==================== design 1
**Design 1: cell placement**

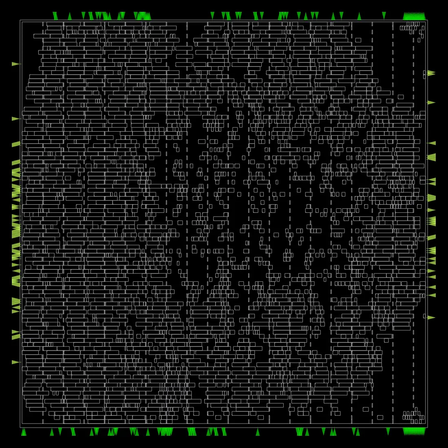

## config.mk

```make
export PLATFORM = sky130hd
export DESIGN_NAME = store_commit_buffer
export DESIGN_NICKNAME = d
export VERILOG_FILES = /design/src/rtl/mips_pkg.sv /design/src/rtl/stb_fwd_match.sv /design/src/rtl/store_commit_buffer.sv
export SDC_FILE = /design/constraint.sdc
export NUM_CORES = 1
export LEC_CHECK = 0
export ABC_CLOCK_PERIOD_IN_PS = 17200
export CORE_UTILIZATION = 47
export DETAILED_ROUTE_END_ITERATION = 12
export MAX_ROUTING_LAYER = met4
export PLACE_DENSITY = 0.68
export SYNTH_ARGS = -nofsm -noshare
export SYNTH_HDL_FRONTEND = slang
export SYNTH_HIERARCHICAL = 1
export SYNTH_SLANG_ARGS = --single-unit
export TNS_END_PERCENT = 50
```

## constraint.sdc

```tcl
create_clock -name clk -period 17.2 [get_ports clk]
set_input_delay 3.44 -clock clk [delete_from_list [all_inputs] [get_ports clk]]
set_output_delay 3.44 -clock clk [all_outputs]
set_load 0.05 [all_outputs]
```

## src/rtl/mips_pkg.sv

```systemverilog
// Shared types and constants for the post-commit store buffer.
//   STB_DEPTH   default number of buffer entries
//   STB_AW/DW   address / data width carried in each entry
//   WORD_MASK   address bits that take part in load/store alias compares
//   stb_entry_t one buffered store {addr, data}
package mips_pkg;

    localparam int STB_DEPTH = 8;
    localparam int STB_AW    = 32;
    localparam int STB_DW    = 32;

    // Byte offset bits [1:0] are ignored: aliasing is resolved per word.
    localparam logic [STB_AW-1:0] WORD_MASK = 32'hFFFF_FFFC;

    typedef struct packed {
        logic [STB_AW-1:0] addr;
        logic [STB_DW-1:0] data;
    } stb_entry_t;

    function automatic logic word_match(input logic [STB_AW-1:0] a,
                                        input logic [STB_AW-1:0] b);
        return ((a ^ b) & WORD_MASK) == '0;
    endfunction

endpackage

```

## src/rtl/stb_fwd_match.sv

```systemverilog
// Youngest-match search over the store buffer for a load address.
// Ports:
//   entries   in   buffer storage, one stb_entry_t per slot
//   valid     in   per-slot occupancy mask
//   tail_idx  in   slot the next store will be written to
//   ld_addr   in   load address being checked
//   hit       out  at least one valid slot aliases ld_addr (word granularity)
//   index     out  slot of the youngest aliasing store (closest to tail)
module stb_fwd_match
    import mips_pkg::*;
#(
    parameter int DEPTH = STB_DEPTH,
    localparam int IW   = $clog2(DEPTH)
) (
    input  stb_entry_t [DEPTH-1:0] entries,
    input  logic [DEPTH-1:0]       valid,
    input  logic [IW-1:0]          tail_idx,
    input  logic [STB_AW-1:0]      ld_addr,
    output logic                   hit,
    output logic [IW-1:0]          index
);

    logic [IW-1:0] idx;

    // Walk from the oldest candidate (tail-DEPTH) to the youngest (tail-1);
    // later matches overwrite earlier ones, so the youngest one wins.
    always_comb begin
        hit   = 1'b0;
        index = '0;
        idx   = '0;
        for (int i = DEPTH - 1; i >= 0; i--) begin
            idx = tail_idx - IW'(i + 1);
            if (valid[idx] && word_match(entries[idx].addr, ld_addr)) begin
                hit   = 1'b1;
                index = idx;
            end
        end
    end

endmodule

```

## src/rtl/store_commit_buffer.sv

```systemverilog
// Post-commit store buffer: absorbs committed stores from the ROB one per
// cycle and drains them in order to data memory under a ready handshake.
// Loads are checked against all buffered stores for word aliasing.
// Entries are already architectural, so there is no flush input.
//
// Build option: define STB_FWD_EN to forward the youngest aliasing store's
// data to the load (ld_hit/ld_data); otherwise an alias raises ld_conflict
// and no forwarding mux is built.
//
// Ports:
//   clk, reset            clock (rising edge), async active-low reset
//   in_we/in_addr/in_data committed store from the ROB
//   full, empty, count    occupancy status
//   mem_we/addr/data      head entry presented to data memory
//   mem_ready             memory accepts the head write this cycle
//   ld_addr               load address to check
//   ld_hit, ld_data       forwarding result (STB_FWD_EN builds only)
//   ld_conflict           alias present that cannot be forwarded
//   overflow              sticky: a store was lost because the buffer was full
//
// AW/DW must match the entry widths in mips_pkg.
module store_commit_buffer
    import mips_pkg::*;
#(
    parameter int DEPTH = STB_DEPTH,
    parameter int AW    = STB_AW,
    parameter int DW    = STB_DW,
    localparam int IW   = $clog2(DEPTH),
    localparam int PW   = IW + 1
) (
    input  logic          clk,
    input  logic          reset,
    input  logic          in_we,
    input  logic [AW-1:0] in_addr,
    input  logic [DW-1:0] in_data,
    output logic          full,
    output logic          empty,
    output logic [PW-1:0] count,
    output logic          mem_we,
    output logic [AW-1:0] mem_addr,
    output logic [DW-1:0] mem_data,
    input  logic          mem_ready,
    input  logic [AW-1:0] ld_addr,
    output logic          ld_hit,
    output logic [DW-1:0] ld_data,
    output logic          ld_conflict,
    output logic          overflow
);

    stb_entry_t [DEPTH-1:0] mem_q;
    logic [PW-1:0]          head_q, tail_q;
    logic                   drain, enq_ok;
    logic [DEPTH-1:0]       valid;
    logic                   fwd_hit;
    logic [IW-1:0]          fwd_idx;

    // Pointers carry one extra wrap bit so full and empty are distinguishable.
    assign count    = tail_q - head_q;
    assign empty    = (head_q == tail_q);
    assign full     = (count == PW'(DEPTH));
    assign mem_we   = !empty;
    assign mem_addr = mem_q[head_q[IW-1:0]].addr;
    assign mem_data = mem_q[head_q[IW-1:0]].data;

    assign drain  = mem_we && mem_ready;
    // A full buffer can still take a store when the head leaves on the same edge.
    assign enq_ok = in_we && (!full || drain);

    always_ff @(posedge clk or negedge reset) begin
        if (!reset) begin
            head_q   <= '0;
            tail_q   <= '0;
            overflow <= 1'b0;
        end else begin
            if (drain)  head_q <= head_q + 1'b1;
            if (enq_ok) tail_q <= tail_q + 1'b1;
            if (in_we && !enq_ok) overflow <= 1'b1;
        end
    end

    always_ff @(posedge clk) begin
        if (enq_ok) mem_q[tail_q[IW-1:0]] <= {in_addr, in_data};
    end

    // Slot j is occupied when its distance from head is below count.
    always_comb begin
        valid = '0;
        for (int j = 0; j < DEPTH; j++) begin
            valid[j] = {1'b0, IW'(j) - head_q[IW-1:0]} < count;
        end
    end

    stb_fwd_match #(.DEPTH(DEPTH)) u_match (
        .entries  (mem_q),
        .valid    (valid),
        .tail_idx (tail_q[IW-1:0]),
        .ld_addr  (ld_addr),
        .hit      (fwd_hit),
        .index    (fwd_idx)
    );

`ifdef STB_FWD_EN
    assign ld_hit      = fwd_hit;
    assign ld_data     = fwd_hit ? mem_q[fwd_idx].data : '0;
    assign ld_conflict = 1'b0;
`else
    logic [IW-1:0] unused_fwd_idx;
    assign unused_fwd_idx = fwd_idx;
    assign ld_hit         = 1'b0;
    assign ld_data        = '0;
    assign ld_conflict    = fwd_hit;
`endif

endmodule
```

==================== design 2
File: src/rtl/pc_stack_unit.sv
// ---------------------------------------------------------------------------
// pc_stack_unit
//
// Program-counter unit for the fetch stage. Each clock edge the PC either
// increments, takes a signed relative branch, takes an absolute jump, calls a
// subroutine (pushing the return address on an internal LIFO), returns (pops
// the LIFO into the PC), or holds (Halt / Fault). A Call on a full stack or a
// Ret on an empty stack sets a sticky Fault that freezes the unit until Reset.
//
// Parameters
//   PCW      PC / instruction-address width in bits
//   RSD      return-stack depth in entries (>= 1)
//   RESET_PC PC value loaded on reset
//
// Ports
//   CLK        in   clock, all state changes on the rising edge
//   Reset      in   synchronous, active-high reset
//   Halt       in   hold PC and stack while high
//   Branch     in   PC <- PC + Offset
//   Offset     in   signed branch offset (PCW bits)
//   Jump       in   PC <- Target
//   Call       in   push PC+1, PC <- Target
//   Ret        in   pop top of stack into PC
//   Target     in   absolute destination for Jump / Call
//   PC         out  current instruction address (registered)
//   Depth      out  number of valid return-stack entries
//   StackFull  out  Depth == RSD
//   StackEmpty out  Depth == 0
//   Fault      out  sticky overflow / underflow flag (registered)
//
// Action priority within one edge:
//   Reset > Fault > Halt > Ret > Call > Jump > Branch > increment
// ---------------------------------------------------------------------------
module pc_stack_unit #(
    parameter int              PCW      = 16,
    parameter int              RSD      = 4,
    parameter logic [PCW-1:0]  RESET_PC = '0
) (
    input  logic                       CLK,
    input  logic                       Reset,
    input  logic                       Halt,
    input  logic                       Branch,
    input  logic signed [PCW-1:0]      Offset,
    input  logic                       Jump,
    input  logic                       Call,
    input  logic                       Ret,
    input  logic [PCW-1:0]             Target,
    output logic [PCW-1:0]             PC,
    output logic [$clog2(RSD+1)-1:0]   Depth,
    output logic                       StackFull,
    output logic                       StackEmpty,
    output logic                       Fault
);

    localparam int DW = $clog2(RSD + 1);
    // Index width into the stack array; a one-entry stack still needs a bit.
    localparam int IW = (RSD > 1) ? $clog2(RSD) : 1;

    typedef enum logic [2:0] {
        A_HOLD,
        A_RET,
        A_UFLOW,
        A_CALL,
        A_OFLOW,
        A_JUMP,
        A_BRANCH,
        A_INC
    } act_t;

    // Modulo-2^PCW address arithmetic; carries out of the top bit are dropped.
    function automatic logic [PCW-1:0] f_pc_add(input logic [PCW-1:0] a,
                                                 input logic [PCW-1:0] b);
        return a + b;
    endfunction

    logic [PCW-1:0] r_pc;
    logic [DW-1:0]  r_depth;
    logic           r_fault;
    logic [PCW-1:0] r_stack [RSD];

    act_t           w_act;
    logic [PCW-1:0] w_pc_inc;
    logic [PCW-1:0] w_pc_br;
    logic [DW-1:0]  w_depth_m1;
    logic [IW-1:0]  w_push_idx;
    logic [IW-1:0]  w_pop_idx;
    logic           w_full;
    logic           w_empty;
    logic [PCW-1:0] w_pc_nxt;
    logic [DW-1:0]  w_depth_nxt;
    logic           w_fault_nxt;
    logic           w_push;

    assign w_pc_inc   = f_pc_add(r_pc, PCW'(1));
    assign w_pc_br    = f_pc_add(r_pc, $unsigned(Offset));
    assign w_depth_m1 = r_depth - DW'(1);
    // Push slot is the current depth, pop slot is one below it; neither is
    // used when it would fall outside the array (full / empty cases fault).
    assign w_push_idx = r_depth[IW-1:0];
    assign w_pop_idx  = w_depth_m1[IW-1:0];
    assign w_full     = (r_depth == DW'(RSD));
    assign w_empty    = (r_depth == '0);

    // Action select: a single winner per edge by fixed priority.
    always_comb begin
        w_act = A_INC;
        if (r_fault || Halt) begin
            w_act = A_HOLD;
        end else if (Ret) begin
            w_act = w_empty ? A_UFLOW : A_RET;
        end else if (Call) begin
            w_act = w_full ? A_OFLOW : A_CALL;
        end else if (Jump) begin
            w_act = A_JUMP;
        end else if (Branch) begin
            w_act = A_BRANCH;
        end
    end

    // Next-state values for PC, depth, fault and the push strobe.
    always_comb begin
        w_pc_nxt    = r_pc;
        w_depth_nxt = r_depth;
        w_fault_nxt = r_fault;
        w_push      = 1'b0;
        unique case (w_act)
            A_HOLD:   ;
            A_RET: begin
                w_pc_nxt    = r_stack[w_pop_idx];
                w_depth_nxt = w_depth_m1;
            end
            A_UFLOW:  w_fault_nxt = 1'b1;
            A_CALL: begin
                w_pc_nxt    = Target;
                w_depth_nxt = r_depth + DW'(1);
                w_push      = 1'b1;
            end
            A_OFLOW:  w_fault_nxt = 1'b1;
            A_JUMP:   w_pc_nxt    = Target;
            A_BRANCH: w_pc_nxt    = w_pc_br;
            A_INC:    w_pc_nxt    = w_pc_inc;
            default:  ;
        endcase
    end

    // Control state: PC, depth and fault all move on the same edge.
    always_ff @(posedge CLK) begin
        if (Reset) begin
            r_pc    <= RESET_PC;
            r_depth <= '0;
            r_fault <= 1'b0;
        end else begin
            r_pc    <= w_pc_nxt;
            r_depth <= w_depth_nxt;
            r_fault <= w_fault_nxt;
        end
    end

    // Stack storage carries no reset; Depth alone defines which entries are
    // valid. Reset still suppresses the write so a Call colliding with Reset
    // leaves nothing behind.
    always_ff @(posedge CLK) begin
        if (!Reset && w_push) begin
            r_stack[w_push_idx] <= w_pc_inc;
        end
    end

    assign PC         = r_pc;
    assign Depth      = r_depth;
    assign StackFull  = w_full;
    assign StackEmpty = w_empty;
    assign Fault      = r_fault;

endmodule

File: config.mk
export PLATFORM = sky130hd
export DESIGN_NAME = pc_stack_unit
export DESIGN_NICKNAME = d
export VERILOG_FILES = /design/src/rtl/pc_stack_unit.sv
export SDC_FILE = /design/constraint.sdc
export NUM_CORES = 1
export LEC_CHECK = 0
export CAP_MARGIN = 25
export CORE_MARGIN = 1
export CORE_UTILIZATION = 60
export CTS_BUF_LIST = sky130_fd_sc_hd__clkbuf_8 sky130_fd_sc_hd__clkbuf_16
export CTS_CLUSTER_DIAMETER = 60
export DETAILED_ROUTE_END_ITERATION = 10
export PLACE_DENSITY = 0.91
export SETUP_SLACK_MARGIN = 0.3
export SYNTH_ARGS = -nofsm -noshare
export SYNTH_HDL_FRONTEND = slang
export SYNTH_SLANG_ARGS = --single-unit
File: constraint.sdc
create_clock -name CLK -period 7.7 [get_ports CLK]
set_clock_uncertainty 0.15 [all_clocks]
set_input_delay 1.54 -clock CLK [delete_from_list [all_inputs] [get_ports CLK]]
set_output_delay 1.54 -clock CLK [all_outputs]
set_load 0.01 [all_outputs]
**Design 1: supply network**

(1.5 px per um) Pins as bars on the die edge.
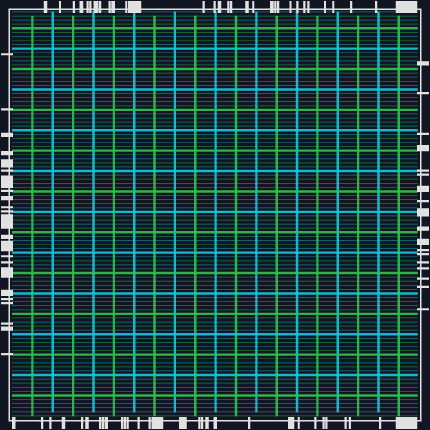
Key: green = VSS; cyan = VDD
19 straps on met5. 206 signal pins sit on the boundary. 19 straps on met4. The core has 99 rows. 100 met1 rails follow the rows.
core area: 72800 um2
overall die width: 273 um

## Picture notes: 'cell placement' of design 1
Fillers: 6007
Util after Layout: 52.8%

==> results.toml, design 1 <==
# yosys + openroad results
[worst_setup_path]
crit_end = "ld_conflict"
cp_max_fo = 12
crit_path_start_kind = "primary input"
crit_chain = "clkdlybuf4s50_1, clkinv_1, and2_1, nor4_1, a21oi_1, or4_1, nor4_4, nor2_1, nand4_1, clkdlybuf4s50_1"
worstRegToRegCells = 9
crit_path_frequent_cell = "clkdlybuf4s50_1"
worstSetupEndpointType = "primary output"
timing.critical_path.depth = 10
cpPeakStageDelay_ns = 0.97
timing.rr.end = "mem_q[107]"
ff2ff_setup_slack_ns = 12.11
critPathTopFamily = "buffers and inverters"
critPathBufInv = 3

[flow_run]
maxCapViolations = 0
warnings = 35

[grt]
met3_usage_pct = 5.40
grt_max_degree = 121
antenna_found_initial = 5
grt_overflow = 0
gr-usage-all-layers_pct = 32.9
grt_pass1_wl_um = 170000
use_met1_pct = 43.1

[cts]
worstSkewPairLatency_ns = 0.65
htree_levels = 2
cts_resized = 0
clock-sinks = 521
cts-buffers-inserted = 54

[layout]
seq_share_pct = 40.6
flops = 521
logic_gates = 1693
inv_count = 44
buffer_area_share_pct = 5.29
fin_cells = 3533
final_cell_mix = "512 x edfxtp_1, 366 x mux4_2, 279 x nand2_1"
layout_top_cell = "edfxtp_1"
largest_register_ffs = 512
dominant_cells = "combinational gates"
flop_area_um2 = 15600
signal_buffers = 213

[placement]
place_area_um2 = 36700
post-place-ws_ns = 5.81
port-buffer-count = 170
gp_congestion = 1.08

[synthesis]
synth_area_um2 = 34600
yosysWarningCount = 6
syn_avg_cell_area_um2 = 14.1

[route]
dr.pass1.iters = 5
routed-wl-met2_um = 58400
drtIter0Drc = 2829
ant_nets = 0
num_vias = 23700
routedWlPerCell_um = 33.8
wirelength_um = 119000
route.detailed.drc = 0

[hold_path]
hold_path_end = "overflow"
holdCritPathClass = "reg -> reg"

[sta]
slew_violations = 0
hold_violations = 0
finClkSkew_ns = 0.0346

[floorplanning]
fp_util_pct = 47.5
tap_cells = 959
dieArea_um2 = 74700
core.rowCount = 99

[run_status]
outcome = "finished clean"
**Design 2: wiring by layer**

(4 px per um) Two of the layers only.
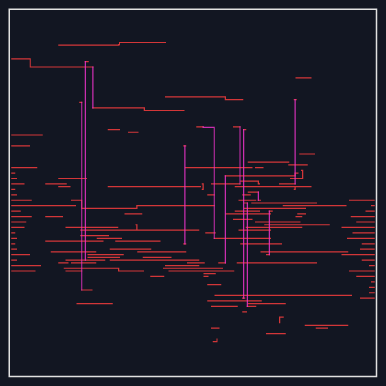
Key: magenta = met4 [wire length 300 um]; red = met3 [wire length 1000 um]
DR vias: 3829
GRT Total Usage: 31.0%
DR WL/cell: 21.3 um
DRT Wirelength: 12300 um

==> results.toml, design 2 <==
# yosys + openroad results
[cts]
htree_levels = 3
worstSkewPairLatency_ns = 0.36
clock-sinks = 84

[run_status]
outcome = "finished clean"

[worst_setup_path]
critPathBufInv = 1
setup.worst_path.start = "Ret"
critPathTopFamily = "simple AND/OR/NAND/NOR gates"
slowest_stage = "nor3_2"
reg2reg_from = "Depth[1]"
cp_max_fo = 16
worstRegToRegCells = 7
critical_path_class = "in -> reg"
crit_chain = "clkdlybuf4s50_1, and4b_1, nor3_2, o21ai_1, nor3_1, and2_1"

[synthesis]
logic_family = "AND-OR/OR-AND gates"
top_area_share_pct = 40.1
adder_share_pct = 5.89
area_leaders = "edfxtp_1 40%, dfxtp_1 8.3%, mux4_2 7.5%"
fp_nets = 474
ys.flop_type = "edfxtp_1"
ys_cells = 413
ys_seq_share_pct = 48.4
synth_flops = 84
synth_cell_type_count = 69

[route]
met1_length_um = 4990
route.detailed.drc = 0
dr.pass1.iters = 5

[sta]
fmax_mhz = 202
slew_violations = 0
worstMarginPinSlew_ns = 0.913
fin_setup_tns_ns = 0

[grt]
grt_max_degree = 20
grt_overflow = 0

[layout]
comb_area_share_pct = 41.4
antenna_cells = 0

[placement]
place_area_um2 = 5450
gp_congestion = 0.932

[floorplanning]
io_pins = 61

[hold_path]
hold_path.startpoint = "Fault"

==================== design 3
`config.mk`:
```
export PLATFORM = sky130hd
export DESIGN_NAME = demux_1x2_stream_ctrl
export DESIGN_NICKNAME = d
export VERILOG_FILES = /design/src/rtl/demux_1x2_stream_ctrl.sv
export SDC_FILE = /design/constraint.sdc
export NUM_CORES = 1
export LEC_CHECK = 0
export ABC_AREA = 1
export CORE_MARGIN = 5
export CORE_UTILIZATION = 42
export CTS_CLUSTER_DIAMETER = 200
export DETAILED_ROUTE_END_ITERATION = 10
export PLACE_DENSITY = 0.82
export SYNTH_ARGS = -nofsm -noshare
export SYNTH_HDL_FRONTEND = slang
export SYNTH_SLANG_ARGS = --single-unit
```
`constraint.sdc`:
```
create_clock -name CLK -period 1.1 [get_ports CLK]
set_input_delay 0.11 -clock CLK [delete_from_list [all_inputs] [get_ports CLK]]
set_output_delay 0.11 -clock CLK [all_outputs]
set_load 0.02 [all_outputs]
```
`src/rtl/demux_1x2_stream_ctrl.sv`:
```
// Packet-aware 1-to-2 stream demultiplexer: steers each packet to one port
// (by destination bit or round-robin), one registered output stage, per-port packet counters.
module demux_1x2_stream_ctrl #(
    parameter int WIDTH = 4,
    parameter int CNT_W = 8
) (
    input  logic             CLK,
    input  logic             RST,
    input  logic             MODE,
    input  logic [WIDTH-1:0] IN_DATA,
    input  logic             IN_VALID,
    input  logic             IN_LAST,
    input  logic             IN_DEST,
    output logic             IN_READY,
    output logic [WIDTH-1:0] OUT0_DATA,
    output logic             OUT0_VALID,
    output logic             OUT0_LAST,
    input  logic             OUT0_READY,
    output logic [WIDTH-1:0] OUT1_DATA,
    output logic             OUT1_VALID,
    output logic             OUT1_LAST,
    input  logic             OUT1_READY,
    output logic             BUSY,
    output logic [CNT_W-1:0] PKT_CNT0,
    output logic [CNT_W-1:0] PKT_CNT1
);

    typedef enum logic [0:0] {
        ST_SOP = 1'b0,
        ST_MID = 1'b1
    } state_t;

    localparam logic [CNT_W-1:0] CNT_ONE = {{(CNT_W-1){1'b0}}, 1'b1};

    state_t           state_r;
    state_t           state_nxt_s;
    logic             rr_ptr_r;
    logic             rr_ptr_nxt_s;
    logic             lock_port_r;
    logic             lock_port_nxt_s;
    logic             lock_rr_r;
    logic             lock_rr_nxt_s;

    // The output stage is the per-port output registers themselves; at most one port is valid.
    logic [WIDTH-1:0] out0_data_r;
    logic             out0_valid_r;
    logic             out0_last_r;
    logic [WIDTH-1:0] out1_data_r;
    logic             out1_valid_r;
    logic             out1_last_r;
    logic [WIDTH-1:0] out0_data_nxt_s;
    logic             out0_valid_nxt_s;
    logic             out0_last_nxt_s;
    logic [WIDTH-1:0] out1_data_nxt_s;
    logic             out1_valid_nxt_s;
    logic             out1_last_nxt_s;

    logic             busy_r;
    logic             busy_nxt_s;
    logic [CNT_W-1:0] cnt0_r;
    logic [CNT_W-1:0] cnt1_r;
    logic [CNT_W-1:0] cnt0_nxt_s;
    logic [CNT_W-1:0] cnt1_nxt_s;

    logic             buf_valid_s;
    logic             deliver0_s;
    logic             deliver1_s;
    logic             deliver_s;
    logic             in_ready_s;
    logic             accept_s;
    logic             route_port_s;
    logic             route_rr_s;

    assign buf_valid_s = out0_valid_r | out1_valid_r;
    assign deliver0_s  = out0_valid_r & OUT0_READY;
    assign deliver1_s  = out1_valid_r & OUT1_READY;
    assign deliver_s   = deliver0_s | deliver1_s;
    assign in_ready_s  = ~buf_valid_s | deliver_s;
    assign accept_s    = IN_VALID & in_ready_s;

    // Destination of the current beat: decided at SOP, locked for the rest of the packet.
    always_comb begin
        route_port_s = lock_port_r;
        route_rr_s   = lock_rr_r;
        if (state_r == ST_SOP) begin
            route_port_s = MODE ? rr_ptr_r : IN_DEST;
            route_rr_s   = MODE;
        end else begin
            route_port_s = lock_port_r;
            route_rr_s   = lock_rr_r;
        end
    end

    // Packet state machine, port lock and round-robin pointer next-state.
    always_comb begin
        state_nxt_s     = state_r;
        lock_port_nxt_s = lock_port_r;
        lock_rr_nxt_s   = lock_rr_r;
        rr_ptr_nxt_s    = rr_ptr_r;
        if (accept_s) begin
            case (state_r)
                ST_SOP: begin
                    lock_port_nxt_s = route_port_s;
                    lock_rr_nxt_s   = MODE;
                    state_nxt_s     = IN_LAST ? ST_SOP : ST_MID;
                end
                ST_MID: begin
                    state_nxt_s = IN_LAST ? ST_SOP : ST_MID;
                end
                default: begin
                    state_nxt_s = ST_SOP;
                end
            endcase
            // Only packets steered by round-robin advance the pointer.
            if (IN_LAST && route_rr_s) begin
                rr_ptr_nxt_s = ~rr_ptr_r;
            end else begin
                rr_ptr_nxt_s = rr_ptr_r;
            end
        end else begin
            state_nxt_s = state_r;
        end
    end

    // Output stage next-state: load on accept, drain on delivery, otherwise hold.
    always_comb begin
        out0_data_nxt_s  = out0_data_r;
        out0_valid_nxt_s = out0_valid_r;
        out0_last_nxt_s  = out0_last_r;
        out1_data_nxt_s  = out1_data_r;
        out1_valid_nxt_s = out1_valid_r;
        out1_last_nxt_s  = out1_last_r;
        if (accept_s) begin
            out0_valid_nxt_s = ~route_port_s;
            out0_last_nxt_s  = ~route_port_s & IN_LAST;
            out0_data_nxt_s  = route_port_s ? {WIDTH{1'b0}} : IN_DATA;
            out1_valid_nxt_s = route_port_s;
            out1_last_nxt_s  = route_port_s & IN_LAST;
            out1_data_nxt_s  = route_port_s ? IN_DATA : {WIDTH{1'b0}};
        end else if (deliver_s) begin
            out0_valid_nxt_s = 1'b0;
            out0_last_nxt_s  = 1'b0;
            out0_data_nxt_s  = {WIDTH{1'b0}};
            out1_valid_nxt_s = 1'b0;
            out1_last_nxt_s  = 1'b0;
            out1_data_nxt_s  = {WIDTH{1'b0}};
        end else begin
            out0_valid_nxt_s = out0_valid_r;
            out1_valid_nxt_s = out1_valid_r;
        end
    end

    // Packet counters and the registered busy flag.
    always_comb begin
        cnt0_nxt_s = cnt0_r;
        cnt1_nxt_s = cnt1_r;
        if (deliver0_s && out0_last_r) begin
            cnt0_nxt_s = cnt0_r + CNT_ONE;
        end else begin
            cnt0_nxt_s = cnt0_r;
        end
        if (deliver1_s && out1_last_r) begin
            cnt1_nxt_s = cnt1_r + CNT_ONE;
        end else begin
            cnt1_nxt_s = cnt1_r;
        end
        busy_nxt_s = (state_nxt_s == ST_MID) | out0_valid_nxt_s | out1_valid_nxt_s;
    end

    // State and output registers with synchronous reset.
    always_ff @(posedge CLK) begin
        if (RST) begin
            state_r      <= ST_SOP;
            rr_ptr_r     <= 1'b0;
            lock_port_r  <= 1'b0;
            lock_rr_r    <= 1'b0;
            out0_data_r  <= {WIDTH{1'b0}};
            out0_valid_r <= 1'b0;
            out0_last_r  <= 1'b0;
            out1_data_r  <= {WIDTH{1'b0}};
            out1_valid_r <= 1'b0;
            out1_last_r  <= 1'b0;
            busy_r       <= 1'b0;
            cnt0_r       <= {CNT_W{1'b0}};
            cnt1_r       <= {CNT_W{1'b0}};
        end else begin
            state_r      <= state_nxt_s;
            rr_ptr_r     <= rr_ptr_nxt_s;
            lock_port_r  <= lock_port_nxt_s;
            lock_rr_r    <= lock_rr_nxt_s;
            out0_data_r  <= out0_data_nxt_s;
            out0_valid_r <= out0_valid_nxt_s;
            out0_last_r  <= out0_last_nxt_s;
            out1_data_r  <= out1_data_nxt_s;
            out1_valid_r <= out1_valid_nxt_s;
            out1_last_r  <= out1_last_nxt_s;
            busy_r       <= busy_nxt_s;
            cnt0_r       <= cnt0_nxt_s;
            cnt1_r       <= cnt1_nxt_s;
        end
    end

    assign IN_READY   = in_ready_s;
    assign OUT0_DATA  = out0_data_r;
    assign OUT0_VALID = out0_valid_r;
    assign OUT0_LAST  = out0_last_r;
    assign OUT1_DATA  = out1_data_r;
    assign OUT1_VALID = out1_valid_r;
    assign OUT1_LAST  = out1_last_r;
    assign BUSY       = busy_r;
    assign PKT_CNT0   = cnt0_r;
    assign PKT_CNT1   = cnt1_r;

endmodule

```
==================== design 4
<file path="src/rtl/id_ex_pipeline_reg.sv">
// ID/EX pipeline register for the pipelined MIPS core.
// Captures a decoded instruction for EX, bypasses same-cycle write-back data
// onto register-bank reads, inserts a bubble on load-use hazards, and honours
// flush (branch resolution) and stall (downstream back-pressure).
module id_ex_pipeline_reg #(
   parameter int DATA_WIDTH     = 32,
   parameter int REG_ADDR_WIDTH = 5
) (
   input  logic                      clk,
   input  logic                      reset,
   input  logic                      id_valid,
   input  logic [REG_ADDR_WIDTH-1:0] id_read_register_1,
   input  logic [REG_ADDR_WIDTH-1:0] id_read_register_2,
   input  logic [REG_ADDR_WIDTH-1:0] id_rd,
   input  logic [DATA_WIDTH-1:0]     id_read_data_1,
   input  logic [DATA_WIDTH-1:0]     id_read_data_2,
   input  logic [DATA_WIDTH-1:0]     id_imm,
   input  logic [DATA_WIDTH-1:0]     id_pc_plus4,
   input  logic                      id_regWrite,
   input  logic                      id_memRead,
   input  logic                      id_memWrite,
   input  logic                      id_memToReg,
   input  logic                      id_aluSrc,
   input  logic                      id_regDst,
   input  logic [3:0]                id_alu_op,
   input  logic                      wb_regWrite,
   input  logic [REG_ADDR_WIDTH-1:0] wb_write_register,
   input  logic [DATA_WIDTH-1:0]     wb_write_data,
   input  logic                      flush,
   input  logic                      ex_stall,
   output logic                      id_hold,
   output logic                      ex_valid,
   output logic [REG_ADDR_WIDTH-1:0] ex_read_register_1,
   output logic [REG_ADDR_WIDTH-1:0] ex_read_register_2,
   output logic [REG_ADDR_WIDTH-1:0] ex_write_register,
   output logic [DATA_WIDTH-1:0]     ex_read_data_1,
   output logic [DATA_WIDTH-1:0]     ex_read_data_2,
   output logic [DATA_WIDTH-1:0]     ex_imm,
   output logic [DATA_WIDTH-1:0]     ex_pc_plus4,
   output logic                      ex_regWrite,
   output logic                      ex_memRead,
   output logic                      ex_memWrite,
   output logic                      ex_memToReg,
   output logic                      ex_aluSrc,
   output logic [3:0]                ex_alu_op
);

   typedef struct packed {
      logic                      valid;
      logic [REG_ADDR_WIDTH-1:0] rs;
      logic [REG_ADDR_WIDTH-1:0] rt;
      logic [REG_ADDR_WIDTH-1:0] wr;
      logic [DATA_WIDTH-1:0]     d1;
      logic [DATA_WIDTH-1:0]     d2;
      logic [DATA_WIDTH-1:0]     imm;
      logic [DATA_WIDTH-1:0]     pc;
      logic                      reg_write;
      logic                      mem_read;
      logic                      mem_write;
      logic                      mem_to_reg;
      logic                      alu_src;
      logic [3:0]                alu_op;
   } ex_slot_t;

   ex_slot_t ex_q;
   ex_slot_t cap;
   ex_slot_t held;
   logic     load_use;

   // r0 is hard-wired zero, so a write-back aimed at it must never leak through.
   function automatic logic [DATA_WIDTH-1:0] byp(
      input logic [REG_ADDR_WIDTH-1:0] r,
      input logic [DATA_WIDTH-1:0]     d,
      input logic                      we,
      input logic [REG_ADDR_WIDTH-1:0] wr,
      input logic [DATA_WIDTH-1:0]     wd
   );
      if (r == '0)               return '0;
      else if (we && (wr == r))  return wd;
      else                       return d;
   endfunction

   // Hazard detect: rt is compared even for instructions that do not read it.
   always_comb begin
      load_use = ex_q.valid && ex_q.mem_read && (ex_q.wr != '0) && id_valid &&
                 ((ex_q.wr == id_read_register_1) || (ex_q.wr == id_read_register_2));
      id_hold  = !flush && (ex_stall || load_use);
   end

   // Candidate next contents: a fresh capture from ID, or the held slot with
   // its operands refreshed by any write-back that lands while stalled.
   always_comb begin
      cap            = '0;
      cap.valid      = id_valid;
      cap.rs         = id_read_register_1;
      cap.rt         = id_read_register_2;
      cap.wr         = id_regDst ? id_rd : id_read_register_2;
      cap.d1         = byp(id_read_register_1, id_read_data_1,
                           wb_regWrite, wb_write_register, wb_write_data);
      cap.d2         = byp(id_read_register_2, id_read_data_2,
                           wb_regWrite, wb_write_register, wb_write_data);
      cap.imm        = id_imm;
      cap.pc         = id_pc_plus4;
      cap.reg_write  = id_valid & id_regWrite;
      cap.mem_read   = id_valid & id_memRead;
      cap.mem_write  = id_valid & id_memWrite;
      cap.mem_to_reg = id_valid & id_memToReg;
      cap.alu_src    = id_valid & id_aluSrc;
      cap.alu_op     = id_valid ? id_alu_op : 4'd0;

      held           = ex_q;
      held.d1        = byp(ex_q.rs, ex_q.d1, wb_regWrite, wb_write_register, wb_write_data);
      held.d2        = byp(ex_q.rt, ex_q.d2, wb_regWrite, wb_write_register, wb_write_data);
   end

   // Slot update: flush beats stall, stall beats the load-use bubble.
   always_ff @(posedge clk or posedge reset) begin
      if (reset)         ex_q <= '0;
      else if (flush)    ex_q <= '0;
      else if (ex_stall) ex_q <= held;
      else if (load_use) ex_q <= '0;
      else               ex_q <= cap;
   end

   assign ex_valid           = ex_q.valid;
   assign ex_read_register_1 = ex_q.rs;
   assign ex_read_register_2 = ex_q.rt;
   assign ex_write_register  = ex_q.wr;
   assign ex_read_data_1     = ex_q.d1;
   assign ex_read_data_2     = ex_q.d2;
   assign ex_imm             = ex_q.imm;
   assign ex_pc_plus4        = ex_q.pc;
   assign ex_regWrite        = ex_q.reg_write;
   assign ex_memRead         = ex_q.mem_read;
   assign ex_memWrite        = ex_q.mem_write;
   assign ex_memToReg        = ex_q.mem_to_reg;
   assign ex_aluSrc          = ex_q.alu_src;
   assign ex_alu_op          = ex_q.alu_op;

endmodule

</file>
<file path="config.mk">
export PLATFORM = sky130hd
export DESIGN_NAME = id_ex_pipeline_reg
export DESIGN_NICKNAME = d
export VERILOG_FILES = /design/src/rtl/id_ex_pipeline_reg.sv
export SDC_FILE = /design/constraint.sdc
export NUM_CORES = 1
export LEC_CHECK = 0
export ABC_AREA = 1
export CORE_MARGIN = 3
export CORE_UTILIZATION = 47
export CTS_CLUSTER_SIZE = 24
export DETAILED_ROUTE_END_ITERATION = 10
export PLACE_DENSITY = 0.95
export SETUP_SLACK_MARGIN = 0.05
export SLEW_MARGIN = 5
export SYNTH_ARGS = -nofsm -noshare
export SYNTH_HDL_FRONTEND = slang
export SYNTH_SLANG_ARGS = --single-unit
</file>
<file path="constraint.sdc">
create_clock -name clk -period 9.1 [get_ports clk]
set_clock_uncertainty 0.15 [all_clocks]
set_input_delay 0.91 -clock clk [delete_from_list [all_inputs] [get_ports clk]]
set_output_delay 0.91 -clock clk [all_outputs]
set_load 0.005 [all_outputs]
</file>
**Design 4: wiring by layer**

(3 px per um) Two of the layers only.
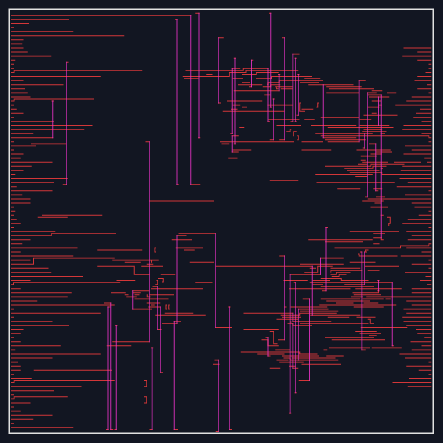
Key: red = met3 [wire length 3700 um]; magenta = met4 [wire length 1310 um]
DRT Wirelength: 31700 um
GRT Total Usage: 31.3%
DR vias: 9863

==> results.toml, design 4 <==
# yosys + openroad results
[layout]
fin_area_um2 = 12600
clk_share_pct = 4.49
num-clock-buffers = 19
flop_area_um2 = 3830
inv_count = 132
antenna_cells = 0

[run_status]
outcome = "complete, but fails checks"
violations = "DRC"

[synthesis]
syn_inst = 1267
adder_share_pct = 0
ys.flop_type = "dfrtp_1"
syn_avg_cell_area_um2 = 6.74
synthXorXnorAreaFrac_pct = 0.410
top_area_share_pct = 44.8

[cts]
cts_tree = "done"
clkSlewWorstSetupHoldPaths_ns = 0.06

[sta]
relSlewSlack_pct = 15.0
fin_crit_ns = 4.07

[pwr]
p_leak_uw = 0.00655
switching_share_pct = 29.5

[worst_setup_path]
critPathTopFamily = "buffers and inverters"
worstRegToRegCells = 8
setup.worst_path.start = "id_read_register_2[4]"

[route]
routed-wl-met2_um = 15400
route.detailed.drc = 1
**Design 3: cell placement**

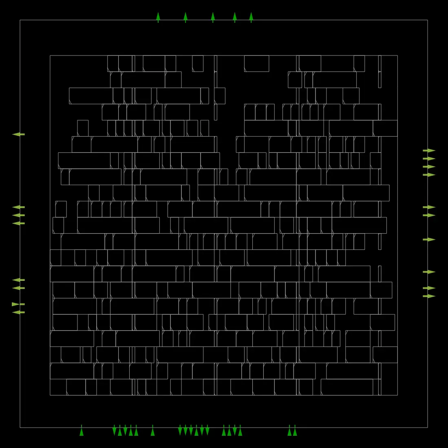
core area: 3340 um2
Fillers: 261

==> results.toml, design 3 <==
# yosys + openroad results
[run_status]
outcome = "complete, but fails checks"
violations = "setup timing"

[layout]
syn_to_final_growth_pct = 68.6
layout_top_cell = "nand2_1"
flops = 33
clk_share_pct = 2.11
combGateArea_um2 = 895
nets = 290

[worst_setup_path]
crit_end = "IN_READY"
setup.worst_path.start = "OUT0_VALID"
timing.rr.end = "OUT0_DATA[3]"
timing.critical_path.depth = 5
critPathTopFamily = "flip-flops"
cp_max_fo = 3
worstRegToRegCells = 9
slowest_stage = "dfxtp_4"
crit_path_start_kind = "register"

[synthesis]
adder_share_pct = 1.74
area_leaders = "dfxtp_1 46%, nand2_1 12%, a21oi_1 7.3%"
synth_flops = 33
logic_family = "simple AND/OR/NAND/NOR gates"
ys_sh_simple_pct = 31.1
syn_inst = 198
synthXorXnorAreaFrac_pct = 1.83
syn_avg_cell_area_um2 = 7.27
edf_count = 0

[pwr]
p_int_uw = 1810
p_clk_share_pct = 25.0
comb_power_uw = 706
power_density_nw_per_um2 = 1090
p_leak_uw = 0.00104
power_frac_comb_pct = 26.6

[hold_path]
hold_path_end = "OUT1_DATA[3]"
holdCritPathClass = "in -> reg"
min_delay_path_depth = 3

[floorplanning]
tap_cells = 46
die_w_um = 68.5

[cts]
worstSkewPairLatency_ns = 0.34
cts_setup_buffers = 5

[sta]
setup_violations = 29
slew_violations = 0
relSlewSlack_pct = 83.5
fin_crit_ns = 1.29
fmax_mhz = 776
worst_slack_ns = -0.189
rsz0062_at_grt = "true"
hold_violations = 0
finClkSkew_ns = 0.00795

[grt]
grt_pass1_wl_um = 7160
use_met1_pct = 23.3
gr-usage-all-layers_pct = 20.8
grt_pass1_vias = 1595
top_usage_layer = "met2"
grt_overflow = 0

[placement]
place_inst = 309

[route]
drtIter0Drc = 70
highest_layer = "met4"

[flow_run]
warnings = 29

==================== design 5
**Design 5: cell placement**

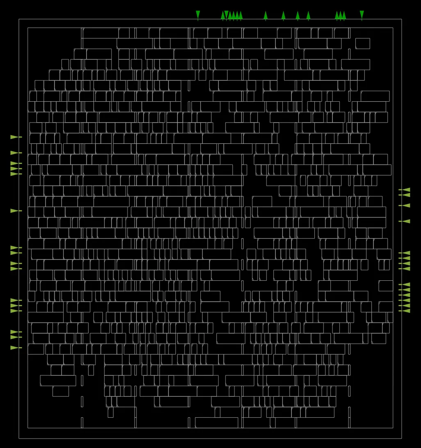

$ cat src/rtl/uart_rx_deserializer_pkg.sv
// Shared UART definitions: configuration enums, receive FSM states and the parity helper
// used by both the receive datapath and line-side stimulus.
package uart_rx_deserializer_pkg;

   localparam int UART_DATA_WIDTH = 8;

   typedef enum logic [2:0] {
      IDLE   = 3'd0,
      START  = 3'd1,
      DATA   = 3'd2,
      PARITY = 3'd3,
      STOP   = 3'd4
   } UartRxStateE;

   typedef enum logic {
      EVEN_PARITY = 1'b0,
      ODD_PARITY  = 1'b1
   } PARITY_TYPE_E;

   typedef enum logic [4:0] {
      X13 = 5'd13,
      X16 = 5'd16
   } OVER_SMPLING_E;

   typedef enum logic [1:0] {
      ONE_BIT = 2'd1,
      TWO_BIT = 2'd2
   } STOP_BIT_E;

   typedef enum logic [3:0] {
      FIVE_BIT  = 4'd5,
      SIX_BIT   = 4'd6,
      SEVEN_BIT = 4'd7,
      EIGHT_BIT = 4'd8
   } DATA_TYPE_E;

   // Parity bit a transmitter appends; unused upper data bits must be zero.
   function automatic logic expected_parity(input logic [UART_DATA_WIDTH-1:0] data,
                                            input logic                       odd);
      return (^data) ^ odd;
   endfunction

endpackage

$ cat src/rtl/uart_rx_deserializer_if.sv
// Downstream word handshake of the UART receiver: data, valid/ready and status flags.
interface uart_rx_deserializer_if
   import uart_rx_deserializer_pkg::*;
#(
   parameter int DATA_WIDTH = UART_DATA_WIDTH
) ();

   logic [DATA_WIDTH-1:0] rxData;
   logic                  rxValid;
   logic                  rxReady;
   logic                  parityError;
   logic                  framingError;
   logic                  overrunError;

   modport master (
      output rxData,
      output rxValid,
      input  rxReady,
      output parityError,
      output framingError,
      output overrunError
   );

   modport slave (
      input  rxData,
      input  rxValid,
      output rxReady,
      input  parityError,
      input  framingError,
      input  overrunError
   );

endinterface

$ cat src/rtl/uart_baud_tick_gen.sv
// Free-running oversample tick generator: counts 0..max(divisor,1)-1 and ticks at terminal
// count; a restart forces the count back to zero so ticks align with a detected start edge.
module uart_baud_tick_gen #(
   parameter int DIV_WIDTH = 16
) (
   input  logic                 clk,
   input  logic                 reset,
   input  logic                 restart,
   input  logic [DIV_WIDTH-1:0] divisor,
   output logic                 tick
);

   localparam logic [DIV_WIDTH-1:0] CNT_ZERO = {DIV_WIDTH{1'b0}};
   localparam logic [DIV_WIDTH-1:0] CNT_ONE  = {{(DIV_WIDTH-1){1'b0}}, 1'b1};

   logic [DIV_WIDTH-1:0] term_s;
   logic [DIV_WIDTH-1:0] cnt_nxt_s;
   logic [DIV_WIDTH-1:0] cnt_r;
   logic                 tick_r;

   // Terminal count (divisor 0 behaves as 1) and next counter value.
   always_comb begin
      term_s    = CNT_ZERO;
      cnt_nxt_s = CNT_ZERO;
      if (divisor == CNT_ZERO) begin
         term_s = CNT_ZERO;
      end else begin
         term_s = divisor - CNT_ONE;
      end
      if (restart) begin
         cnt_nxt_s = CNT_ZERO;
      end else if (cnt_r >= term_s) begin
         cnt_nxt_s = CNT_ZERO;
      end else begin
         cnt_nxt_s = cnt_r + CNT_ONE;
      end
   end

   // Counter and registered tick, high while the counter sits at terminal count.
   always_ff @(posedge clk) begin
      if (reset) begin
         cnt_r  <= CNT_ZERO;
         tick_r <= 1'b0;
      end else begin
         cnt_r  <= cnt_nxt_s;
         tick_r <= (cnt_nxt_s == term_s);
      end
   end

   assign tick = tick_r;

endmodule

$ cat src/rtl/uart_rx_deserializer.sv
// UART receive stage: synchronizes rx, detects and validates the start bit, samples LSB-first
// data, optional parity and 1-2 stop bits mid-bit, and delivers words over valid/ready.
module uart_rx_deserializer
   import uart_rx_deserializer_pkg::*;
#(
   parameter int DATA_WIDTH  = 8,
   parameter int DIV_WIDTH   = 16,
   parameter int SYNC_STAGES = 2
) (
   input  logic                   clk,
   input  logic                   reset,
   input  logic                   rx,
   input  logic [DIV_WIDTH-1:0]   baudDivisor,
   input  logic [4:0]             overSample,
   input  logic [3:0]             dataType,
   input  logic                   parityEnable,
   input  logic                   parityType,
   input  logic [1:0]             stopBits,
   uart_rx_deserializer_if.master rx_if
);

   localparam int IDX_W = $clog2(DATA_WIDTH);

   logic [SYNC_STAGES-1:0] rx_sync_r;
   logic                   rx_s;
   logic                   tick_s;
   logic                   restart_s;
   logic                   latch_cfg_s;
   logic                   deliver_s;

   UartRxStateE            state_r, state_nxt_s;
   logic [4:0]             sample_cnt_r, sample_cnt_nxt_s;
   logic [3:0]             bit_cnt_r, bit_cnt_nxt_s;
   logic [DATA_WIDTH-1:0]  data_r, data_nxt_s;
   logic                   par_err_r, par_err_nxt_s;
   logic                   frm_err_r, frm_err_nxt_s;

   logic [4:0]             os_in_s, os_r, os_m1_s, half_m1_s;
   logic [3:0]             dbits_in_s, dbits_r;
   logic                   par_en_r, par_odd_r, two_stop_r;

   logic [DATA_WIDTH-1:0]  rx_data_r;
   logic                   rx_valid_r, parity_error_r, framing_error_r, overrun_error_r;

   // Metastability synchronizer; idles high like the line.
   always_ff @(posedge clk) begin
      if (reset) begin
         rx_sync_r <= {SYNC_STAGES{1'b1}};
      end else begin
         rx_sync_r <= {rx_sync_r[SYNC_STAGES-2:0], rx};
      end
   end

   assign rx_s = rx_sync_r[SYNC_STAGES-1];

   uart_baud_tick_gen #(
      .DIV_WIDTH (DIV_WIDTH)
   ) u_tick_gen (
      .clk     (clk),
      .reset   (reset),
      .restart (restart_s),
      .divisor (baudDivisor),
      .tick    (tick_s)
   );

   // Out-of-range configuration values fall back to X16 / 8 data bits / 1 stop bit.
   always_comb begin
      os_in_s    = 5'd16;
      dbits_in_s = 4'd8;
      if (overSample == 5'd13) begin
         os_in_s = 5'd13;
      end else begin
         os_in_s = 5'd16;
      end
      if ((dataType >= 4'd5) && (dataType <= 4'd8)) begin
         dbits_in_s = dataType;
      end else begin
         dbits_in_s = 4'd8;
      end
   end

   // Frame configuration, captured when a start edge is seen.
   always_ff @(posedge clk) begin
      if (reset) begin
         os_r       <= 5'd16;
         dbits_r    <= 4'd8;
         par_en_r   <= 1'b0;
         par_odd_r  <= 1'b0;
         two_stop_r <= 1'b0;
      end else if (latch_cfg_s) begin
         os_r       <= os_in_s;
         dbits_r    <= dbits_in_s;
         par_en_r   <= parityEnable;
         par_odd_r  <= parityType;
         two_stop_r <= (stopBits == 2'd2);
      end
   end

   assign os_m1_s   = os_r - 5'd1;
   assign half_m1_s = {1'b0, os_r[4:1]} - 5'd1;

   // Receive FSM next state and datapath updates.
   always_comb begin
      state_nxt_s      = state_r;
      sample_cnt_nxt_s = sample_cnt_r;
      bit_cnt_nxt_s    = bit_cnt_r;
      data_nxt_s       = data_r;
      par_err_nxt_s    = par_err_r;
      frm_err_nxt_s    = frm_err_r;
      restart_s        = 1'b0;
      latch_cfg_s      = 1'b0;
      deliver_s        = 1'b0;
      case (state_r)
         IDLE: begin
            if (!rx_s) begin
               state_nxt_s      = START;
               sample_cnt_nxt_s = 5'd0;
               bit_cnt_nxt_s    = 4'd0;
               data_nxt_s       = {DATA_WIDTH{1'b0}};
               par_err_nxt_s    = 1'b0;
               frm_err_nxt_s    = 1'b0;
               restart_s        = 1'b1;
               latch_cfg_s      = 1'b1;
            end else begin
               state_nxt_s = IDLE;
            end
         end
         START: begin
            if (tick_s && (sample_cnt_r == half_m1_s)) begin
               sample_cnt_nxt_s = 5'd0;
               bit_cnt_nxt_s    = 4'd0;
               // A line back high at mid start bit was only a glitch.
               if (rx_s) begin
                  state_nxt_s = IDLE;
               end else begin
                  state_nxt_s = DATA;
               end
            end else if (tick_s) begin
               sample_cnt_nxt_s = sample_cnt_r + 5'd1;
            end else begin
               state_nxt_s = START;
            end
         end
         DATA: begin
            if (tick_s && (sample_cnt_r == os_m1_s)) begin
               data_nxt_s[bit_cnt_r[IDX_W-1:0]] = rx_s;
               sample_cnt_nxt_s                 = 5'd0;
               if (bit_cnt_r == (dbits_r - 4'd1)) begin
                  bit_cnt_nxt_s = 4'd0;
                  state_nxt_s   = par_en_r ? PARITY : STOP;
               end else begin
                  bit_cnt_nxt_s = bit_cnt_r + 4'd1;
               end
            end else if (tick_s) begin
               sample_cnt_nxt_s = sample_cnt_r + 5'd1;
            end else begin
               state_nxt_s = DATA;
            end
         end
         PARITY: begin
            if (tick_s && (sample_cnt_r == os_m1_s)) begin
               sample_cnt_nxt_s = 5'd0;
               bit_cnt_nxt_s    = 4'd0;
               state_nxt_s      = STOP;
               if (rx_s != expected_parity(data_r, par_odd_r)) begin
                  par_err_nxt_s = 1'b1;
               end else begin
                  par_err_nxt_s = par_err_r;
               end
            end else if (tick_s) begin
               sample_cnt_nxt_s = sample_cnt_r + 5'd1;
            end else begin
               state_nxt_s = PARITY;
            end
         end
         STOP: begin
            if (tick_s && (sample_cnt_r == os_m1_s)) begin
               sample_cnt_nxt_s = 5'd0;
               if (!rx_s) begin
                  frm_err_nxt_s = 1'b1;
               end else begin
                  frm_err_nxt_s = frm_err_r;
               end
               // Leave at mid stop bit so a back-to-back start edge is not missed.
               if (bit_cnt_r == (two_stop_r ? 4'd1 : 4'd0)) begin
                  deliver_s     = 1'b1;
                  bit_cnt_nxt_s = 4'd0;
                  state_nxt_s   = IDLE;
               end else begin
                  bit_cnt_nxt_s = bit_cnt_r + 4'd1;
               end
            end else if (tick_s) begin
               sample_cnt_nxt_s = sample_cnt_r + 5'd1;
            end else begin
               state_nxt_s = STOP;
            end
         end
         default: begin
            state_nxt_s = IDLE;
         end
      endcase
   end

   // Receive FSM state and datapath registers.
   always_ff @(posedge clk) begin
      if (reset) begin
         state_r      <= IDLE;
         sample_cnt_r <= 5'd0;
         bit_cnt_r    <= 4'd0;
         data_r       <= {DATA_WIDTH{1'b0}};
         par_err_r    <= 1'b0;
         frm_err_r    <= 1'b0;
      end else begin
         state_r      <= state_nxt_s;
         sample_cnt_r <= sample_cnt_nxt_s;
         bit_cnt_r    <= bit_cnt_nxt_s;
         data_r       <= data_nxt_s;
         par_err_r    <= par_err_nxt_s;
         frm_err_r    <= frm_err_nxt_s;
      end
   end

   // Output word register: load, hold until accepted, or drop with an overrun pulse.
   always_ff @(posedge clk) begin
      if (reset) begin
         rx_data_r       <= {DATA_WIDTH{1'b0}};
         rx_valid_r      <= 1'b0;
         parity_error_r  <= 1'b0;
         framing_error_r <= 1'b0;
         overrun_error_r <= 1'b0;
      end else begin
         overrun_error_r <= 1'b0;
         if (deliver_s) begin
            if (!rx_valid_r || rx_if.rxReady) begin
               rx_data_r       <= data_r;
               parity_error_r  <= par_err_r;
               framing_error_r <= frm_err_nxt_s;
               rx_valid_r      <= 1'b1;
            end else begin
               overrun_error_r <= 1'b1;
            end
         end else if (rx_valid_r && rx_if.rxReady) begin
            rx_valid_r <= 1'b0;
         end
      end
   end

   assign rx_if.rxData       = rx_data_r;
   assign rx_if.rxValid      = rx_valid_r;
   assign rx_if.parityError  = parity_error_r;
   assign rx_if.framingError = framing_error_r;
   assign rx_if.overrunError = overrun_error_r;

endmodule

$ cat src/flat_wrapper.sv
// flat-port wrapper written by rule: the top's interface ports become plain ports
module uart_rx_deserializer_flat import uart_rx_deserializer_pkg::*;
#(
   parameter int DATA_WIDTH  = 8,
   parameter int DIV_WIDTH   = 16,
   parameter int SYNC_STAGES = 2
)
  (clk, reset, rx, baudDivisor, overSample, dataType, parityEnable, parityType, stopBits, rx_if_rxData, rx_if_rxValid, rx_if_rxReady, rx_if_parityError, rx_if_framingError, rx_if_overrunError);
  uart_rx_deserializer_if #(.DATA_WIDTH(DATA_WIDTH)) rx_if_i ();
  input  logic clk;
  input  logic reset;
  input  logic rx;
  input  logic [DIV_WIDTH-1:0] baudDivisor;
  input  logic [4:0] overSample;
  input  logic [3:0] dataType;
  input  logic parityEnable;
  input  logic parityType;
  input  logic [1:0] stopBits;
  output wire logic [$bits(rx_if_i.rxData)-1:0] rx_if_rxData;
  output wire logic [$bits(rx_if_i.rxValid)-1:0] rx_if_rxValid;
  input wire logic [$bits(rx_if_i.rxReady)-1:0] rx_if_rxReady;
  output wire logic [$bits(rx_if_i.parityError)-1:0] rx_if_parityError;
  output wire logic [$bits(rx_if_i.framingError)-1:0] rx_if_framingError;
  output wire logic [$bits(rx_if_i.overrunError)-1:0] rx_if_overrunError;
  assign rx_if_rxData = rx_if_i.rxData;
  assign rx_if_rxValid = rx_if_i.rxValid;
  assign rx_if_i.rxReady = rx_if_rxReady;
  assign rx_if_parityError = rx_if_i.parityError;
  assign rx_if_framingError = rx_if_i.framingError;
  assign rx_if_overrunError = rx_if_i.overrunError;
  uart_rx_deserializer #(.DATA_WIDTH(DATA_WIDTH), .DIV_WIDTH(DIV_WIDTH), .SYNC_STAGES(SYNC_STAGES)) u_core (.clk(clk), .reset(reset), .rx(rx), .baudDivisor(baudDivisor), .overSample(overSample), .dataType(dataType), .parityEnable(parityEnable), .parityType(parityType), .stopBits(stopBits), .rx_if(rx_if_i));
endmodule
$ cat config.mk
export PLATFORM = sky130hd
export DESIGN_NAME = uart_rx_deserializer_flat
export DESIGN_NICKNAME = d
export VERILOG_FILES = /design/src/rtl/uart_rx_deserializer_pkg.sv /design/src/rtl/uart_rx_deserializer_if.sv /design/src/rtl/uart_baud_tick_gen.sv /design/src/rtl/uart_rx_deserializer.sv /design/src/flat_wrapper.sv
export SDC_FILE = /design/constraint.sdc
export NUM_CORES = 1
export LEC_CHECK = 0
export ABC_AREA = 1
export CAP_MARGIN = 5
export CORE_ASPECT_RATIO = 1.1
export CORE_MARGIN = 2
export CORE_UTILIZATION = 45
export CTS_CLUSTER_SIZE = 20
export DETAILED_ROUTE_END_ITERATION = 8
export GPL_ROUTABILITY_DRIVEN = 0
export PLACE_DENSITY = 0.65
export SLEW_MARGIN = 20
export SYNTH_ARGS = -nofsm -noshare
export SYNTH_HDL_FRONTEND = slang
export SYNTH_SLANG_ARGS = --single-unit
$ cat constraint.sdc
create_clock -name clk -period 2.8 [get_ports clk]
set_input_delay 0.56 -clock clk [delete_from_list [all_inputs] [get_ports clk]]
set_output_delay 0.56 -clock clk [all_outputs]
set_load 0.01 [all_outputs]
==================== design 6
### config.mk
export PLATFORM = sky130hd
export DESIGN_NAME = ps2_key_tracker
export DESIGN_NICKNAME = d
export VERILOG_FILES = /design/src/rtl/ps2_key_pkg.sv /design/src/rtl/ps2_code_decoder.sv /design/src/rtl/ps2_key_tracker.sv
export SDC_FILE = /design/constraint.sdc
export NUM_CORES = 1
export LEC_CHECK = 0
export CORE_MARGIN = 1.5
export CORE_UTILIZATION = 41
export DETAILED_ROUTE_END_ITERATION = 12
export PLACE_DENSITY = 0.65
export SYNTH_ARGS = -nofsm -noshare
export SYNTH_HDL_FRONTEND = slang
export SYNTH_SLANG_ARGS = --single-unit
### constraint.sdc
create_clock -name clk -period 5.7 [get_ports clk]
set_clock_uncertainty 0.1 [all_clocks]
set_input_delay 1.71 -clock clk [delete_from_list [all_inputs] [get_ports clk]]
set_output_delay 1.71 -clock clk [all_outputs]
set_load 0.05 [all_outputs]
### src/rtl/ps2_key_pkg.sv
// ps2_key_pkg: shared constants and types for the PS/2 key tracker.
// Holds scan-code prefixes, decoder states, register addresses, keymap
// field positions and the event record layout.
// Optional feature macro used by the tracker: PS2_KEY_EVENT_FIFO_EN.
package ps2_key_pkg;

  // Scan-code prefix bytes
  localparam logic [7:0] SC_EXT   = 8'hE0;
  localparam logic [7:0] SC_BRK   = 8'hF0;
  localparam logic [7:0] SC_PAUSE = 8'hE1;

  // Bytes swallowed after the E1 pause prefix
  localparam int unsigned SKIP_W         = 3;
  localparam int unsigned PAUSE_SKIP_LEN = 7;

  typedef enum logic [2:0] {
    ST_IDLE,
    ST_EXT,
    ST_BRK,
    ST_EXT_BRK,
    ST_SKIP
  } dec_state_t;

  // Register word addresses
  localparam int unsigned REG_PRESSED = 32'h20;
  localparam int unsigned REG_EVENT   = 32'h21;
  localparam int unsigned REG_STATUS  = 32'h22;
  localparam int unsigned REG_CTRL    = 32'h23;

  // Control register bits
  localparam int unsigned CTRL_CLR_MAP = 0;
  localparam int unsigned CTRL_CLR_OVF = 1;
  localparam int unsigned CTRL_FLUSH   = 2;

  // Keymap entry field positions
  localparam int unsigned KM_EN_BIT   = 9;
  localparam int unsigned KM_EXT_BIT  = 8;
  localparam int unsigned KM_CODE_MSB = 7;
  localparam int unsigned KM_CODE_LSB = 0;

  typedef struct packed {
    logic       en;
    logic       ext;
    logic [7:0] code;
  } keymap_t;

  // Event record as stored in the FIFO
  localparam int unsigned EV_IDX_W = 5;

  typedef struct packed {
    logic                press;
    logic [EV_IDX_W-1:0] idx;
  } key_event_t;

  // Event pop readback: valid bit15, press bit8, idx bits4:0
  function automatic logic [15:0] event_word(input key_event_t ev);
    return {1'b1, 6'b0, ev.press, 3'b0, ev.idx};
  endfunction

endpackage

### src/rtl/ps2_code_decoder.sv
// ps2_code_decoder: turns a stream of scan-code bytes into make/break strobes.
// Ports: clk, reset (sync, active-high), code_in/code_valid byte stream;
//        make_c/brk_c/ext_c/code_c are combinational and valid in the cycle
//        carrying the final byte of a sequence.
module ps2_code_decoder
  import ps2_key_pkg::*;
(
  input  logic       clk,
  input  logic       reset,
  input  logic [7:0] code_in,
  input  logic       code_valid,
  output logic       make_c,
  output logic       brk_c,
  output logic       ext_c,
  output logic [7:0] code_c
);

  dec_state_t        state, state_nxt;
  logic [SKIP_W-1:0] skip_cnt, skip_nxt;

  assign code_c = code_in;

  // State register
  always_ff @(posedge clk) begin
    if (reset) begin
      state    <= ST_IDLE;
      skip_cnt <= '0;
    end else begin
      state    <= state_nxt;
      skip_cnt <= skip_nxt;
    end
  end

  // Next state and decode strobes; only a valid byte moves the FSM
  always_comb begin
    state_nxt = state;
    skip_nxt  = skip_cnt;
    make_c    = 1'b0;
    brk_c     = 1'b0;
    ext_c     = 1'b0;
    if (code_valid) begin
      unique case (state)
        ST_IDLE: begin
          if (code_in == SC_EXT) begin
            state_nxt = ST_EXT;
          end else if (code_in == SC_BRK) begin
            state_nxt = ST_BRK;
          end else if (code_in == SC_PAUSE) begin
            state_nxt = ST_SKIP;
            skip_nxt  = SKIP_W'(PAUSE_SKIP_LEN);
          end else begin
            make_c = 1'b1;
          end
        end
        ST_EXT: begin
          if (code_in == SC_BRK) begin
            state_nxt = ST_EXT_BRK;
          end else if (code_in != SC_EXT) begin
            make_c    = 1'b1;
            ext_c     = 1'b1;
            state_nxt = ST_IDLE;
          end
        end
        ST_BRK: begin
          brk_c     = 1'b1;
          state_nxt = ST_IDLE;
        end
        ST_EXT_BRK: begin
          brk_c     = 1'b1;
          ext_c     = 1'b1;
          state_nxt = ST_IDLE;
        end
        ST_SKIP: begin
          skip_nxt = skip_cnt - SKIP_W'(1);
          // Last swallowed byte returns to IDLE
          if (skip_cnt <= SKIP_W'(1)) state_nxt = ST_IDLE;
        end
        default: state_nxt = ST_IDLE;
      endcase
    end
  end

endmodule

### src/rtl/ps2_key_tracker.sv
// ps2_key_tracker: PS/2 key press tracker with bus-programmable key slots.
// Ports: clk, reset (sync, active-high); code_in/code_valid scan-code bytes;
//        bus_addr/bus_wr/bus_rd/bus_wdata register access; bus_rdata and
//        bus_rvalid one cycle after bus_rd; irq level interrupt.
// Macro PS2_KEY_EVENT_FIFO_EN builds the event FIFO (regs 0x21/0x22, flush);
// without it a sticky "changed" flag drives irq and clears on a 0x20 read.
module ps2_key_tracker
  import ps2_key_pkg::*;
#(
  parameter int unsigned NUM_KEYS   = 16,
  parameter int unsigned FIFO_DEPTH = 8,
  parameter int unsigned BUS_WIDTH  = 32,
  parameter int unsigned ADDR_WIDTH = 6
) (
  input  logic                  clk,
  input  logic                  reset,
  input  logic [7:0]            code_in,
  input  logic                  code_valid,
  input  logic [ADDR_WIDTH-1:0] bus_addr,
  input  logic                  bus_wr,
  input  logic                  bus_rd,
  input  logic [BUS_WIDTH-1:0]  bus_wdata,
  output logic [BUS_WIDTH-1:0]  bus_rdata,
  output logic                  bus_rvalid,
  output logic                  irq
);

  localparam int unsigned SLOT_W = (NUM_KEYS > 1) ? $clog2(NUM_KEYS) : 1;

  logic                 dec_make, dec_brk, dec_ext;
  logic [7:0]           dec_code;
  keymap_t              keymap [NUM_KEYS];
  logic [NUM_KEYS-1:0]  pressed, pressed_nxt;
  logic                 hit;
  logic [SLOT_W-1:0]    hit_idx, slot_sel;
  logic                 key_sel, key_wr, ctrl_wr;
  logic                 push;
  key_event_t           push_ev;
  logic [BUS_WIDTH-1:0] rdata_nxt;
  logic                 irq_nxt;
  logic                 unused_wdata;

  assign unused_wdata = ^bus_wdata;

  ps2_code_decoder u_decoder (
    .clk        (clk),
    .reset      (reset),
    .code_in    (code_in),
    .code_valid (code_valid),
    .make_c     (dec_make),
    .brk_c      (dec_brk),
    .ext_c      (dec_ext),
    .code_c     (dec_code)
  );

  assign slot_sel = bus_addr[SLOT_W-1:0];
  assign key_sel  = (bus_addr < ADDR_WIDTH'(NUM_KEYS));
  assign key_wr   = bus_wr && key_sel;
  assign ctrl_wr  = bus_wr && (bus_addr == ADDR_WIDTH'(REG_CTRL));

  // Parallel keymap match; descending scan leaves the lowest index winning
  always_comb begin
    hit     = 1'b0;
    hit_idx = '0;
    for (int i = NUM_KEYS - 1; i >= 0; i--) begin
      if (keymap[i].en && keymap[i].ext == dec_ext && keymap[i].code == dec_code) begin
        hit     = 1'b1;
        hit_idx = SLOT_W'(i);
      end
    end
  end

  // Bitmap update and event generation; bus clears override decode
  always_comb begin
    pressed_nxt = pressed;
    push        = 1'b0;
    push_ev     = '0;
    if (hit && dec_make && !pressed[hit_idx]) begin
      pressed_nxt[hit_idx] = 1'b1;
      push                 = 1'b1;
      push_ev              = '{press: 1'b1, idx: EV_IDX_W'(hit_idx)};
    end else if (hit && dec_brk && pressed[hit_idx]) begin
      pressed_nxt[hit_idx] = 1'b0;
      push                 = 1'b1;
      push_ev              = '{press: 1'b0, idx: EV_IDX_W'(hit_idx)};
    end
    if (key_wr) pressed_nxt[slot_sel] = 1'b0;
    if (ctrl_wr && bus_wdata[CTRL_CLR_MAP]) pressed_nxt = '0;
  end

  // Keymap, bitmap and bus response registers
  always_ff @(posedge clk) begin
    if (reset) begin
      for (int i = 0; i < NUM_KEYS; i++) keymap[i] <= '0;
      pressed    <= '0;
      bus_rdata  <= '0;
      bus_rvalid <= 1'b0;
      irq        <= 1'b0;
    end else begin
      if (key_wr) begin
        keymap[slot_sel] <= '{en:   bus_wdata[KM_EN_BIT],
                              ext:  bus_wdata[KM_EXT_BIT],
                              code: bus_wdata[KM_CODE_MSB:KM_CODE_LSB]};
      end
      pressed    <= pressed_nxt;
      bus_rdata  <= rdata_nxt;
      bus_rvalid <= bus_rd;
      irq        <= irq_nxt;
    end
  end

`ifdef PS2_KEY_EVENT_FIFO_EN
  localparam int unsigned PTR_W = $clog2(FIFO_DEPTH);
  localparam int unsigned CNT_W = PTR_W + 1;

  key_event_t       fifo_mem [FIFO_DEPTH];
  logic [PTR_W-1:0] wr_ptr, rd_ptr;
  logic [CNT_W-1:0] count, count_nxt;
  logic             overflow, overflow_nxt;
  logic             pop, flush, accept;

  assign pop    = bus_rd && (bus_addr == ADDR_WIDTH'(REG_EVENT)) && (count != '0);
  assign flush  = ctrl_wr && bus_wdata[CTRL_FLUSH];
  // A simultaneous pop frees the slot the push needs
  assign accept = push && !flush && ((count != CNT_W'(FIFO_DEPTH)) || pop);

  always_comb begin
    count_nxt = count;
    if (flush) begin
      count_nxt = '0;
    end else if (accept && !pop) begin
      count_nxt = count + CNT_W'(1);
    end else if (pop && !accept) begin
      count_nxt = count - CNT_W'(1);
    end
    overflow_nxt = (overflow && !(ctrl_wr && bus_wdata[CTRL_CLR_OVF])) ||
                   (push && !flush && !accept);
    irq_nxt = (count_nxt != '0) || overflow_nxt;
  end

  // FIFO storage
  always_ff @(posedge clk) begin
    if (accept) fifo_mem[wr_ptr] <= push_ev;
  end

  // FIFO pointers and status
  always_ff @(posedge clk) begin
    if (reset || flush) begin
      wr_ptr <= '0;
      rd_ptr <= '0;
    end else begin
      if (accept) wr_ptr <= wr_ptr + PTR_W'(1);
      if (pop)    rd_ptr <= rd_ptr + PTR_W'(1);
    end
    if (reset) begin
      count    <= '0;
      overflow <= 1'b0;
    end else begin
      count    <= count_nxt;
      overflow <= overflow_nxt;
    end
  end

  // Read mux
  always_comb begin
    rdata_nxt = '0;
    if (bus_rd) begin
      if (key_sel) begin
        rdata_nxt = BUS_WIDTH'(keymap[slot_sel]);
      end else if (bus_addr == ADDR_WIDTH'(REG_PRESSED)) begin
        rdata_nxt = BUS_WIDTH'(pressed);
      end else if (bus_addr == ADDR_WIDTH'(REG_EVENT)) begin
        if (count != '0) rdata_nxt = BUS_WIDTH'(event_word(fifo_mem[rd_ptr]));
      end else if (bus_addr == ADDR_WIDTH'(REG_STATUS)) begin
        rdata_nxt = BUS_WIDTH'({overflow, 8'(count)});
      end
    end
  end
`else
  logic changed, changed_nxt;
  logic unused_ev;

  assign unused_ev = ^{push, push_ev};

  // Sticky flag: any bitmap change sets it, a bitmap read clears it
  always_comb begin
    changed_nxt = (changed && !(bus_rd && bus_addr == ADDR_WIDTH'(REG_PRESSED))) ||
                  (pressed_nxt != pressed);
    irq_nxt     = changed_nxt;
  end

  always_ff @(posedge clk) begin
    if (reset) changed <= 1'b0;
    else       changed <= changed_nxt;
  end

  // Read mux
  always_comb begin
    rdata_nxt = '0;
    if (bus_rd) begin
      if (key_sel) begin
        rdata_nxt = BUS_WIDTH'(keymap[slot_sel]);
      end else if (bus_addr == ADDR_WIDTH'(REG_PRESSED)) begin
        rdata_nxt = BUS_WIDTH'(pressed);
      end
    end
  end
`endif

endmodule

==================== design 7
--- src/rtl/nrisc_ula_if.sv ---
// Operand/result bundle of the NRISC ULA; the datapath drives it as master,
// the ULA answers as slave.
interface nrisc_ula_if #(parameter int TAM = 16);
  logic [TAM-1:0] ULA_A;
  logic [TAM-1:0] ULA_B;
  logic           incdec;
  logic [3:0]     ULA_ctrl;
  logic [TAM-1:0] ULA_OUT;
  logic [2:0]     ULA_flags;
  logic [2:0]     ULA_flags_q;

  modport master (
    output ULA_A, ULA_B, incdec, ULA_ctrl,
    input  ULA_OUT, ULA_flags, ULA_flags_q
  );

  modport slave (
    input  ULA_A, ULA_B, incdec, ULA_ctrl,
    output ULA_OUT, ULA_flags, ULA_flags_q
  );
endinterface

--- src/rtl/nrisc_ula.sv ---
// NRISC ULA: combinational TAM-bit ALU with {minus, zero, carry} flags and a
// registered copy of the flags for the status register.
module nrisc_ula #(
  parameter int TAM = 16
) (
  input logic        clk,
  input logic        rst,
  nrisc_ula_if.slave ula
);

  localparam logic [3:0] OP_ADD = 4'b0000;
  localparam logic [3:0] OP_SUB = 4'b0001;
  localparam logic [3:0] OP_AND = 4'b0010;
  localparam logic [3:0] OP_OR  = 4'b0011;
  localparam logic [3:0] OP_XOR = 4'b0100;
  localparam logic [3:0] OP_SHR = 4'b0101;
  localparam logic [3:0] OP_SHL = 4'b0110;
  localparam logic [3:0] OP_NOT = 4'b0111;
  localparam logic [3:0] OP_RTR = 4'b1101;
  localparam logic [3:0] OP_RTL = 4'b1110;

  localparam logic [TAM-1:0] ONE = {{(TAM-1){1'b0}}, 1'b1};

  logic [TAM-1:0] a, bx, res;
  logic [TAM:0]   sum_x, dif_x;
  logic           minus, carry, zero, use_one;

  assign a       = ula.ULA_A;
  assign use_one = ula.incdec && (ula.ULA_ctrl == OP_ADD || ula.ULA_ctrl == OP_SUB);
  assign bx      = use_one ? ONE : ula.ULA_B;

  // Sign-extended by one bit so the MSB of each is the sign of the exact result.
  assign sum_x = {a[TAM-1], a} + {bx[TAM-1], bx};
  assign dif_x = {a[TAM-1], a} - {bx[TAM-1], bx};

  always_comb begin
    res   = '0;
    minus = 1'b0;
    carry = 1'b0;
    case (ula.ULA_ctrl)
      OP_ADD: begin
        res   = sum_x[TAM-1:0];
        minus = sum_x[TAM];
        carry = a[TAM-1] ^ bx[TAM-1] ^ sum_x[TAM-1];
      end
      OP_SUB: begin
        res   = dif_x[TAM-1:0];
        minus = dif_x[TAM];
        carry = (bx != '0) && !(a[TAM-1] ^ bx[TAM-1] ^ dif_x[TAM-1]);
      end
      OP_AND: res = a & ula.ULA_B;
      OP_OR:  res = a | ula.ULA_B;
      OP_XOR: res = a ^ ula.ULA_B;
      OP_SHR: begin
        res   = {a[TAM-1], a[TAM-1:1]};
        carry = a[0];
      end
      OP_RTR: res = {a[0], a[TAM-1:1]};
      OP_SHL: begin
        res   = {a[TAM-2:0], 1'b0};
        carry = a[TAM-1];
      end
      OP_RTL: res = {a[TAM-2:0], a[TAM-1]};
      OP_NOT: res = ~a;
      default: res = '0;
    endcase
  end

  assign zero          = (res == '0);
  assign ula.ULA_OUT   = res;
  assign ula.ULA_flags = {minus, zero, carry};

  always_ff @(posedge clk or negedge rst) begin
    if (!rst) ula.ULA_flags_q <= 3'b000;
    else      ula.ULA_flags_q <= {minus, zero, carry};
  end

endmodule

--- src/flat_wrapper.sv ---
// flat-port wrapper written by rule: the top's interface ports become plain ports
module nrisc_ula_flat 
#(
  parameter int TAM = 16
)
  (clk, rst, ula_ULA_A, ula_ULA_B, ula_incdec, ula_ULA_ctrl, ula_ULA_OUT, ula_ULA_flags, ula_ULA_flags_q);
  nrisc_ula_if #(.TAM(TAM)) ula_i ();
  input logic clk;
  input logic rst;
  input wire logic [$bits(ula_i.ULA_A)-1:0] ula_ULA_A;
  input wire logic [$bits(ula_i.ULA_B)-1:0] ula_ULA_B;
  input wire logic [$bits(ula_i.incdec)-1:0] ula_incdec;
  input wire logic [$bits(ula_i.ULA_ctrl)-1:0] ula_ULA_ctrl;
  output wire logic [$bits(ula_i.ULA_OUT)-1:0] ula_ULA_OUT;
  output wire logic [$bits(ula_i.ULA_flags)-1:0] ula_ULA_flags;
  output wire logic [$bits(ula_i.ULA_flags_q)-1:0] ula_ULA_flags_q;
  assign ula_i.ULA_A = ula_ULA_A;
  assign ula_i.ULA_B = ula_ULA_B;
  assign ula_i.incdec = ula_incdec;
  assign ula_i.ULA_ctrl = ula_ULA_ctrl;
  assign ula_ULA_OUT = ula_i.ULA_OUT;
  assign ula_ULA_flags = ula_i.ULA_flags;
  assign ula_ULA_flags_q = ula_i.ULA_flags_q;
  nrisc_ula #(.TAM(TAM)) u_core (.clk(clk), .rst(rst), .ula(ula_i));
endmodule
--- config.mk ---
export PLATFORM = sky130hd
export DESIGN_NAME = nrisc_ula_flat
export DESIGN_NICKNAME = d
export VERILOG_FILES = /design/src/rtl/nrisc_ula_if.sv /design/src/rtl/nrisc_ula.sv /design/src/flat_wrapper.sv
export SDC_FILE = /design/constraint.sdc
export NUM_CORES = 1
export LEC_CHECK = 0
export CAP_MARGIN = 20
export CORE_UTILIZATION = 45
export CTS_BUF_LIST = sky130_fd_sc_hd__clkbuf_4 sky130_fd_sc_hd__clkbuf_8
export DETAILED_ROUTE_END_ITERATION = 10
export PLACE_DENSITY = 0.73
export SYNTH_ARGS = -nofsm -noshare
export SYNTH_HDL_FRONTEND = slang
export SYNTH_SLANG_ARGS = --single-unit
--- constraint.sdc ---
create_clock -name clk -period 3.8 [get_ports clk]
set_clock_uncertainty 0.1 [all_clocks]
set_input_delay 0.38 -clock clk [delete_from_list [all_inputs] [get_ports clk]]
set_output_delay 0.38 -clock clk [all_outputs]
set_load 0.005 [all_outputs]
**Design 5: supply network**

(3 px per um) Pins as bars on the die edge.
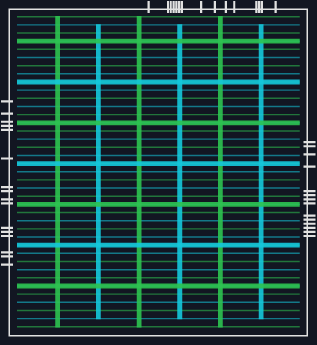
Key: green = VSS; cyan = VDD
45 signal pins sit on the boundary. 6 straps on met4. 7 straps on met5. The core has 38 rows.
die y size: 108 um
overall die width: 98.8 um

Notes on 'cell placement' of design 5 above:
row cnt: 38
Well Taps: 120
fraction of area in registers: 19.0%

==> results.toml, design 5 <==
# yosys + openroad results
[sta]
setup_violations = 1
worst_slack_ns = -0.177
fin_setup_tns_ns = -0.177
finClkSkew_ns = 0.0133

[layout]
num-clock-buffers = 9
logic_gates = 498
flops = 62

[run_status]
outcome = "complete, but fails checks"
violations = "setup timing"

[grt]
grt_pass1_wl_um = 21000
top_usage_layer = "met2"

[pwr]
power_frac_comb_pct = 19.9
comb_power_uw = 422
finalPower_uw = 2120

[synthesis]
area_leaders = "dfxtp_1 28%, nand2_1 12%, nor2_1 8.7%"
top_cell = "nand2_1"
synth_cell_type_count = 43

[floorplanning]
coreArea_um2 = 9750

[placement]
port-buffer-count = 44
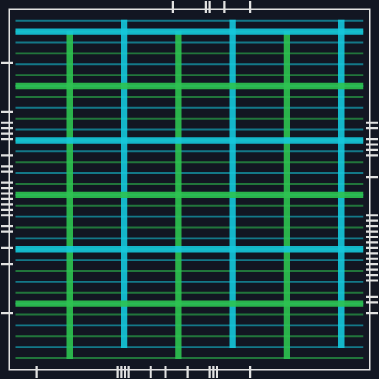
**Above:** design 7 (supply network).
(4 px per um) Pins as bars on the die edge.
Key: cyan = VDD; green = VSS
32 met1 rails follow the rows. 6 straps on met5. 61 signal pins sit on the boundary. The core has 31 rows. 6 straps on met4.
core area: 7330 um2
overall die width: 89.7 um
VDD IR max: 0.0000979 V

==> results.toml, design 7 <==
# yosys + openroad results
[run_status]
outcome = "complete, but fails checks"
violations = "setup timing"

[synthesis]
synth_flops = 3
logic_family = "AND-OR/OR-AND gates"
synth.area.mux_share_pct = 1.16
synth_area_um2 = 3460

[layout]
combGateArea_um2 = 3560
fin_cells = 833
fill_cells = 432

[pwr]
p_int_uw = 591
switchingPower_uw = 491
power_density_nw_per_um2 = 175

[worst_setup_path]
critPathTopFamily = "AND-OR/OR-AND gates"
critPathBufInv = 4
crit_end = "ula_ULA_flags[1]"
cp.arrival_ns = 3.67
crit_chain = "clkdlybuf4s50_1, nand2_1, inv_1, ha_4, inv_1, a221oi_4, o21a_2, a21boi_2, a221o_1, a221o_1, or3_4, nor4_4, buf_2"

[sta]
worst_slack_ns = -0.348
worstMarginPinSlew_ns = 0.646
setup_violations = 6
fin_setup_tns_ns = -0.849

[grt]
use_met1_pct = 44.0
grt_max_degree = 23

[placement]
place_area_um2 = 5600
post-place-ws_ns = -1.09

[cts]
ctsRootBufferMaster = "clkbuf_8"
cts-buffers-inserted = 3

[flow_run]
maxCapViolations = 0
**Design 6: supply network**

(2 px per um) Pins as bars on the die edge.
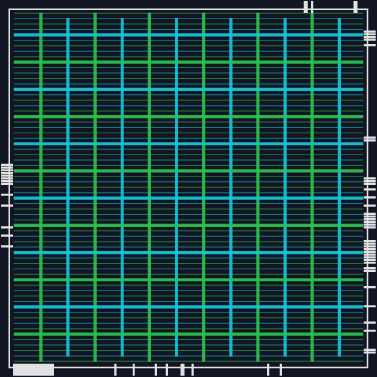
Key: cyan = VDD; green = VSS
65 met1 rails follow the rows. 12 straps on met4. The core has 64 rows. 85 signal pins sit on the boundary.
overall die width: 178 um
VDD IR max: 0.000212 V
core area: 30400 um2

==> results.toml, design 6 <==
# yosys + openroad results
[synthesis]
ys.flop_type = "edfxtp_1"
netlist_top_cells_count = "172 x and2_1, 160 x edfxtp_1, 111 x xnor2_1"
top_area_share_pct = 38.1
logic_family = "simple AND/OR/NAND/NOR gates"
synth_flops = 200
top_cell = "and2_1"
yosysWarningCount = 0
adder_share_pct = 0.198

[hold_path]
holdCritPathClass = "reg -> reg"
hold_path_end = "u_decoder.skip_cnt[1]"

[route]
highest_layer = "met4"

[worst_setup_path]
critPathBufInv = 5
crit_end = "pressed[5]"
reg2reg_from = "keymap[6][1]"
critical_path_class = "in -> reg"
critPathTopFamily = "AND-OR/OR-AND gates"
crit_chain = "clkdlybuf4s50_1, or4_4, o31a_1, buf_12, and2_1, buf_4, o21ai_0, and3_2, a41oi_4, a211o_1, a2111oi_4, buf_4, a21oi_2, a31oi_4, buf_4, nand4_1, a21oi_1"
worstSetupEndpointType = "register"
slowest_stage = "or4_4"

[pwr]
p_int_uw = 2490
finalPower_uw = 3480
p_clk_share_pct = 35.4
switching_share_pct = 28.4

[layout]
fin_area_um2 = 15200
antenna_cells = 0
post-route-util_pct = 50.0
nets = 1381
seq_share_pct = 36.8
largest_register_ffs = 160

[placement]
dp_hpwl_um = 32200
place_inst = 1703
gp_congestion = 1.01
post-place-ws_ns = -0.552

[flow_run]
maxCapViolations = 0

[run_status]
outcome = "finished clean"

[grt]
antenna_found_initial = 0

[cts]
cts.path.max_buffers = 2
clock-sinks = 200

[sta]
fin_setup_tns_ns = 0
worstMarginPinSlew_ns = 1.11

[floorplanning]
tap_cells = 396

==> screenshots <==
Wiring by layer.
(a)
(2 px per um) Two of the layers only.
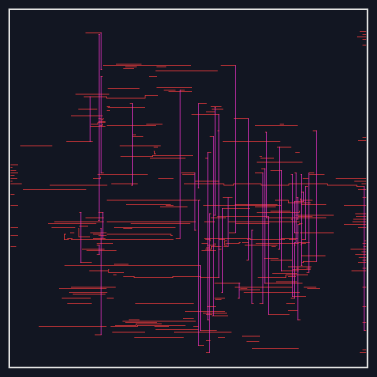
(b)
(4 px per um) Two of the layers only.
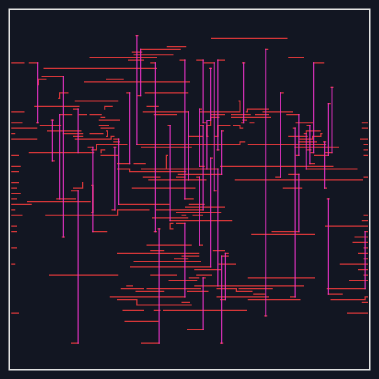
(c)
(3 px per um) Two of the layers only.
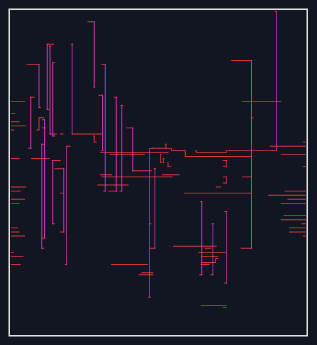
The one with the smallest die is (b).
The one with the least wire is (c).
(c) is design 5.
(b) is design 7.
(a) is design 6.


==================== design 8
**Design 8: placed cells, one color a class**

(2 px per um) Fill, decap, tap and diode cells in gray.
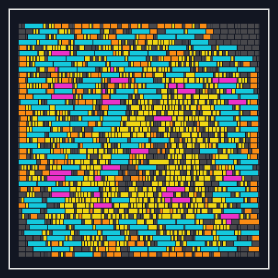

$ cat config.mk
export PLATFORM = sky130hd
export DESIGN_NAME = div
export DESIGN_NICKNAME = d
export VERILOG_FILES = /design/src/rtl/configure.sv /design/src/rtl/div.sv
export SDC_FILE = /design/constraint.sdc
export NUM_CORES = 1
export LEC_CHECK = 0
export ABC_AREA = 0
export CAP_MARGIN = 20
export CORE_MARGIN = 4
export CORE_UTILIZATION = 59
export CTS_BUF_LIST = sky130_fd_sc_hd__clkbuf_16
export DETAILED_ROUTE_END_ITERATION = 12
export GPL_TIMING_DRIVEN = 0
export PLACE_DENSITY = 0.86
export SYNTH_ARGS = -nofsm -noshare
export SYNTH_HDL_FRONTEND = slang
export SYNTH_SLANG_ARGS = --single-unit
$ cat constraint.sdc
create_clock -name clk_i -period 7.7 [get_ports clk_i]
set_input_delay 0.77 -clock clk_i [delete_from_list [all_inputs] [get_ports clk_i]]
set_output_delay 0.77 -clock clk_i [all_outputs]
set_load 0.05 [all_outputs]
$ cat src/rtl/configure.sv
// Shared operand widths so the divider and the multiplier are built and checked
// against the same sizes.
package configure;
  parameter int XLEN = 32;
  parameter int YLEN = 32;
endpackage

$ cat src/rtl/div.sv
// Sequential unsigned radix-2 restoring divider: XLEN-bit dividend, YLEN-bit
// divisor, one quotient bit per cycle, results held until the next completion.
module div #(
  parameter int XLEN = configure::XLEN,
  parameter int YLEN = configure::YLEN
) (
  input  logic            clk_i,
  input  logic            rst_ni,
  input  logic            valid_i,
  output logic            ready_o,
  input  logic [XLEN-1:0] a_i,
  input  logic [YLEN-1:0] b_i,
  output logic [XLEN-1:0] q_o,
  output logic [YLEN-1:0] r_o,
  output logic            dz_o,
  output logic            done_o
);

  localparam int CW = $clog2(XLEN);

  typedef enum logic [1:0] {
    IDLE = 2'd0,
    BUSY = 2'd1,
    DONE = 2'd2
  } state_e;

  state_e          state_q, state_d;
  logic [CW-1:0]   cnt_q, cnt_d;
  logic [XLEN-1:0] dvd_q, dvd_d;
  logic [YLEN-1:0] rem_q, rem_d;
  logic [YLEN-1:0] dvs_q, dvs_d;
  logic            dzp_q, dzp_d;
  logic [XLEN-1:0] q_q, q_d;
  logic [YLEN-1:0] r_q, r_d;
  logic            dz_q, dz_d;

  logic            accept;
  logic            last_iter;
  logic [YLEN:0]   shifted;
  logic [YLEN-1:0] diff;
  logic            ge;
  logic [YLEN-1:0] rem_step;
  logic [XLEN-1:0] dvd_step;

  assign accept    = (state_q == IDLE) && valid_i;
  assign last_iter = (state_q == BUSY) && (cnt_q == '0);

  // The shifted value is the full YLEN+1-bit partial remainder; after a
  // successful subtraction the result is below the divisor, so YLEN bits hold it.
  always_comb begin
    shifted  = {rem_q, dvd_q[XLEN-1]};
    ge       = shifted >= {1'b0, dvs_q};
    diff     = shifted[YLEN-1:0] - dvs_q;
    rem_step = ge ? diff : shifted[YLEN-1:0];
    dvd_step = {dvd_q[XLEN-2:0], ge};
  end

  always_ff @(posedge clk_i or negedge rst_ni) begin
    if (!rst_ni) begin
      state_q <= IDLE;
    end else begin
      state_q <= state_d;
    end
  end

  always_comb begin
    state_d = state_q;
    case (state_q)
      IDLE:    if (valid_i) state_d = BUSY;
      BUSY:    if (cnt_q == '0) state_d = DONE;
      DONE:    state_d = IDLE;
      default: state_d = IDLE;
    endcase
  end

  always_comb begin
    ready_o = (state_q == IDLE);
    done_o  = (state_q == DONE);
  end

  // The dividend register doubles as the quotient collector: dividend bits
  // leave at the top while quotient bits enter at the bottom.
  always_comb begin
    cnt_d = cnt_q;
    dvd_d = dvd_q;
    rem_d = rem_q;
    dvs_d = dvs_q;
    dzp_d = dzp_q;
    q_d   = q_q;
    r_d   = r_q;
    dz_d  = dz_q;
    if (accept) begin
      cnt_d = CW'(XLEN - 1);
      dvd_d = a_i;
      rem_d = '0;
      dvs_d = b_i;
      dzp_d = (b_i == '0);
    end else if (state_q == BUSY) begin
      dvd_d = dvd_step;
      rem_d = rem_step;
      cnt_d = cnt_q - CW'(1);
      if (last_iter) begin
        cnt_d = '0;
        q_d   = dvd_step;
        r_d   = rem_step;
        dz_d  = dzp_q;
      end
    end
  end

  always_ff @(posedge clk_i or negedge rst_ni) begin
    if (!rst_ni) begin
      cnt_q <= '0;
      dvd_q <= '0;
      rem_q <= '0;
      dvs_q <= '0;
      dzp_q <= 1'b0;
      q_q   <= '0;
      r_q   <= '0;
      dz_q  <= 1'b0;
    end else begin
      cnt_q <= cnt_d;
      dvd_q <= dvd_d;
      rem_q <= rem_d;
      dvs_q <= dvs_d;
      dzp_q <= dzp_d;
      q_q   <= q_d;
      r_q   <= r_d;
      dz_q  <= dz_d;
    end
  end

  assign q_o  = q_q;
  assign r_o  = r_q;
  assign dz_o = dz_q;

endmodule

==================== design 9
--- src/rtl/tdc_readout_scheduler_pkg.sv ---
// Shared definitions for the TDC readout scheduler.
//   sched_state_e : sequencer states (IDLE / RUN / CAL / CAL_RST)
//   STALL_W       : width of the saturating stall counter
package tdc_readout_scheduler_pkg;

    typedef enum logic [1:0] {
        ST_IDLE    = 2'd0,
        ST_RUN     = 2'd1,
        ST_CAL     = 2'd2,
        ST_CAL_RST = 2'd3
    } sched_state_e;

    localparam int unsigned STALL_W = 16;
    localparam logic [STALL_W-1:0] STALL_MAX = '1;

endpackage

--- src/rtl/tdc_readout_scheduler_hit_fifo.sv ---
// tdc_hit_fifo: synchronous first-word-fall-through hit FIFO.
//   clk_i, reset_i : clock, synchronous active-high reset
//   push_i         : write push_data_i (caller only pushes when not full, or when popping)
//   pop_i          : consume the head word (caller only pops when valid_o)
//   valid_o        : head word present
//   data_o         : head word; forced to zero while empty
//   level_o        : current occupancy, 0..DEPTH
module tdc_hit_fifo #(
    parameter int unsigned DATA_W = 32,
    parameter int unsigned DEPTH  = 8,
    localparam int unsigned AW    = $clog2(DEPTH),
    localparam int unsigned LVL_W = AW + 1
) (
    input  logic              clk_i,
    input  logic              reset_i,
    input  logic              push_i,
    input  logic [DATA_W-1:0] push_data_i,
    input  logic              pop_i,
    output logic              valid_o,
    output logic [DATA_W-1:0] data_o,
    output logic [LVL_W-1:0]  level_o
);

    logic [DATA_W-1:0] mem_q [DEPTH];
    logic [AW-1:0]     wr_ptr_q;
    logic [AW-1:0]     rd_ptr_q;
    logic [LVL_W-1:0]  level_q;

    always_ff @(posedge clk_i) begin
        if (reset_i) begin
            wr_ptr_q <= '0;
            rd_ptr_q <= '0;
            level_q  <= '0;
        end else begin
            if (push_i) wr_ptr_q <= wr_ptr_q + 1'b1;
            if (pop_i)  rd_ptr_q <= rd_ptr_q + 1'b1;
            case ({push_i, pop_i})
                2'b10:   level_q <= level_q + 1'b1;
                2'b01:   level_q <= level_q - 1'b1;
                default: level_q <= level_q;
            endcase
        end
    end

    // When full, wr_ptr equals rd_ptr: the head is read combinationally this
    // cycle, so overwriting that slot on the same edge as the pop is safe.
    always_ff @(posedge clk_i) begin
        if (push_i) mem_q[wr_ptr_q] <= push_data_i;
    end

    assign valid_o = (level_q != '0);
    assign data_o  = valid_o ? mem_q[rd_ptr_q] : '0;
    assign level_o = level_q;

endmodule

--- src/rtl/tdc_readout_scheduler.sv ---
// tdc_readout_scheduler: round-robin readout of NUM_CH TDC channels into one hit
// FIFO, plus periodic calibration windows (test_mode, then an auto_reset pulse).
//   clk40_i, reset_i    : 40 MHz clock, synchronous active-high reset
//   enable_i            : scheduler enable; low forces IDLE and blocks grants
//   ch_valid_i          : per-channel hit pending, held until acked
//   ch_toa/tot/cal_i    : packed per-channel codes, channel i at [i*W +: W]
//   ch_ack_o            : one-hot hit-accepted pulse, cycle after the grant
//   test_mode_o         : high during the calibration window
//   auto_reset_o        : one-cycle pulse after each calibration window
//   out_valid_o/_ready_i: FIFO head handshake
//   out_data_o          : {cal_flag, ch_id, toa, tot, cal}
//   fifo_level_o        : FIFO occupancy
//   stall_cnt_o         : saturating count of cycles with a pending hit but no push
//
// state    | meaning
// ---------+--------------------------------------------------------------
// IDLE     | disabled; no grants, cal counter held at 0, FIFO still drains
// RUN      | grants; cal counter counts up to CAL_PERIOD-1
// CAL      | test_mode high for CAL_LEN cycles, grants continue
// CAL_RST  | auto_reset pulse, no grant this cycle
module tdc_readout_scheduler
    import tdc_readout_scheduler_pkg::*;
#(
    parameter int unsigned NUM_CH     = 4,
    parameter int unsigned TOA_W      = 10,
    parameter int unsigned TOT_W      = 9,
    parameter int unsigned CAL_W      = 10,
    parameter int unsigned FIFO_DEPTH = 8,
    parameter int unsigned CAL_PERIOD = 1024,
    parameter int unsigned CAL_LEN    = 4,
    localparam int unsigned CH_W      = $clog2(NUM_CH),
    localparam int unsigned DATA_W    = 1 + CH_W + TOA_W + TOT_W + CAL_W,
    localparam int unsigned LVL_W     = $clog2(FIFO_DEPTH) + 1
) (
    input  logic                    clk40_i,
    input  logic                    reset_i,
    input  logic                    enable_i,
    input  logic [NUM_CH-1:0]       ch_valid_i,
    input  logic [NUM_CH*TOA_W-1:0] ch_toa_i,
    input  logic [NUM_CH*TOT_W-1:0] ch_tot_i,
    input  logic [NUM_CH*CAL_W-1:0] ch_cal_i,
    output logic [NUM_CH-1:0]       ch_ack_o,
    output logic                    test_mode_o,
    output logic                    auto_reset_o,
    output logic                    out_valid_o,
    input  logic                    out_ready_i,
    output logic [DATA_W-1:0]       out_data_o,
    output logic [LVL_W-1:0]        fifo_level_o,
    output logic [STALL_W-1:0]      stall_cnt_o
);

    localparam int unsigned CNT_W = $clog2(CAL_PERIOD);

    sched_state_e       state_q;
    logic [CNT_W-1:0]   cal_cnt_q;
    logic               test_mode_q;
    logic               auto_reset_q;

    logic [CH_W-1:0]    rr_ptr_q, rr_ptr_d;
    logic [NUM_CH-1:0]  ch_ack_q, ch_ack_d;
    logic [STALL_W-1:0] stall_cnt_q, stall_cnt_d;

    logic [NUM_CH-1:0]  eligible;
    logic [CH_W-1:0]    idx;
    logic [CH_W-1:0]    pick;
    logic               found;
    logic               in_run;
    logic               pop;
    logic               push;
    logic [DATA_W-1:0]  push_data;

    always_ff @(posedge clk40_i) begin
        if (reset_i || !enable_i) begin
            state_q      <= ST_IDLE;
            cal_cnt_q    <= '0;
            test_mode_q  <= 1'b0;
            auto_reset_q <= 1'b0;
        end else begin
            case (state_q)
                ST_IDLE: begin
                    state_q   <= ST_RUN;
                    cal_cnt_q <= '0;
                end
                ST_RUN: begin
                    if (cal_cnt_q == CNT_W'(CAL_PERIOD - 1)) begin
                        cal_cnt_q   <= '0;
                        state_q     <= ST_CAL;
                        test_mode_q <= 1'b1;
                    end else begin
                        cal_cnt_q <= cal_cnt_q + 1'b1;
                    end
                end
                ST_CAL: begin
                    // The same counter times the window length.
                    if (cal_cnt_q == CNT_W'(CAL_LEN - 1)) begin
                        cal_cnt_q    <= '0;
                        state_q      <= ST_CAL_RST;
                        test_mode_q  <= 1'b0;
                        auto_reset_q <= 1'b1;
                    end else begin
                        cal_cnt_q <= cal_cnt_q + 1'b1;
                    end
                end
                ST_CAL_RST: begin
                    state_q      <= ST_RUN;
                    cal_cnt_q    <= '0;
                    auto_reset_q <= 1'b0;
                end
                default: state_q <= ST_IDLE;
            endcase
        end
    end

    always_comb begin
        // A channel just acked still shows valid for a cycle; mask it.
        eligible = ch_valid_i & ~ch_ack_q;
        found    = 1'b0;
        pick     = '0;
        idx      = '0;
        for (int unsigned i = 0; i < NUM_CH; i++) begin
            idx = CH_W'((32'(rr_ptr_q) + i) % NUM_CH);
            if (!found && eligible[idx]) begin
                found = 1'b1;
                pick  = idx;
            end
        end

        pop    = out_valid_o & out_ready_i;
        in_run = (state_q == ST_RUN) || (state_q == ST_CAL);
        push   = enable_i & in_run & found
               & ((fifo_level_o != LVL_W'(FIFO_DEPTH)) | pop);

        push_data = {test_mode_q, pick,
                     ch_toa_i[32'(pick)*TOA_W +: TOA_W],
                     ch_tot_i[32'(pick)*TOT_W +: TOT_W],
                     ch_cal_i[32'(pick)*CAL_W +: CAL_W]};

        rr_ptr_d    = rr_ptr_q;
        ch_ack_d    = '0;
        stall_cnt_d = stall_cnt_q;
        if (push) begin
            rr_ptr_d       = (pick == CH_W'(NUM_CH - 1)) ? '0 : pick + 1'b1;
            ch_ack_d[pick] = 1'b1;
        end
        if ((|eligible) && !push && (stall_cnt_q != STALL_MAX)) begin
            stall_cnt_d = stall_cnt_q + 1'b1;
        end
    end

    always_ff @(posedge clk40_i) begin
        if (reset_i) begin
            rr_ptr_q    <= '0;
            ch_ack_q    <= '0;
            stall_cnt_q <= '0;
        end else begin
            rr_ptr_q    <= rr_ptr_d;
            ch_ack_q    <= ch_ack_d;
            stall_cnt_q <= stall_cnt_d;
        end
    end

    tdc_hit_fifo #(
        .DATA_W (DATA_W),
        .DEPTH  (FIFO_DEPTH)
    ) u_hit_fifo (
        .clk_i       (clk40_i),
        .reset_i     (reset_i),
        .push_i      (push),
        .push_data_i (push_data),
        .pop_i       (pop),
        .valid_o     (out_valid_o),
        .data_o      (out_data_o),
        .level_o     (fifo_level_o)
    );

    assign ch_ack_o     = ch_ack_q;
    assign test_mode_o  = test_mode_q;
    assign auto_reset_o = auto_reset_q;
    assign stall_cnt_o  = stall_cnt_q;

endmodule

--- config.mk ---
export PLATFORM = sky130hd
export DESIGN_NAME = tdc_readout_scheduler
export DESIGN_NICKNAME = d
export VERILOG_FILES = /design/src/rtl/tdc_readout_scheduler_pkg.sv /design/src/rtl/tdc_readout_scheduler_hit_fifo.sv /design/src/rtl/tdc_readout_scheduler.sv
export SDC_FILE = /design/constraint.sdc
export NUM_CORES = 1
export LEC_CHECK = 0
export ABC_CLOCK_PERIOD_IN_PS = 7800
export CORE_UTILIZATION = 40
export CTS_BUF_LIST = sky130_fd_sc_hd__clkbuf_2
export DETAILED_ROUTE_END_ITERATION = 6
export GPL_TIMING_DRIVEN = 0
export PLACE_DENSITY_LB_ADDON = 0.1
export REMOVE_ABC_BUFFERS = 1
export SLEW_MARGIN = 20
export SYNTH_ARGS = -nofsm -noshare
export SYNTH_HDL_FRONTEND = slang
export SYNTH_SLANG_ARGS = --single-unit
export TNS_END_PERCENT = 20
--- constraint.sdc ---
create_clock -name clk40_i -period 7.8 [get_ports clk40_i]
set_input_delay 1.56 -clock clk40_i [delete_from_list [all_inputs] [get_ports clk40_i]]
set_output_delay 1.56 -clock clk40_i [all_outputs]
set_load 0.005 [all_outputs]
==================== design 10
`config.mk`:
```
export PLATFORM = sky130hd
export DESIGN_NAME = right_shifter_seq_flat
export DESIGN_NICKNAME = d
export VERILOG_FILES = /design/src/rtl/shifter_pkg.sv /design/src/rtl/right_shifter_seq_if.sv /design/src/rtl/right_shifter_1.sv /design/src/rtl/right_shifter_seq.sv /design/src/flat_wrapper.sv
export SDC_FILE = /design/constraint.sdc
export NUM_CORES = 1
export LEC_CHECK = 0
export CAP_MARGIN = 20
export CORE_MARGIN = 10
export CORE_UTILIZATION = 45
export DETAILED_ROUTE_END_ITERATION = 7
export PLACE_DENSITY = 0.8
export SLEW_MARGIN = 20
export SYNTH_ARGS = -nofsm -noshare
export SYNTH_HDL_FRONTEND = slang
export SYNTH_HIERARCHICAL = 1
export SYNTH_SLANG_ARGS = --single-unit
export TNS_END_PERCENT = 100
```
`constraint.sdc`:
```
create_clock -name clk -period 1.76 [get_ports clk]
set_input_delay 0.352 -clock clk [delete_from_list [all_inputs] [get_ports clk]]
set_output_delay 0.352 -clock clk [all_outputs]
set_load 0.05 [all_outputs]
```
`src/rtl/shifter_pkg.sv`:
```
// Shared constants and types for the sequential shifter family.
// Holds the operand geometry, the sequencer state encoding and its output flags.
package shifter_pkg;

    localparam int WIDTH = 64;
    localparam int SHW   = $clog2(WIDTH);

    typedef enum logic [1:0] {
        IDLE,
        SHIFT,
        DONE
    } shr_state_t;

    typedef struct packed {
        logic ready;
        logic busy;
        logic done;
    } shr_flags_t;

    // Handshake flags are a pure function of the state they accompany.
    function automatic shr_flags_t flagsFor(shr_state_t s);
        shr_flags_t f;
        f = '{ready: 1'b1, busy: 1'b0, done: 1'b0};
        case (s)
            SHIFT:   f = '{ready: 1'b0, busy: 1'b1, done: 1'b0};
            DONE:    f = '{ready: 1'b1, busy: 1'b0, done: 1'b1};
            default: f = '{ready: 1'b1, busy: 1'b0, done: 1'b0};
        endcase
        return f;
    endfunction

endpackage

```
`src/rtl/right_shifter_seq_if.sv`:
```
// Request/completion bundle between a requester and the sequential right shifter.
interface right_shifter_seq_if #(
    parameter int WIDTH = shifter_pkg::WIDTH,
    parameter int SHW   = shifter_pkg::SHW
);
    logic             start;
    logic [WIDTH-1:0] a;
    logic [SHW-1:0]   shamt;
    logic             arith;
    logic             ready;
    logic             busy;
    logic             done;
    logic [WIDTH-1:0] result;

    modport master (
        output start, a, shamt, arith,
        input  ready, busy, done, result
    );

    modport slave (
        input  start, a, shamt, arith,
        output ready, busy, done, result
    );
endinterface

```
`src/rtl/right_shifter_1.sv`:
```
// Combinational single-position right shift with an explicit fill bit;
// the right-direction mirror of left_shifter_1.
module right_shifter_1 #(
    parameter int WIDTH = shifter_pkg::WIDTH
) (
    input  logic [WIDTH-1:0] a,
    input  logic             fill,
    output logic [WIDTH-1:0] y
);
    // Same as {fill, a[WIDTH-1:1]}; the shifted-out LSB is simply dropped.
    assign y = {fill, {(WIDTH-1){1'b0}}} | (a >> 1);
endmodule

```
`src/rtl/right_shifter_seq.sv`:
```
// Multi-cycle right shifter: one bit per clock through right_shifter_1,
// sequenced by a start/done handshake with registered status flags.
import shifter_pkg::*;

module right_shifter_seq #(
    parameter int WIDTH = shifter_pkg::WIDTH,
    parameter int SHW   = shifter_pkg::SHW
) (
    input  logic                 clk,
    input  logic                 rst_n,
    right_shifter_seq_if.slave   bus
);
    shr_state_t       state;
    shr_flags_t       flags;
    logic [WIDTH-1:0] shiftReg;
    logic [WIDTH-1:0] shiftedVal;
    logic [SHW-1:0]   count;
    logic             fillBit;

    right_shifter_1 #(.WIDTH(WIDTH)) u_stage (
        .a    (shiftReg),
        .fill (fillBit),
        .y    (shiftedVal)
    );

    // NOTE: all state here uses non-blocking assignments so every register
    // samples pre-edge values, independent of statement order.
    always_ff @(posedge clk or negedge rst_n) begin
        if (!rst_n) begin
            state    <= IDLE;
            flags    <= flagsFor(IDLE);
            shiftReg <= '0;
            count    <= '0;
            fillBit  <= 1'b0;
        end else begin
            case (state)
                IDLE, DONE: begin
                    if (bus.start) begin
                        shiftReg <= bus.a;
                        count    <= bus.shamt;
                        // NOTE: fill is frozen at accept; the operand port may change mid-shift.
                        fillBit  <= bus.arith & bus.a[WIDTH-1];
                        if (bus.shamt != '0) begin
                            state <= SHIFT;
                            flags <= flagsFor(SHIFT);
                        end else begin
                            state <= DONE;
                            flags <= flagsFor(DONE);
                        end
                    end else begin
                        state <= IDLE;
                        flags <= flagsFor(IDLE);
                    end
                end
                SHIFT: begin
                    shiftReg <= shiftedVal;
                    count    <= count - SHW'(1);
                    if (count == SHW'(1)) begin
                        state <= DONE;
                        flags <= flagsFor(DONE);
                    end
                end
                default: begin
                    state <= IDLE;
                    flags <= flagsFor(IDLE);
                end
            endcase
        end
    end

    assign bus.ready  = flags.ready;
    assign bus.busy   = flags.busy;
    assign bus.done   = flags.done;
    assign bus.result = shiftReg;

endmodule

```
`src/flat_wrapper.sv`:
```
// flat-port wrapper written by rule: the top's interface ports become plain ports
module right_shifter_seq_flat 
#(
    parameter int WIDTH = shifter_pkg::WIDTH,
    parameter int SHW   = shifter_pkg::SHW
)
  (clk, rst_n, bus_start, bus_a, bus_shamt, bus_arith, bus_ready, bus_busy, bus_done, bus_result);
  right_shifter_seq_if #(.WIDTH(WIDTH), .SHW(SHW)) bus_i ();
  input  logic clk;
  input  logic rst_n;
  input wire logic [$bits(bus_i.start)-1:0] bus_start;
  input wire logic [$bits(bus_i.a)-1:0] bus_a;
  input wire logic [$bits(bus_i.shamt)-1:0] bus_shamt;
  input wire logic [$bits(bus_i.arith)-1:0] bus_arith;
  output wire logic [$bits(bus_i.ready)-1:0] bus_ready;
  output wire logic [$bits(bus_i.busy)-1:0] bus_busy;
  output wire logic [$bits(bus_i.done)-1:0] bus_done;
  output wire logic [$bits(bus_i.result)-1:0] bus_result;
  assign bus_i.start = bus_start;
  assign bus_i.a = bus_a;
  assign bus_i.shamt = bus_shamt;
  assign bus_i.arith = bus_arith;
  assign bus_ready = bus_i.ready;
  assign bus_busy = bus_i.busy;
  assign bus_done = bus_i.done;
  assign bus_result = bus_i.result;
  right_shifter_seq #(.WIDTH(WIDTH), .SHW(SHW)) u_core (.clk(clk), .rst_n(rst_n), .bus(bus_i));
endmodule
```
==================== design 11
File: config.mk
export PLATFORM = sky130hd
export DESIGN_NAME = instr_fetch
export DESIGN_NICKNAME = d
export VERILOG_FILES = /design/src/rtl/fetch_pkg.sv /design/src/rtl/fetch_fifo.sv /design/src/rtl/instr_fetch.sv
export SDC_FILE = /design/constraint.sdc
export NUM_CORES = 1
export LEC_CHECK = 0
export CAP_MARGIN = 20
export CORE_MARGIN = 3
export CORE_UTILIZATION = 52
export DETAILED_ROUTE_END_ITERATION = 7
export GPL_ROUTABILITY_DRIVEN = 0
export PLACE_DENSITY = 0.92
export SLEW_MARGIN = 20
export SYNTH_ARGS = -nofsm -noshare
export SYNTH_HDL_FRONTEND = slang
export SYNTH_SLANG_ARGS = --single-unit
export TNS_END_PERCENT = 50
File: constraint.sdc
create_clock -name clk -period 5 [get_ports clk]
set_clock_uncertainty 0.2 [all_clocks]
set_input_delay 0.75 -clock clk [delete_from_list [all_inputs] [get_ports clk]]
set_output_delay 0.75 -clock clk [all_outputs]
set_load 0.01 [all_outputs]
File: src/rtl/fetch_pkg.sv
// Shared types and constants for the instruction fetch stage.
package fetch_pkg;
  localparam int FETCH_DEPTH = 2;
  localparam logic [31:0] HALT_ENCODING = 32'h0100_0000;
  localparam logic [31:0] HALT_MASK = 32'h0FFF_FFFF;

  typedef struct packed {
    logic [31:0] pc;
    logic [31:0] word;
  } fetch_entry_t;

  typedef enum logic {RUN, HALTED} fetch_state_t;

  function automatic logic is_halt(input logic [31:0] w);
    return (w & HALT_MASK) == HALT_ENCODING;
  endfunction
endpackage

File: src/rtl/fetch_fifo.sv
// Two-entry registered FIFO of {pc, word}; slot 0 is always the head.
module fetch_fifo
  import fetch_pkg::*;
(
  input  logic         clk,
  input  logic         rst,
  input  logic         push,
  input  logic         pop,
  input  logic         clear,
  input  fetch_entry_t din,
  output fetch_entry_t head,
  output logic [1:0]   occupancy
);
  fetch_entry_t [FETCH_DEPTH-1:0] slot;
  logic [1:0] cnt;
  logic       do_pop;

  assign do_pop = pop && (cnt != 2'd0);

  // Upstream credit accounting guarantees push never lands on a full FIFO.
  always_ff @(posedge clk) begin
    if (rst) begin
      slot <= '0;
      cnt  <= 2'd0;
    end else if (clear) begin
      cnt <= 2'd0;
    end else begin
      case ({push, do_pop})
        2'b10: begin
          slot[cnt[0]] <= din;
          cnt <= cnt + 2'd1;
        end
        2'b01: begin
          slot[0] <= slot[1];
          cnt <= cnt - 2'd1;
        end
        2'b11: begin
          if (cnt == 2'd1) slot[0] <= din;
          else begin
            slot[0] <= slot[1];
            slot[1] <= din;
          end
        end
        default: ;
      endcase
    end
  end

  assign head      = slot[0];
  assign occupancy = cnt;
endmodule

File: src/rtl/instr_fetch.sv
// ARM32 fetch stage: PC, imem credit/outstanding tracking, redirect drops.
// Optional HALT detection is enabled with FETCH_HALT_DETECT_EN.
module instr_fetch
  import fetch_pkg::*;
#(
  parameter logic [31:0] RESET_PC = 32'h0000_0000
) (
  input  logic        clk,
  input  logic        rst,
  output logic        imem_req,
  output logic [31:0] imem_addr,
  input  logic        imem_gnt,
  input  logic        imem_rvalid,
  input  logic [31:0] imem_rdata,
  input  logic        branch_taken,
  input  logic [31:0] branch_target,
  output logic        instr_valid,
  output logic [31:0] instr,
  output logic [31:0] instr_pc,
  input  logic        instr_ready,
  output logic        halted
);
  logic [31:0]  fetch_pc;
  logic [1:0]   outstanding, drop_cnt, occupancy, out_next;
  logic [2:0]   credit_use;
  fetch_entry_t head, push_entry;
  logic         halt_st, halt_pop, br, pop, push, clear, fire, rsp;

`ifdef FETCH_HALT_DETECT_EN
  fetch_state_t state, state_next;

  always_ff @(posedge clk) begin
    if (rst) state <= RUN;
    else     state <= state_next;
  end

  always_comb begin
    state_next = state;
    halt_pop   = 1'b0;
    if (state == RUN && pop && is_halt(head.word)) begin
      halt_pop   = 1'b1;
      state_next = HALTED;
    end
  end

  assign halt_st = (state == HALTED);
`else
  assign halt_pop = 1'b0;
  assign halt_st  = 1'b0;
`endif

  assign br          = branch_taken && !halt_st;
  assign instr_valid = (occupancy != 2'd0) && !halt_st;
  assign pop         = instr_valid && instr_ready && !br;

  // The slot freed by this cycle's pop is already available as credit.
  assign credit_use = {1'b0, occupancy} - {2'b00, pop} + {1'b0, outstanding};
  assign imem_req   = !rst && !halt_st && !br && (credit_use < 3'd2);
  assign imem_addr  = fetch_pc;
  assign fire       = imem_req && imem_gnt;

  // A response with nothing outstanding is a protocol violation; ignore it.
  assign rsp      = imem_rvalid && (outstanding != 2'd0);
  assign out_next = outstanding + {1'b0, fire} - {1'b0, rsp};
  assign push     = rsp && (drop_cnt == 2'd0) && !br && !halt_pop && !halt_st;
  assign clear    = br || halt_pop;

  // With no drops pending, the returning word is the oldest live request.
  assign push_entry = '{pc: fetch_pc - {28'd0, outstanding, 2'b00}, word: imem_rdata};

  always_ff @(posedge clk) begin
    if (rst) begin
      fetch_pc    <= RESET_PC & ~32'h3;
      outstanding <= 2'd0;
      drop_cnt    <= 2'd0;
    end else begin
      outstanding <= out_next;
      if (br) begin
        fetch_pc <= branch_target & ~32'h3;
        drop_cnt <= out_next;
      end else begin
        if (fire) fetch_pc <= fetch_pc + 32'd4;
        if (halt_pop) drop_cnt <= out_next;
        else if (rsp && drop_cnt != 2'd0) drop_cnt <= drop_cnt - 2'd1;
      end
    end
  end

  fetch_fifo u_fifo (
    .clk       (clk),
    .rst       (rst),
    .push      (push),
    .pop       (pop),
    .clear     (clear),
    .din       (push_entry),
    .head      (head),
    .occupancy (occupancy)
  );

  assign instr    = head.word;
  assign instr_pc = head.pc;
  assign halted   = halt_st;
endmodule

**Design 10: cell placement**

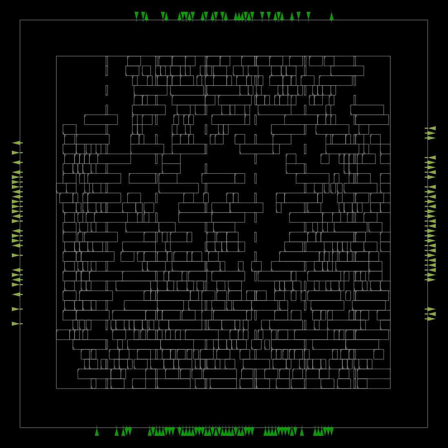
core area: 8590 um2
row cnt: 34
Well Taps: 108
Fillers: 797
Util after Layout: 58.5%

**Design 10: clock distribution**

(4 px per um)
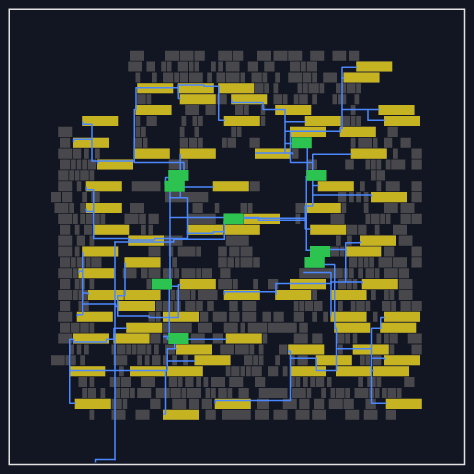
Key: yellow = flip-flops [count 74]; blue = clock wires [length 943 um]; green = cells driving clock nets [count 9]
There are 10 routed clock nets.
Clock Skew: 0.0116 ns

==> results.toml, design 10 <==
# yosys + openroad results
[run_status]
outcome = "finished clean"

[flow_run]
warnings = 27
maxCapViolations = 0

[layout]
fin_cells = 649
buffer_area_share_pct = 27.8
comb_area_share_pct = 28.1
layout_top_cell = "nand2_1"
seq_share_pct = 36.9

[synthesis]
synth.cellmix.compoundShare_pct = 12.6
top_cell = "nand2_1"

[worst_setup_path]
crit_end = "u_core/count[1]"
ff2ff_setup_slack_ns = 0.14

[grt]
use_met2_pct = 25.6

[sta]
fmax_mhz = 617
setup_violations = 0

[route]
met1_length_um = 4400

[hold_path]
min_delay_path_depth = 2

[cts]
cts_resized = 0

[floorplanning]
dieArea_um2 = 12900
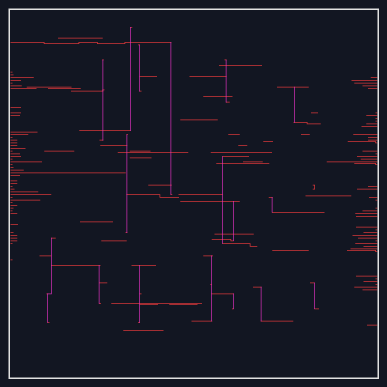
**Above:** design 9 (wiring by layer).
(2 px per um) Two of the layers only.
Key: red = met3 [wire length 1510 um]; magenta = met4 [wire length 511 um]
DR WL/cell: 18.0 um
DR vias: 7920

==> results.toml, design 9 <==
# yosys + openroad results
[layout]
flops = 305
largest_register_ffs = 256
clk_share_pct = 4.41
num-clock-buffers = 114
dominant_cells = "registers"
seq_share_pct = 51.6
buffer_area_share_pct = 14.4
antenna_cells = 2
fill_cells = 2865
regMostFlops = "u_hit_fifo.mem_q"
comb_area_share_pct = 25.9
logic_gates = 434

[worst_setup_path]
cp_max_fo = 8
worstRegToRegCells = 10
required_ns = 6.24
crit_path_start_kind = "register"
setup.worst_path.start = "u_hit_fifo.level_o[0]"
worstSetupEndpointType = "primary output"
crit_path_frequent_cell = "buf_4"
critical_path_class = "reg -> out"
timing.critical_path.depth = 8
timing.rr.end = "u_hit_fifo.mem_q[1][13]"

[grt]
gr-usage-all-layers_pct = 17.4
use_met1_pct = 22.4
grt_pass1_wl_um = 44800
antenna_found_initial = 1

[placement]
dp_hpwl_um = 19300
port-buffer-count = 182
post-place-ws_ns = 2.84
place_inst = 1438

[synthesis]
edf_count = 256
netlist_top_cells_count = "256 x edfxtp_1, 123 x mux2i_1, 66 x nor2_1"
top_cell = "edfxtp_1"
top_area_share_pct = 58.2
syn_avg_cell_area_um2 = 16.7
synth_area_um2 = 13200
ys_cells = 793
ys_sh_simple_pct = 6.42
adder_share_pct = 1.38
async_flop_share_pct = 0
ys_seq_share_pct = 65.6

[route]
wirelength_um = 28400
drtIter0Drc = 343
routed-wl-met2_um = 14000
route.detailed.drc = 0
ant_nets = 0

[sta]
relSlewSlack_pct = 40.3
worst_slack_ns = 2.98
fin_setup_tns_ns = 0
worstMarginPinSlew_ns = 0.871
finClkSkew_ns = 0.0890

[run_status]
outcome = "finished clean"

[flow_run]
warnings = 30

[floorplanning]
fp_util_pct = 40.6
die_h_um = 184
io_pins = 183
core.rowCount = 66

[hold_path]
min_delay_path_depth = 2
hold_path.startpoint = "auto_reset_o"
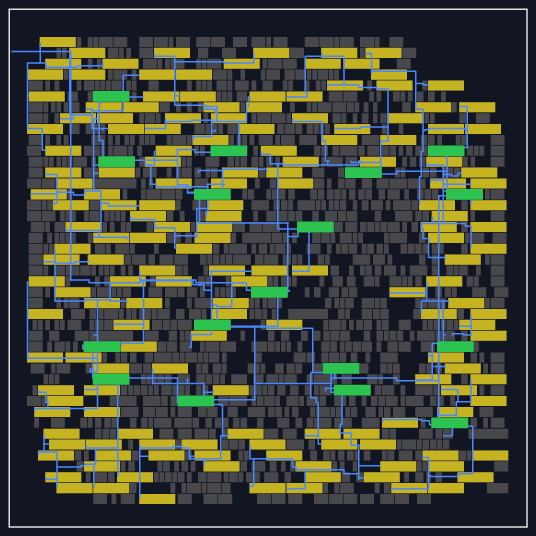
**Above:** design 8 (clock distribution).
(4 px per um)
Key: green = cells driving clock nets [count 17]; blue = clock wires [length 2060 um]; yellow = flip-flops [count 169]
Position of the flops: all over the die.
Skew-Pair Late Insertion Delay: 0.44 ns
Clock Skew: 0.00545 ns

**Design 8: cell placement**

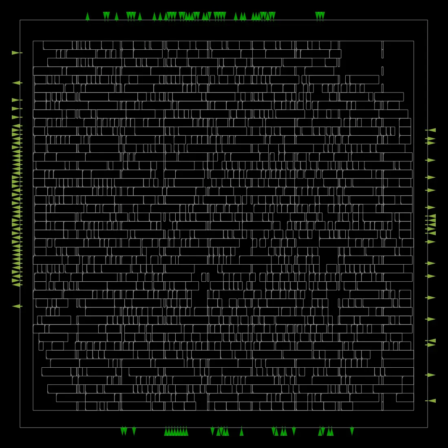
seq_cells: 169
core area: 14100 um2

About 'placed cells, one color a class' of design 8:
Key: yellow = all other logic [cells 770, share of their area 39%]; cyan = flops [cells 169, share of their area 40%]; orange = other buffers and delay cells [cells 199, share of their area 15%]; magenta = clock drivers and dummy loads [cells 32, share of their area 5.6%]
row cnt: 43
fraction of area in registers: 39.1%
post-route cell area: 10800 um2

==> results.toml, design 8 <==
# yosys + openroad results
[layout]
buffer_area_share_pct = 15.0
flop_area_um2 = 4230
comb_area_share_pct = 36.7
signal_buffers = 199
combGateArea_um2 = 3970
nets = 1258
layout-drive-gt1-share_pct = 3.59
logic_gates = 721

[grt]
grt_pass1_wl_um = 40900
grt_overflow = 0
grt_max_degree = 101
use_met2_pct = 48.6
grt_pass1_vias = 7933
top_usage_layer = "met2"
use_met1_pct = 42.3

[sta]
setup_violations = 0
slew_violations = 0
hold_ws_ns = 0.260
relSlewSlack_pct = 33.7
fmax_mhz = 262
fin_crit_ns = 3.82
finalClockPeriodUsage_pct = 49.6
worstMarginPinSlew_ns = 0.980
rsz0062_at_grt = "false"

[worst_setup_path]
required_ns = 8.03
cp.arrival_ns = 4.14
cp_max_fo = 10
critPathTopFamily = "AND-OR/OR-AND gates"

[synthesis]
ys_sh_simple_pct = 19.2
yosysWarningCount = 0
top_cell = "nand2_1"
syn_inst = 1004
ys.flop_type = "dfrtp_1"
area_leaders = "dfrtp_1 49%, nand2_1 11%, o21ai_0 6.7%"
synth_cell_type_count = 54
synth.cellmix.compoundShare_pct = 18.3
adder_share_pct = 5.01
ys_seq_share_pct = 48.9

[placement]
place_area_um2 = 10200
dp_hpwl_um = 17900

[route]
highest_layer = "met4"
drtIter0Drc = 679
dr.pass1.iters = 7
routed-wl-met2_um = 11900
wirelength_um = 24800

[cts]
cts.path.max_buffers = 2
cts_tree = "done"
cts_resized = 0

[floorplanning]
die_w_um = 129

[hold_path]
holdCritPathClass = "in -> async"

[run_status]
outcome = "finished clean"

[flow_run]
maxCapViolations = 0
**Design 11: wiring by layer**

(3 px per um) Two of the layers only.
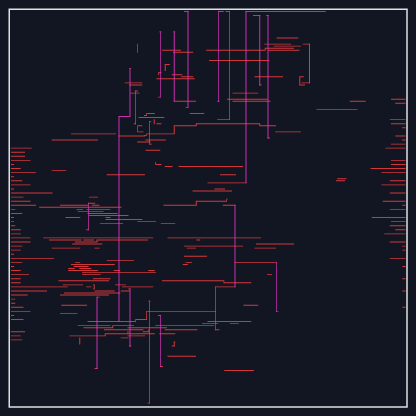
Key: magenta = met4 [wire length 544 um]; red = met3 [wire length 1600 um]
DRT Wirelength: 22100 um
DR vias: 7615
DR WL/cell: 17.0 um
GRT Total Usage: 24.6%

==> results.toml, design 11 <==
# yosys + openroad results
[worst_setup_path]
critPathBufInv = 3
crit_path_start_kind = "register"
slowest_stage = "or3b_2"
required_ns = 4.05

[layout]
layout_top_cell = "clkdlybuf4s50_1"
seq_share_pct = 31.8
logic_gates = 697
fill_cells = 1179
clk_share_pct = 6.12
signal_buffers = 178
nets = 1160
flop_area_um2 = 3220

[grt]
antenna_found_initial = 0
grt_max_degree = 105
grt_pass1_wl_um = 35800
use_met1_pct = 32.9
top_usage_layer = "met2"

[run_status]
outcome = "finished clean"

[hold_path]
holdCritPathClass = "reg -> reg"
min_delay_path_depth = 2

[synthesis]
synth.area.mux_share_pct = 1.70
ys_seq_share_pct = 39.0
synth.cellmix.compoundShare_pct = 18.6
ys_cells = 1030
syn_avg_cell_area_um2 = 8.02
yosysWarningCount = 0
synth_flops = 161
area_leaders = "dfxtp_1 39%, buf_4 6.1%, nor2_1 6.0%"
synthXorXnorAreaFrac_pct = 3.92

[cts]
ctsHoldBuffers = 0
worstSkewPairLatency_ns = 0.43
cts-buffers-inserted = 17

[placement]
dp_hpwl_um = 14500
post-place-ws_ns = 0.348

[route]
routed-wl-met2_um = 10600
drtIter0Drc = 734
ant_nets = 0

[floorplanning]
io_pins = 169
core.rowCount = 45

[sta]
worst_slack_ns = 0.204
hold_violations = 0
fin_crit_ns = 4.80
slew_violations = 0
rsz0062_at_grt = "false"

[flow_run]
warnings = 34


## Gallery

Clock distribution.
picture 1
(3 px per um)
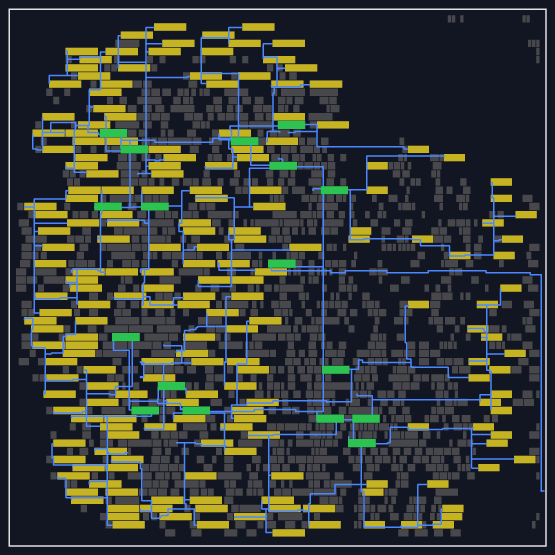
picture 2
(6 px per um)
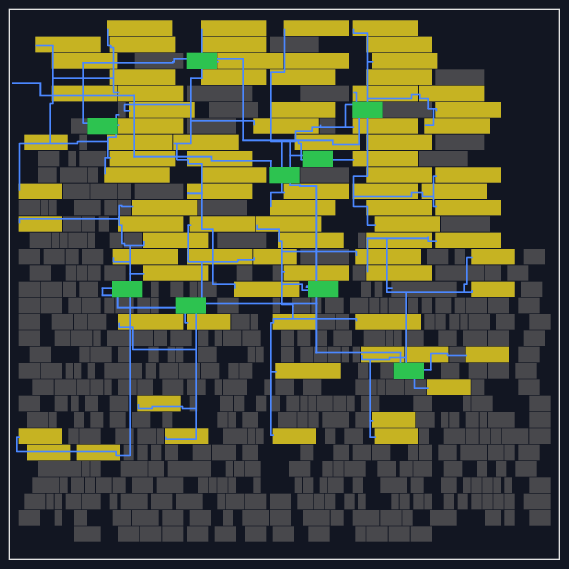
picture 3
(2 px per um)
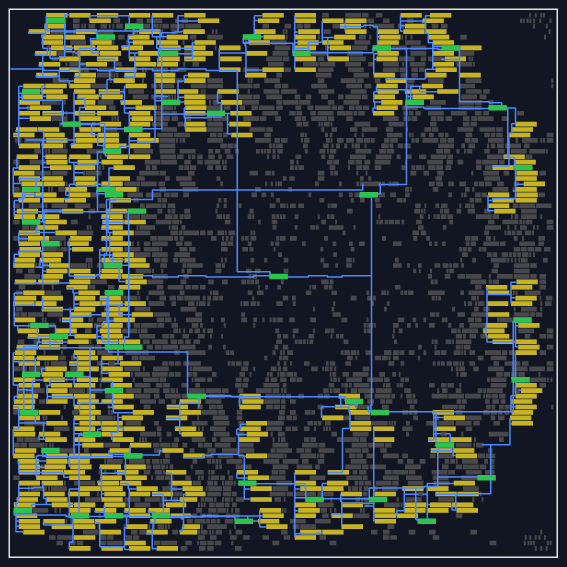
picture 4
(6 px per um)
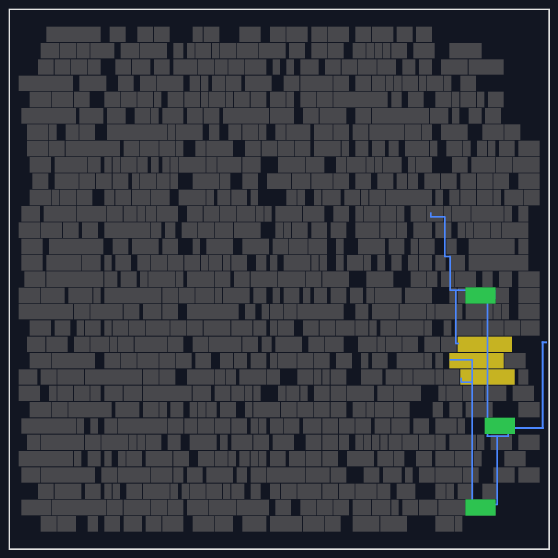
picture 5
(3 px per um)
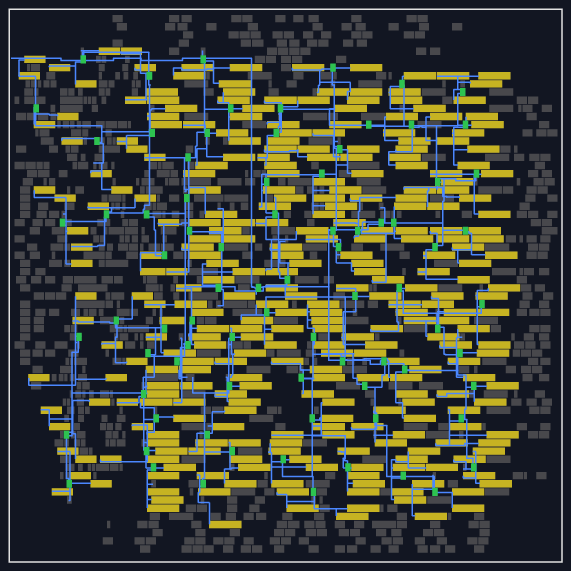
picture 6
(8 px per um)
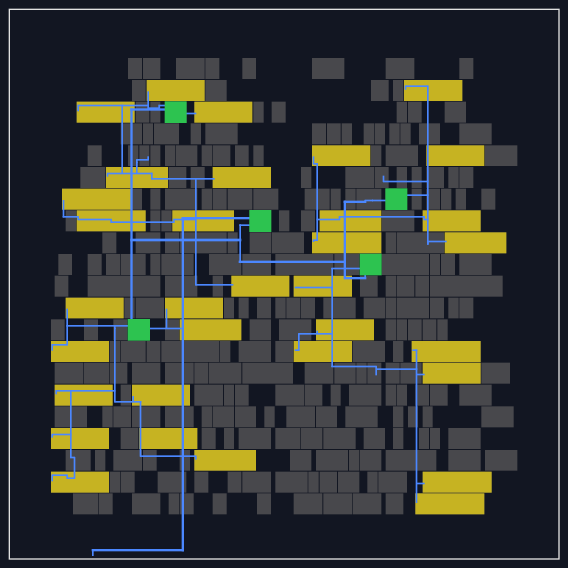
Of these, fewest sequential cells: picture 4
Of these, smallest die: picture 6
| picture | from |
|---|---|
| picture 5 | design 9 |
| picture 3 | design 1 |
| picture 1 | design 6 |
| picture 4 | design 7 |
| picture 2 | design 2 |
| picture 6 | design 3 |

Key to picture 5:
Key: yellow = flip-flops [count 305]; blue = clock wires [length 3920 um]; green = cells driving clock nets [count 80]
There are 81 routed clock nets.


## Gallery

Supply network.
shot_01.png
(3 px per um) Pins as bars on the die edge.
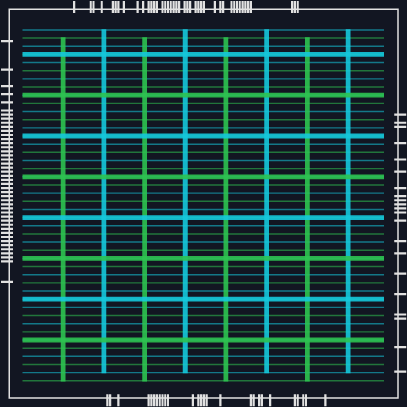
shot_02.png
(4 px per um) Pins as bars on the die edge.
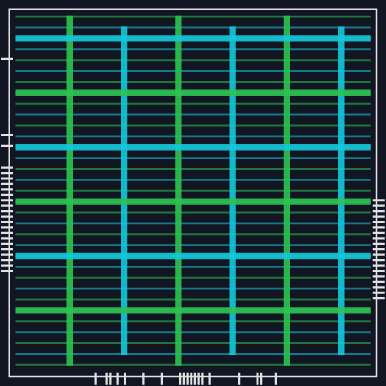
shot_03.png
(3 px per um) Pins as bars on the die edge.
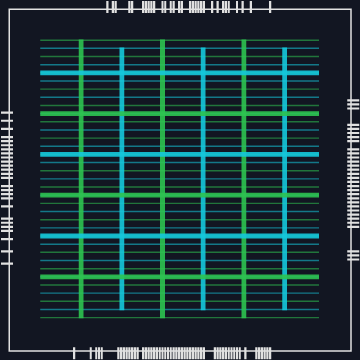
shot_04.png
(2 px per um) Pins as bars on the die edge.
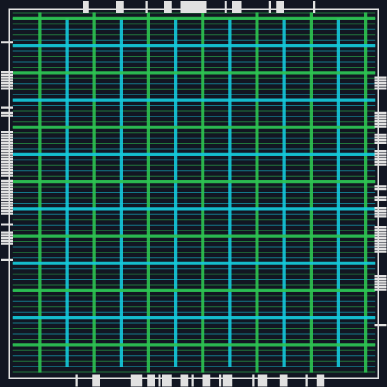
shot_05.png
(3 px per um) Pins as bars on the die edge.
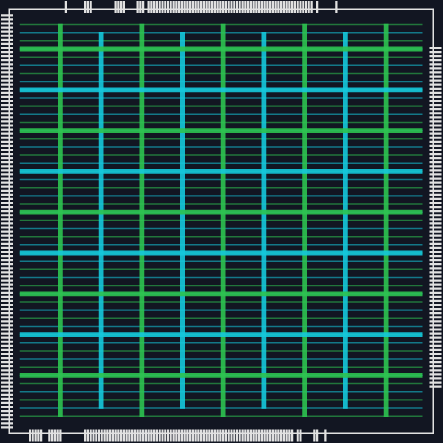
shot_06.png
(6 px per um) Pins as bars on the die edge.
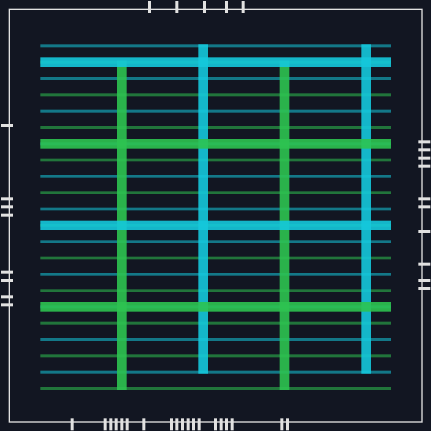
The one with the largest die is shot_04.png.
shot_04.png: design 9
shot_06.png: design 3
shot_01.png: design 8
shot_05.png: design 4
shot_03.png: design 10
shot_02.png: design 2

Power is estimated from default activity; no workload was simulated.
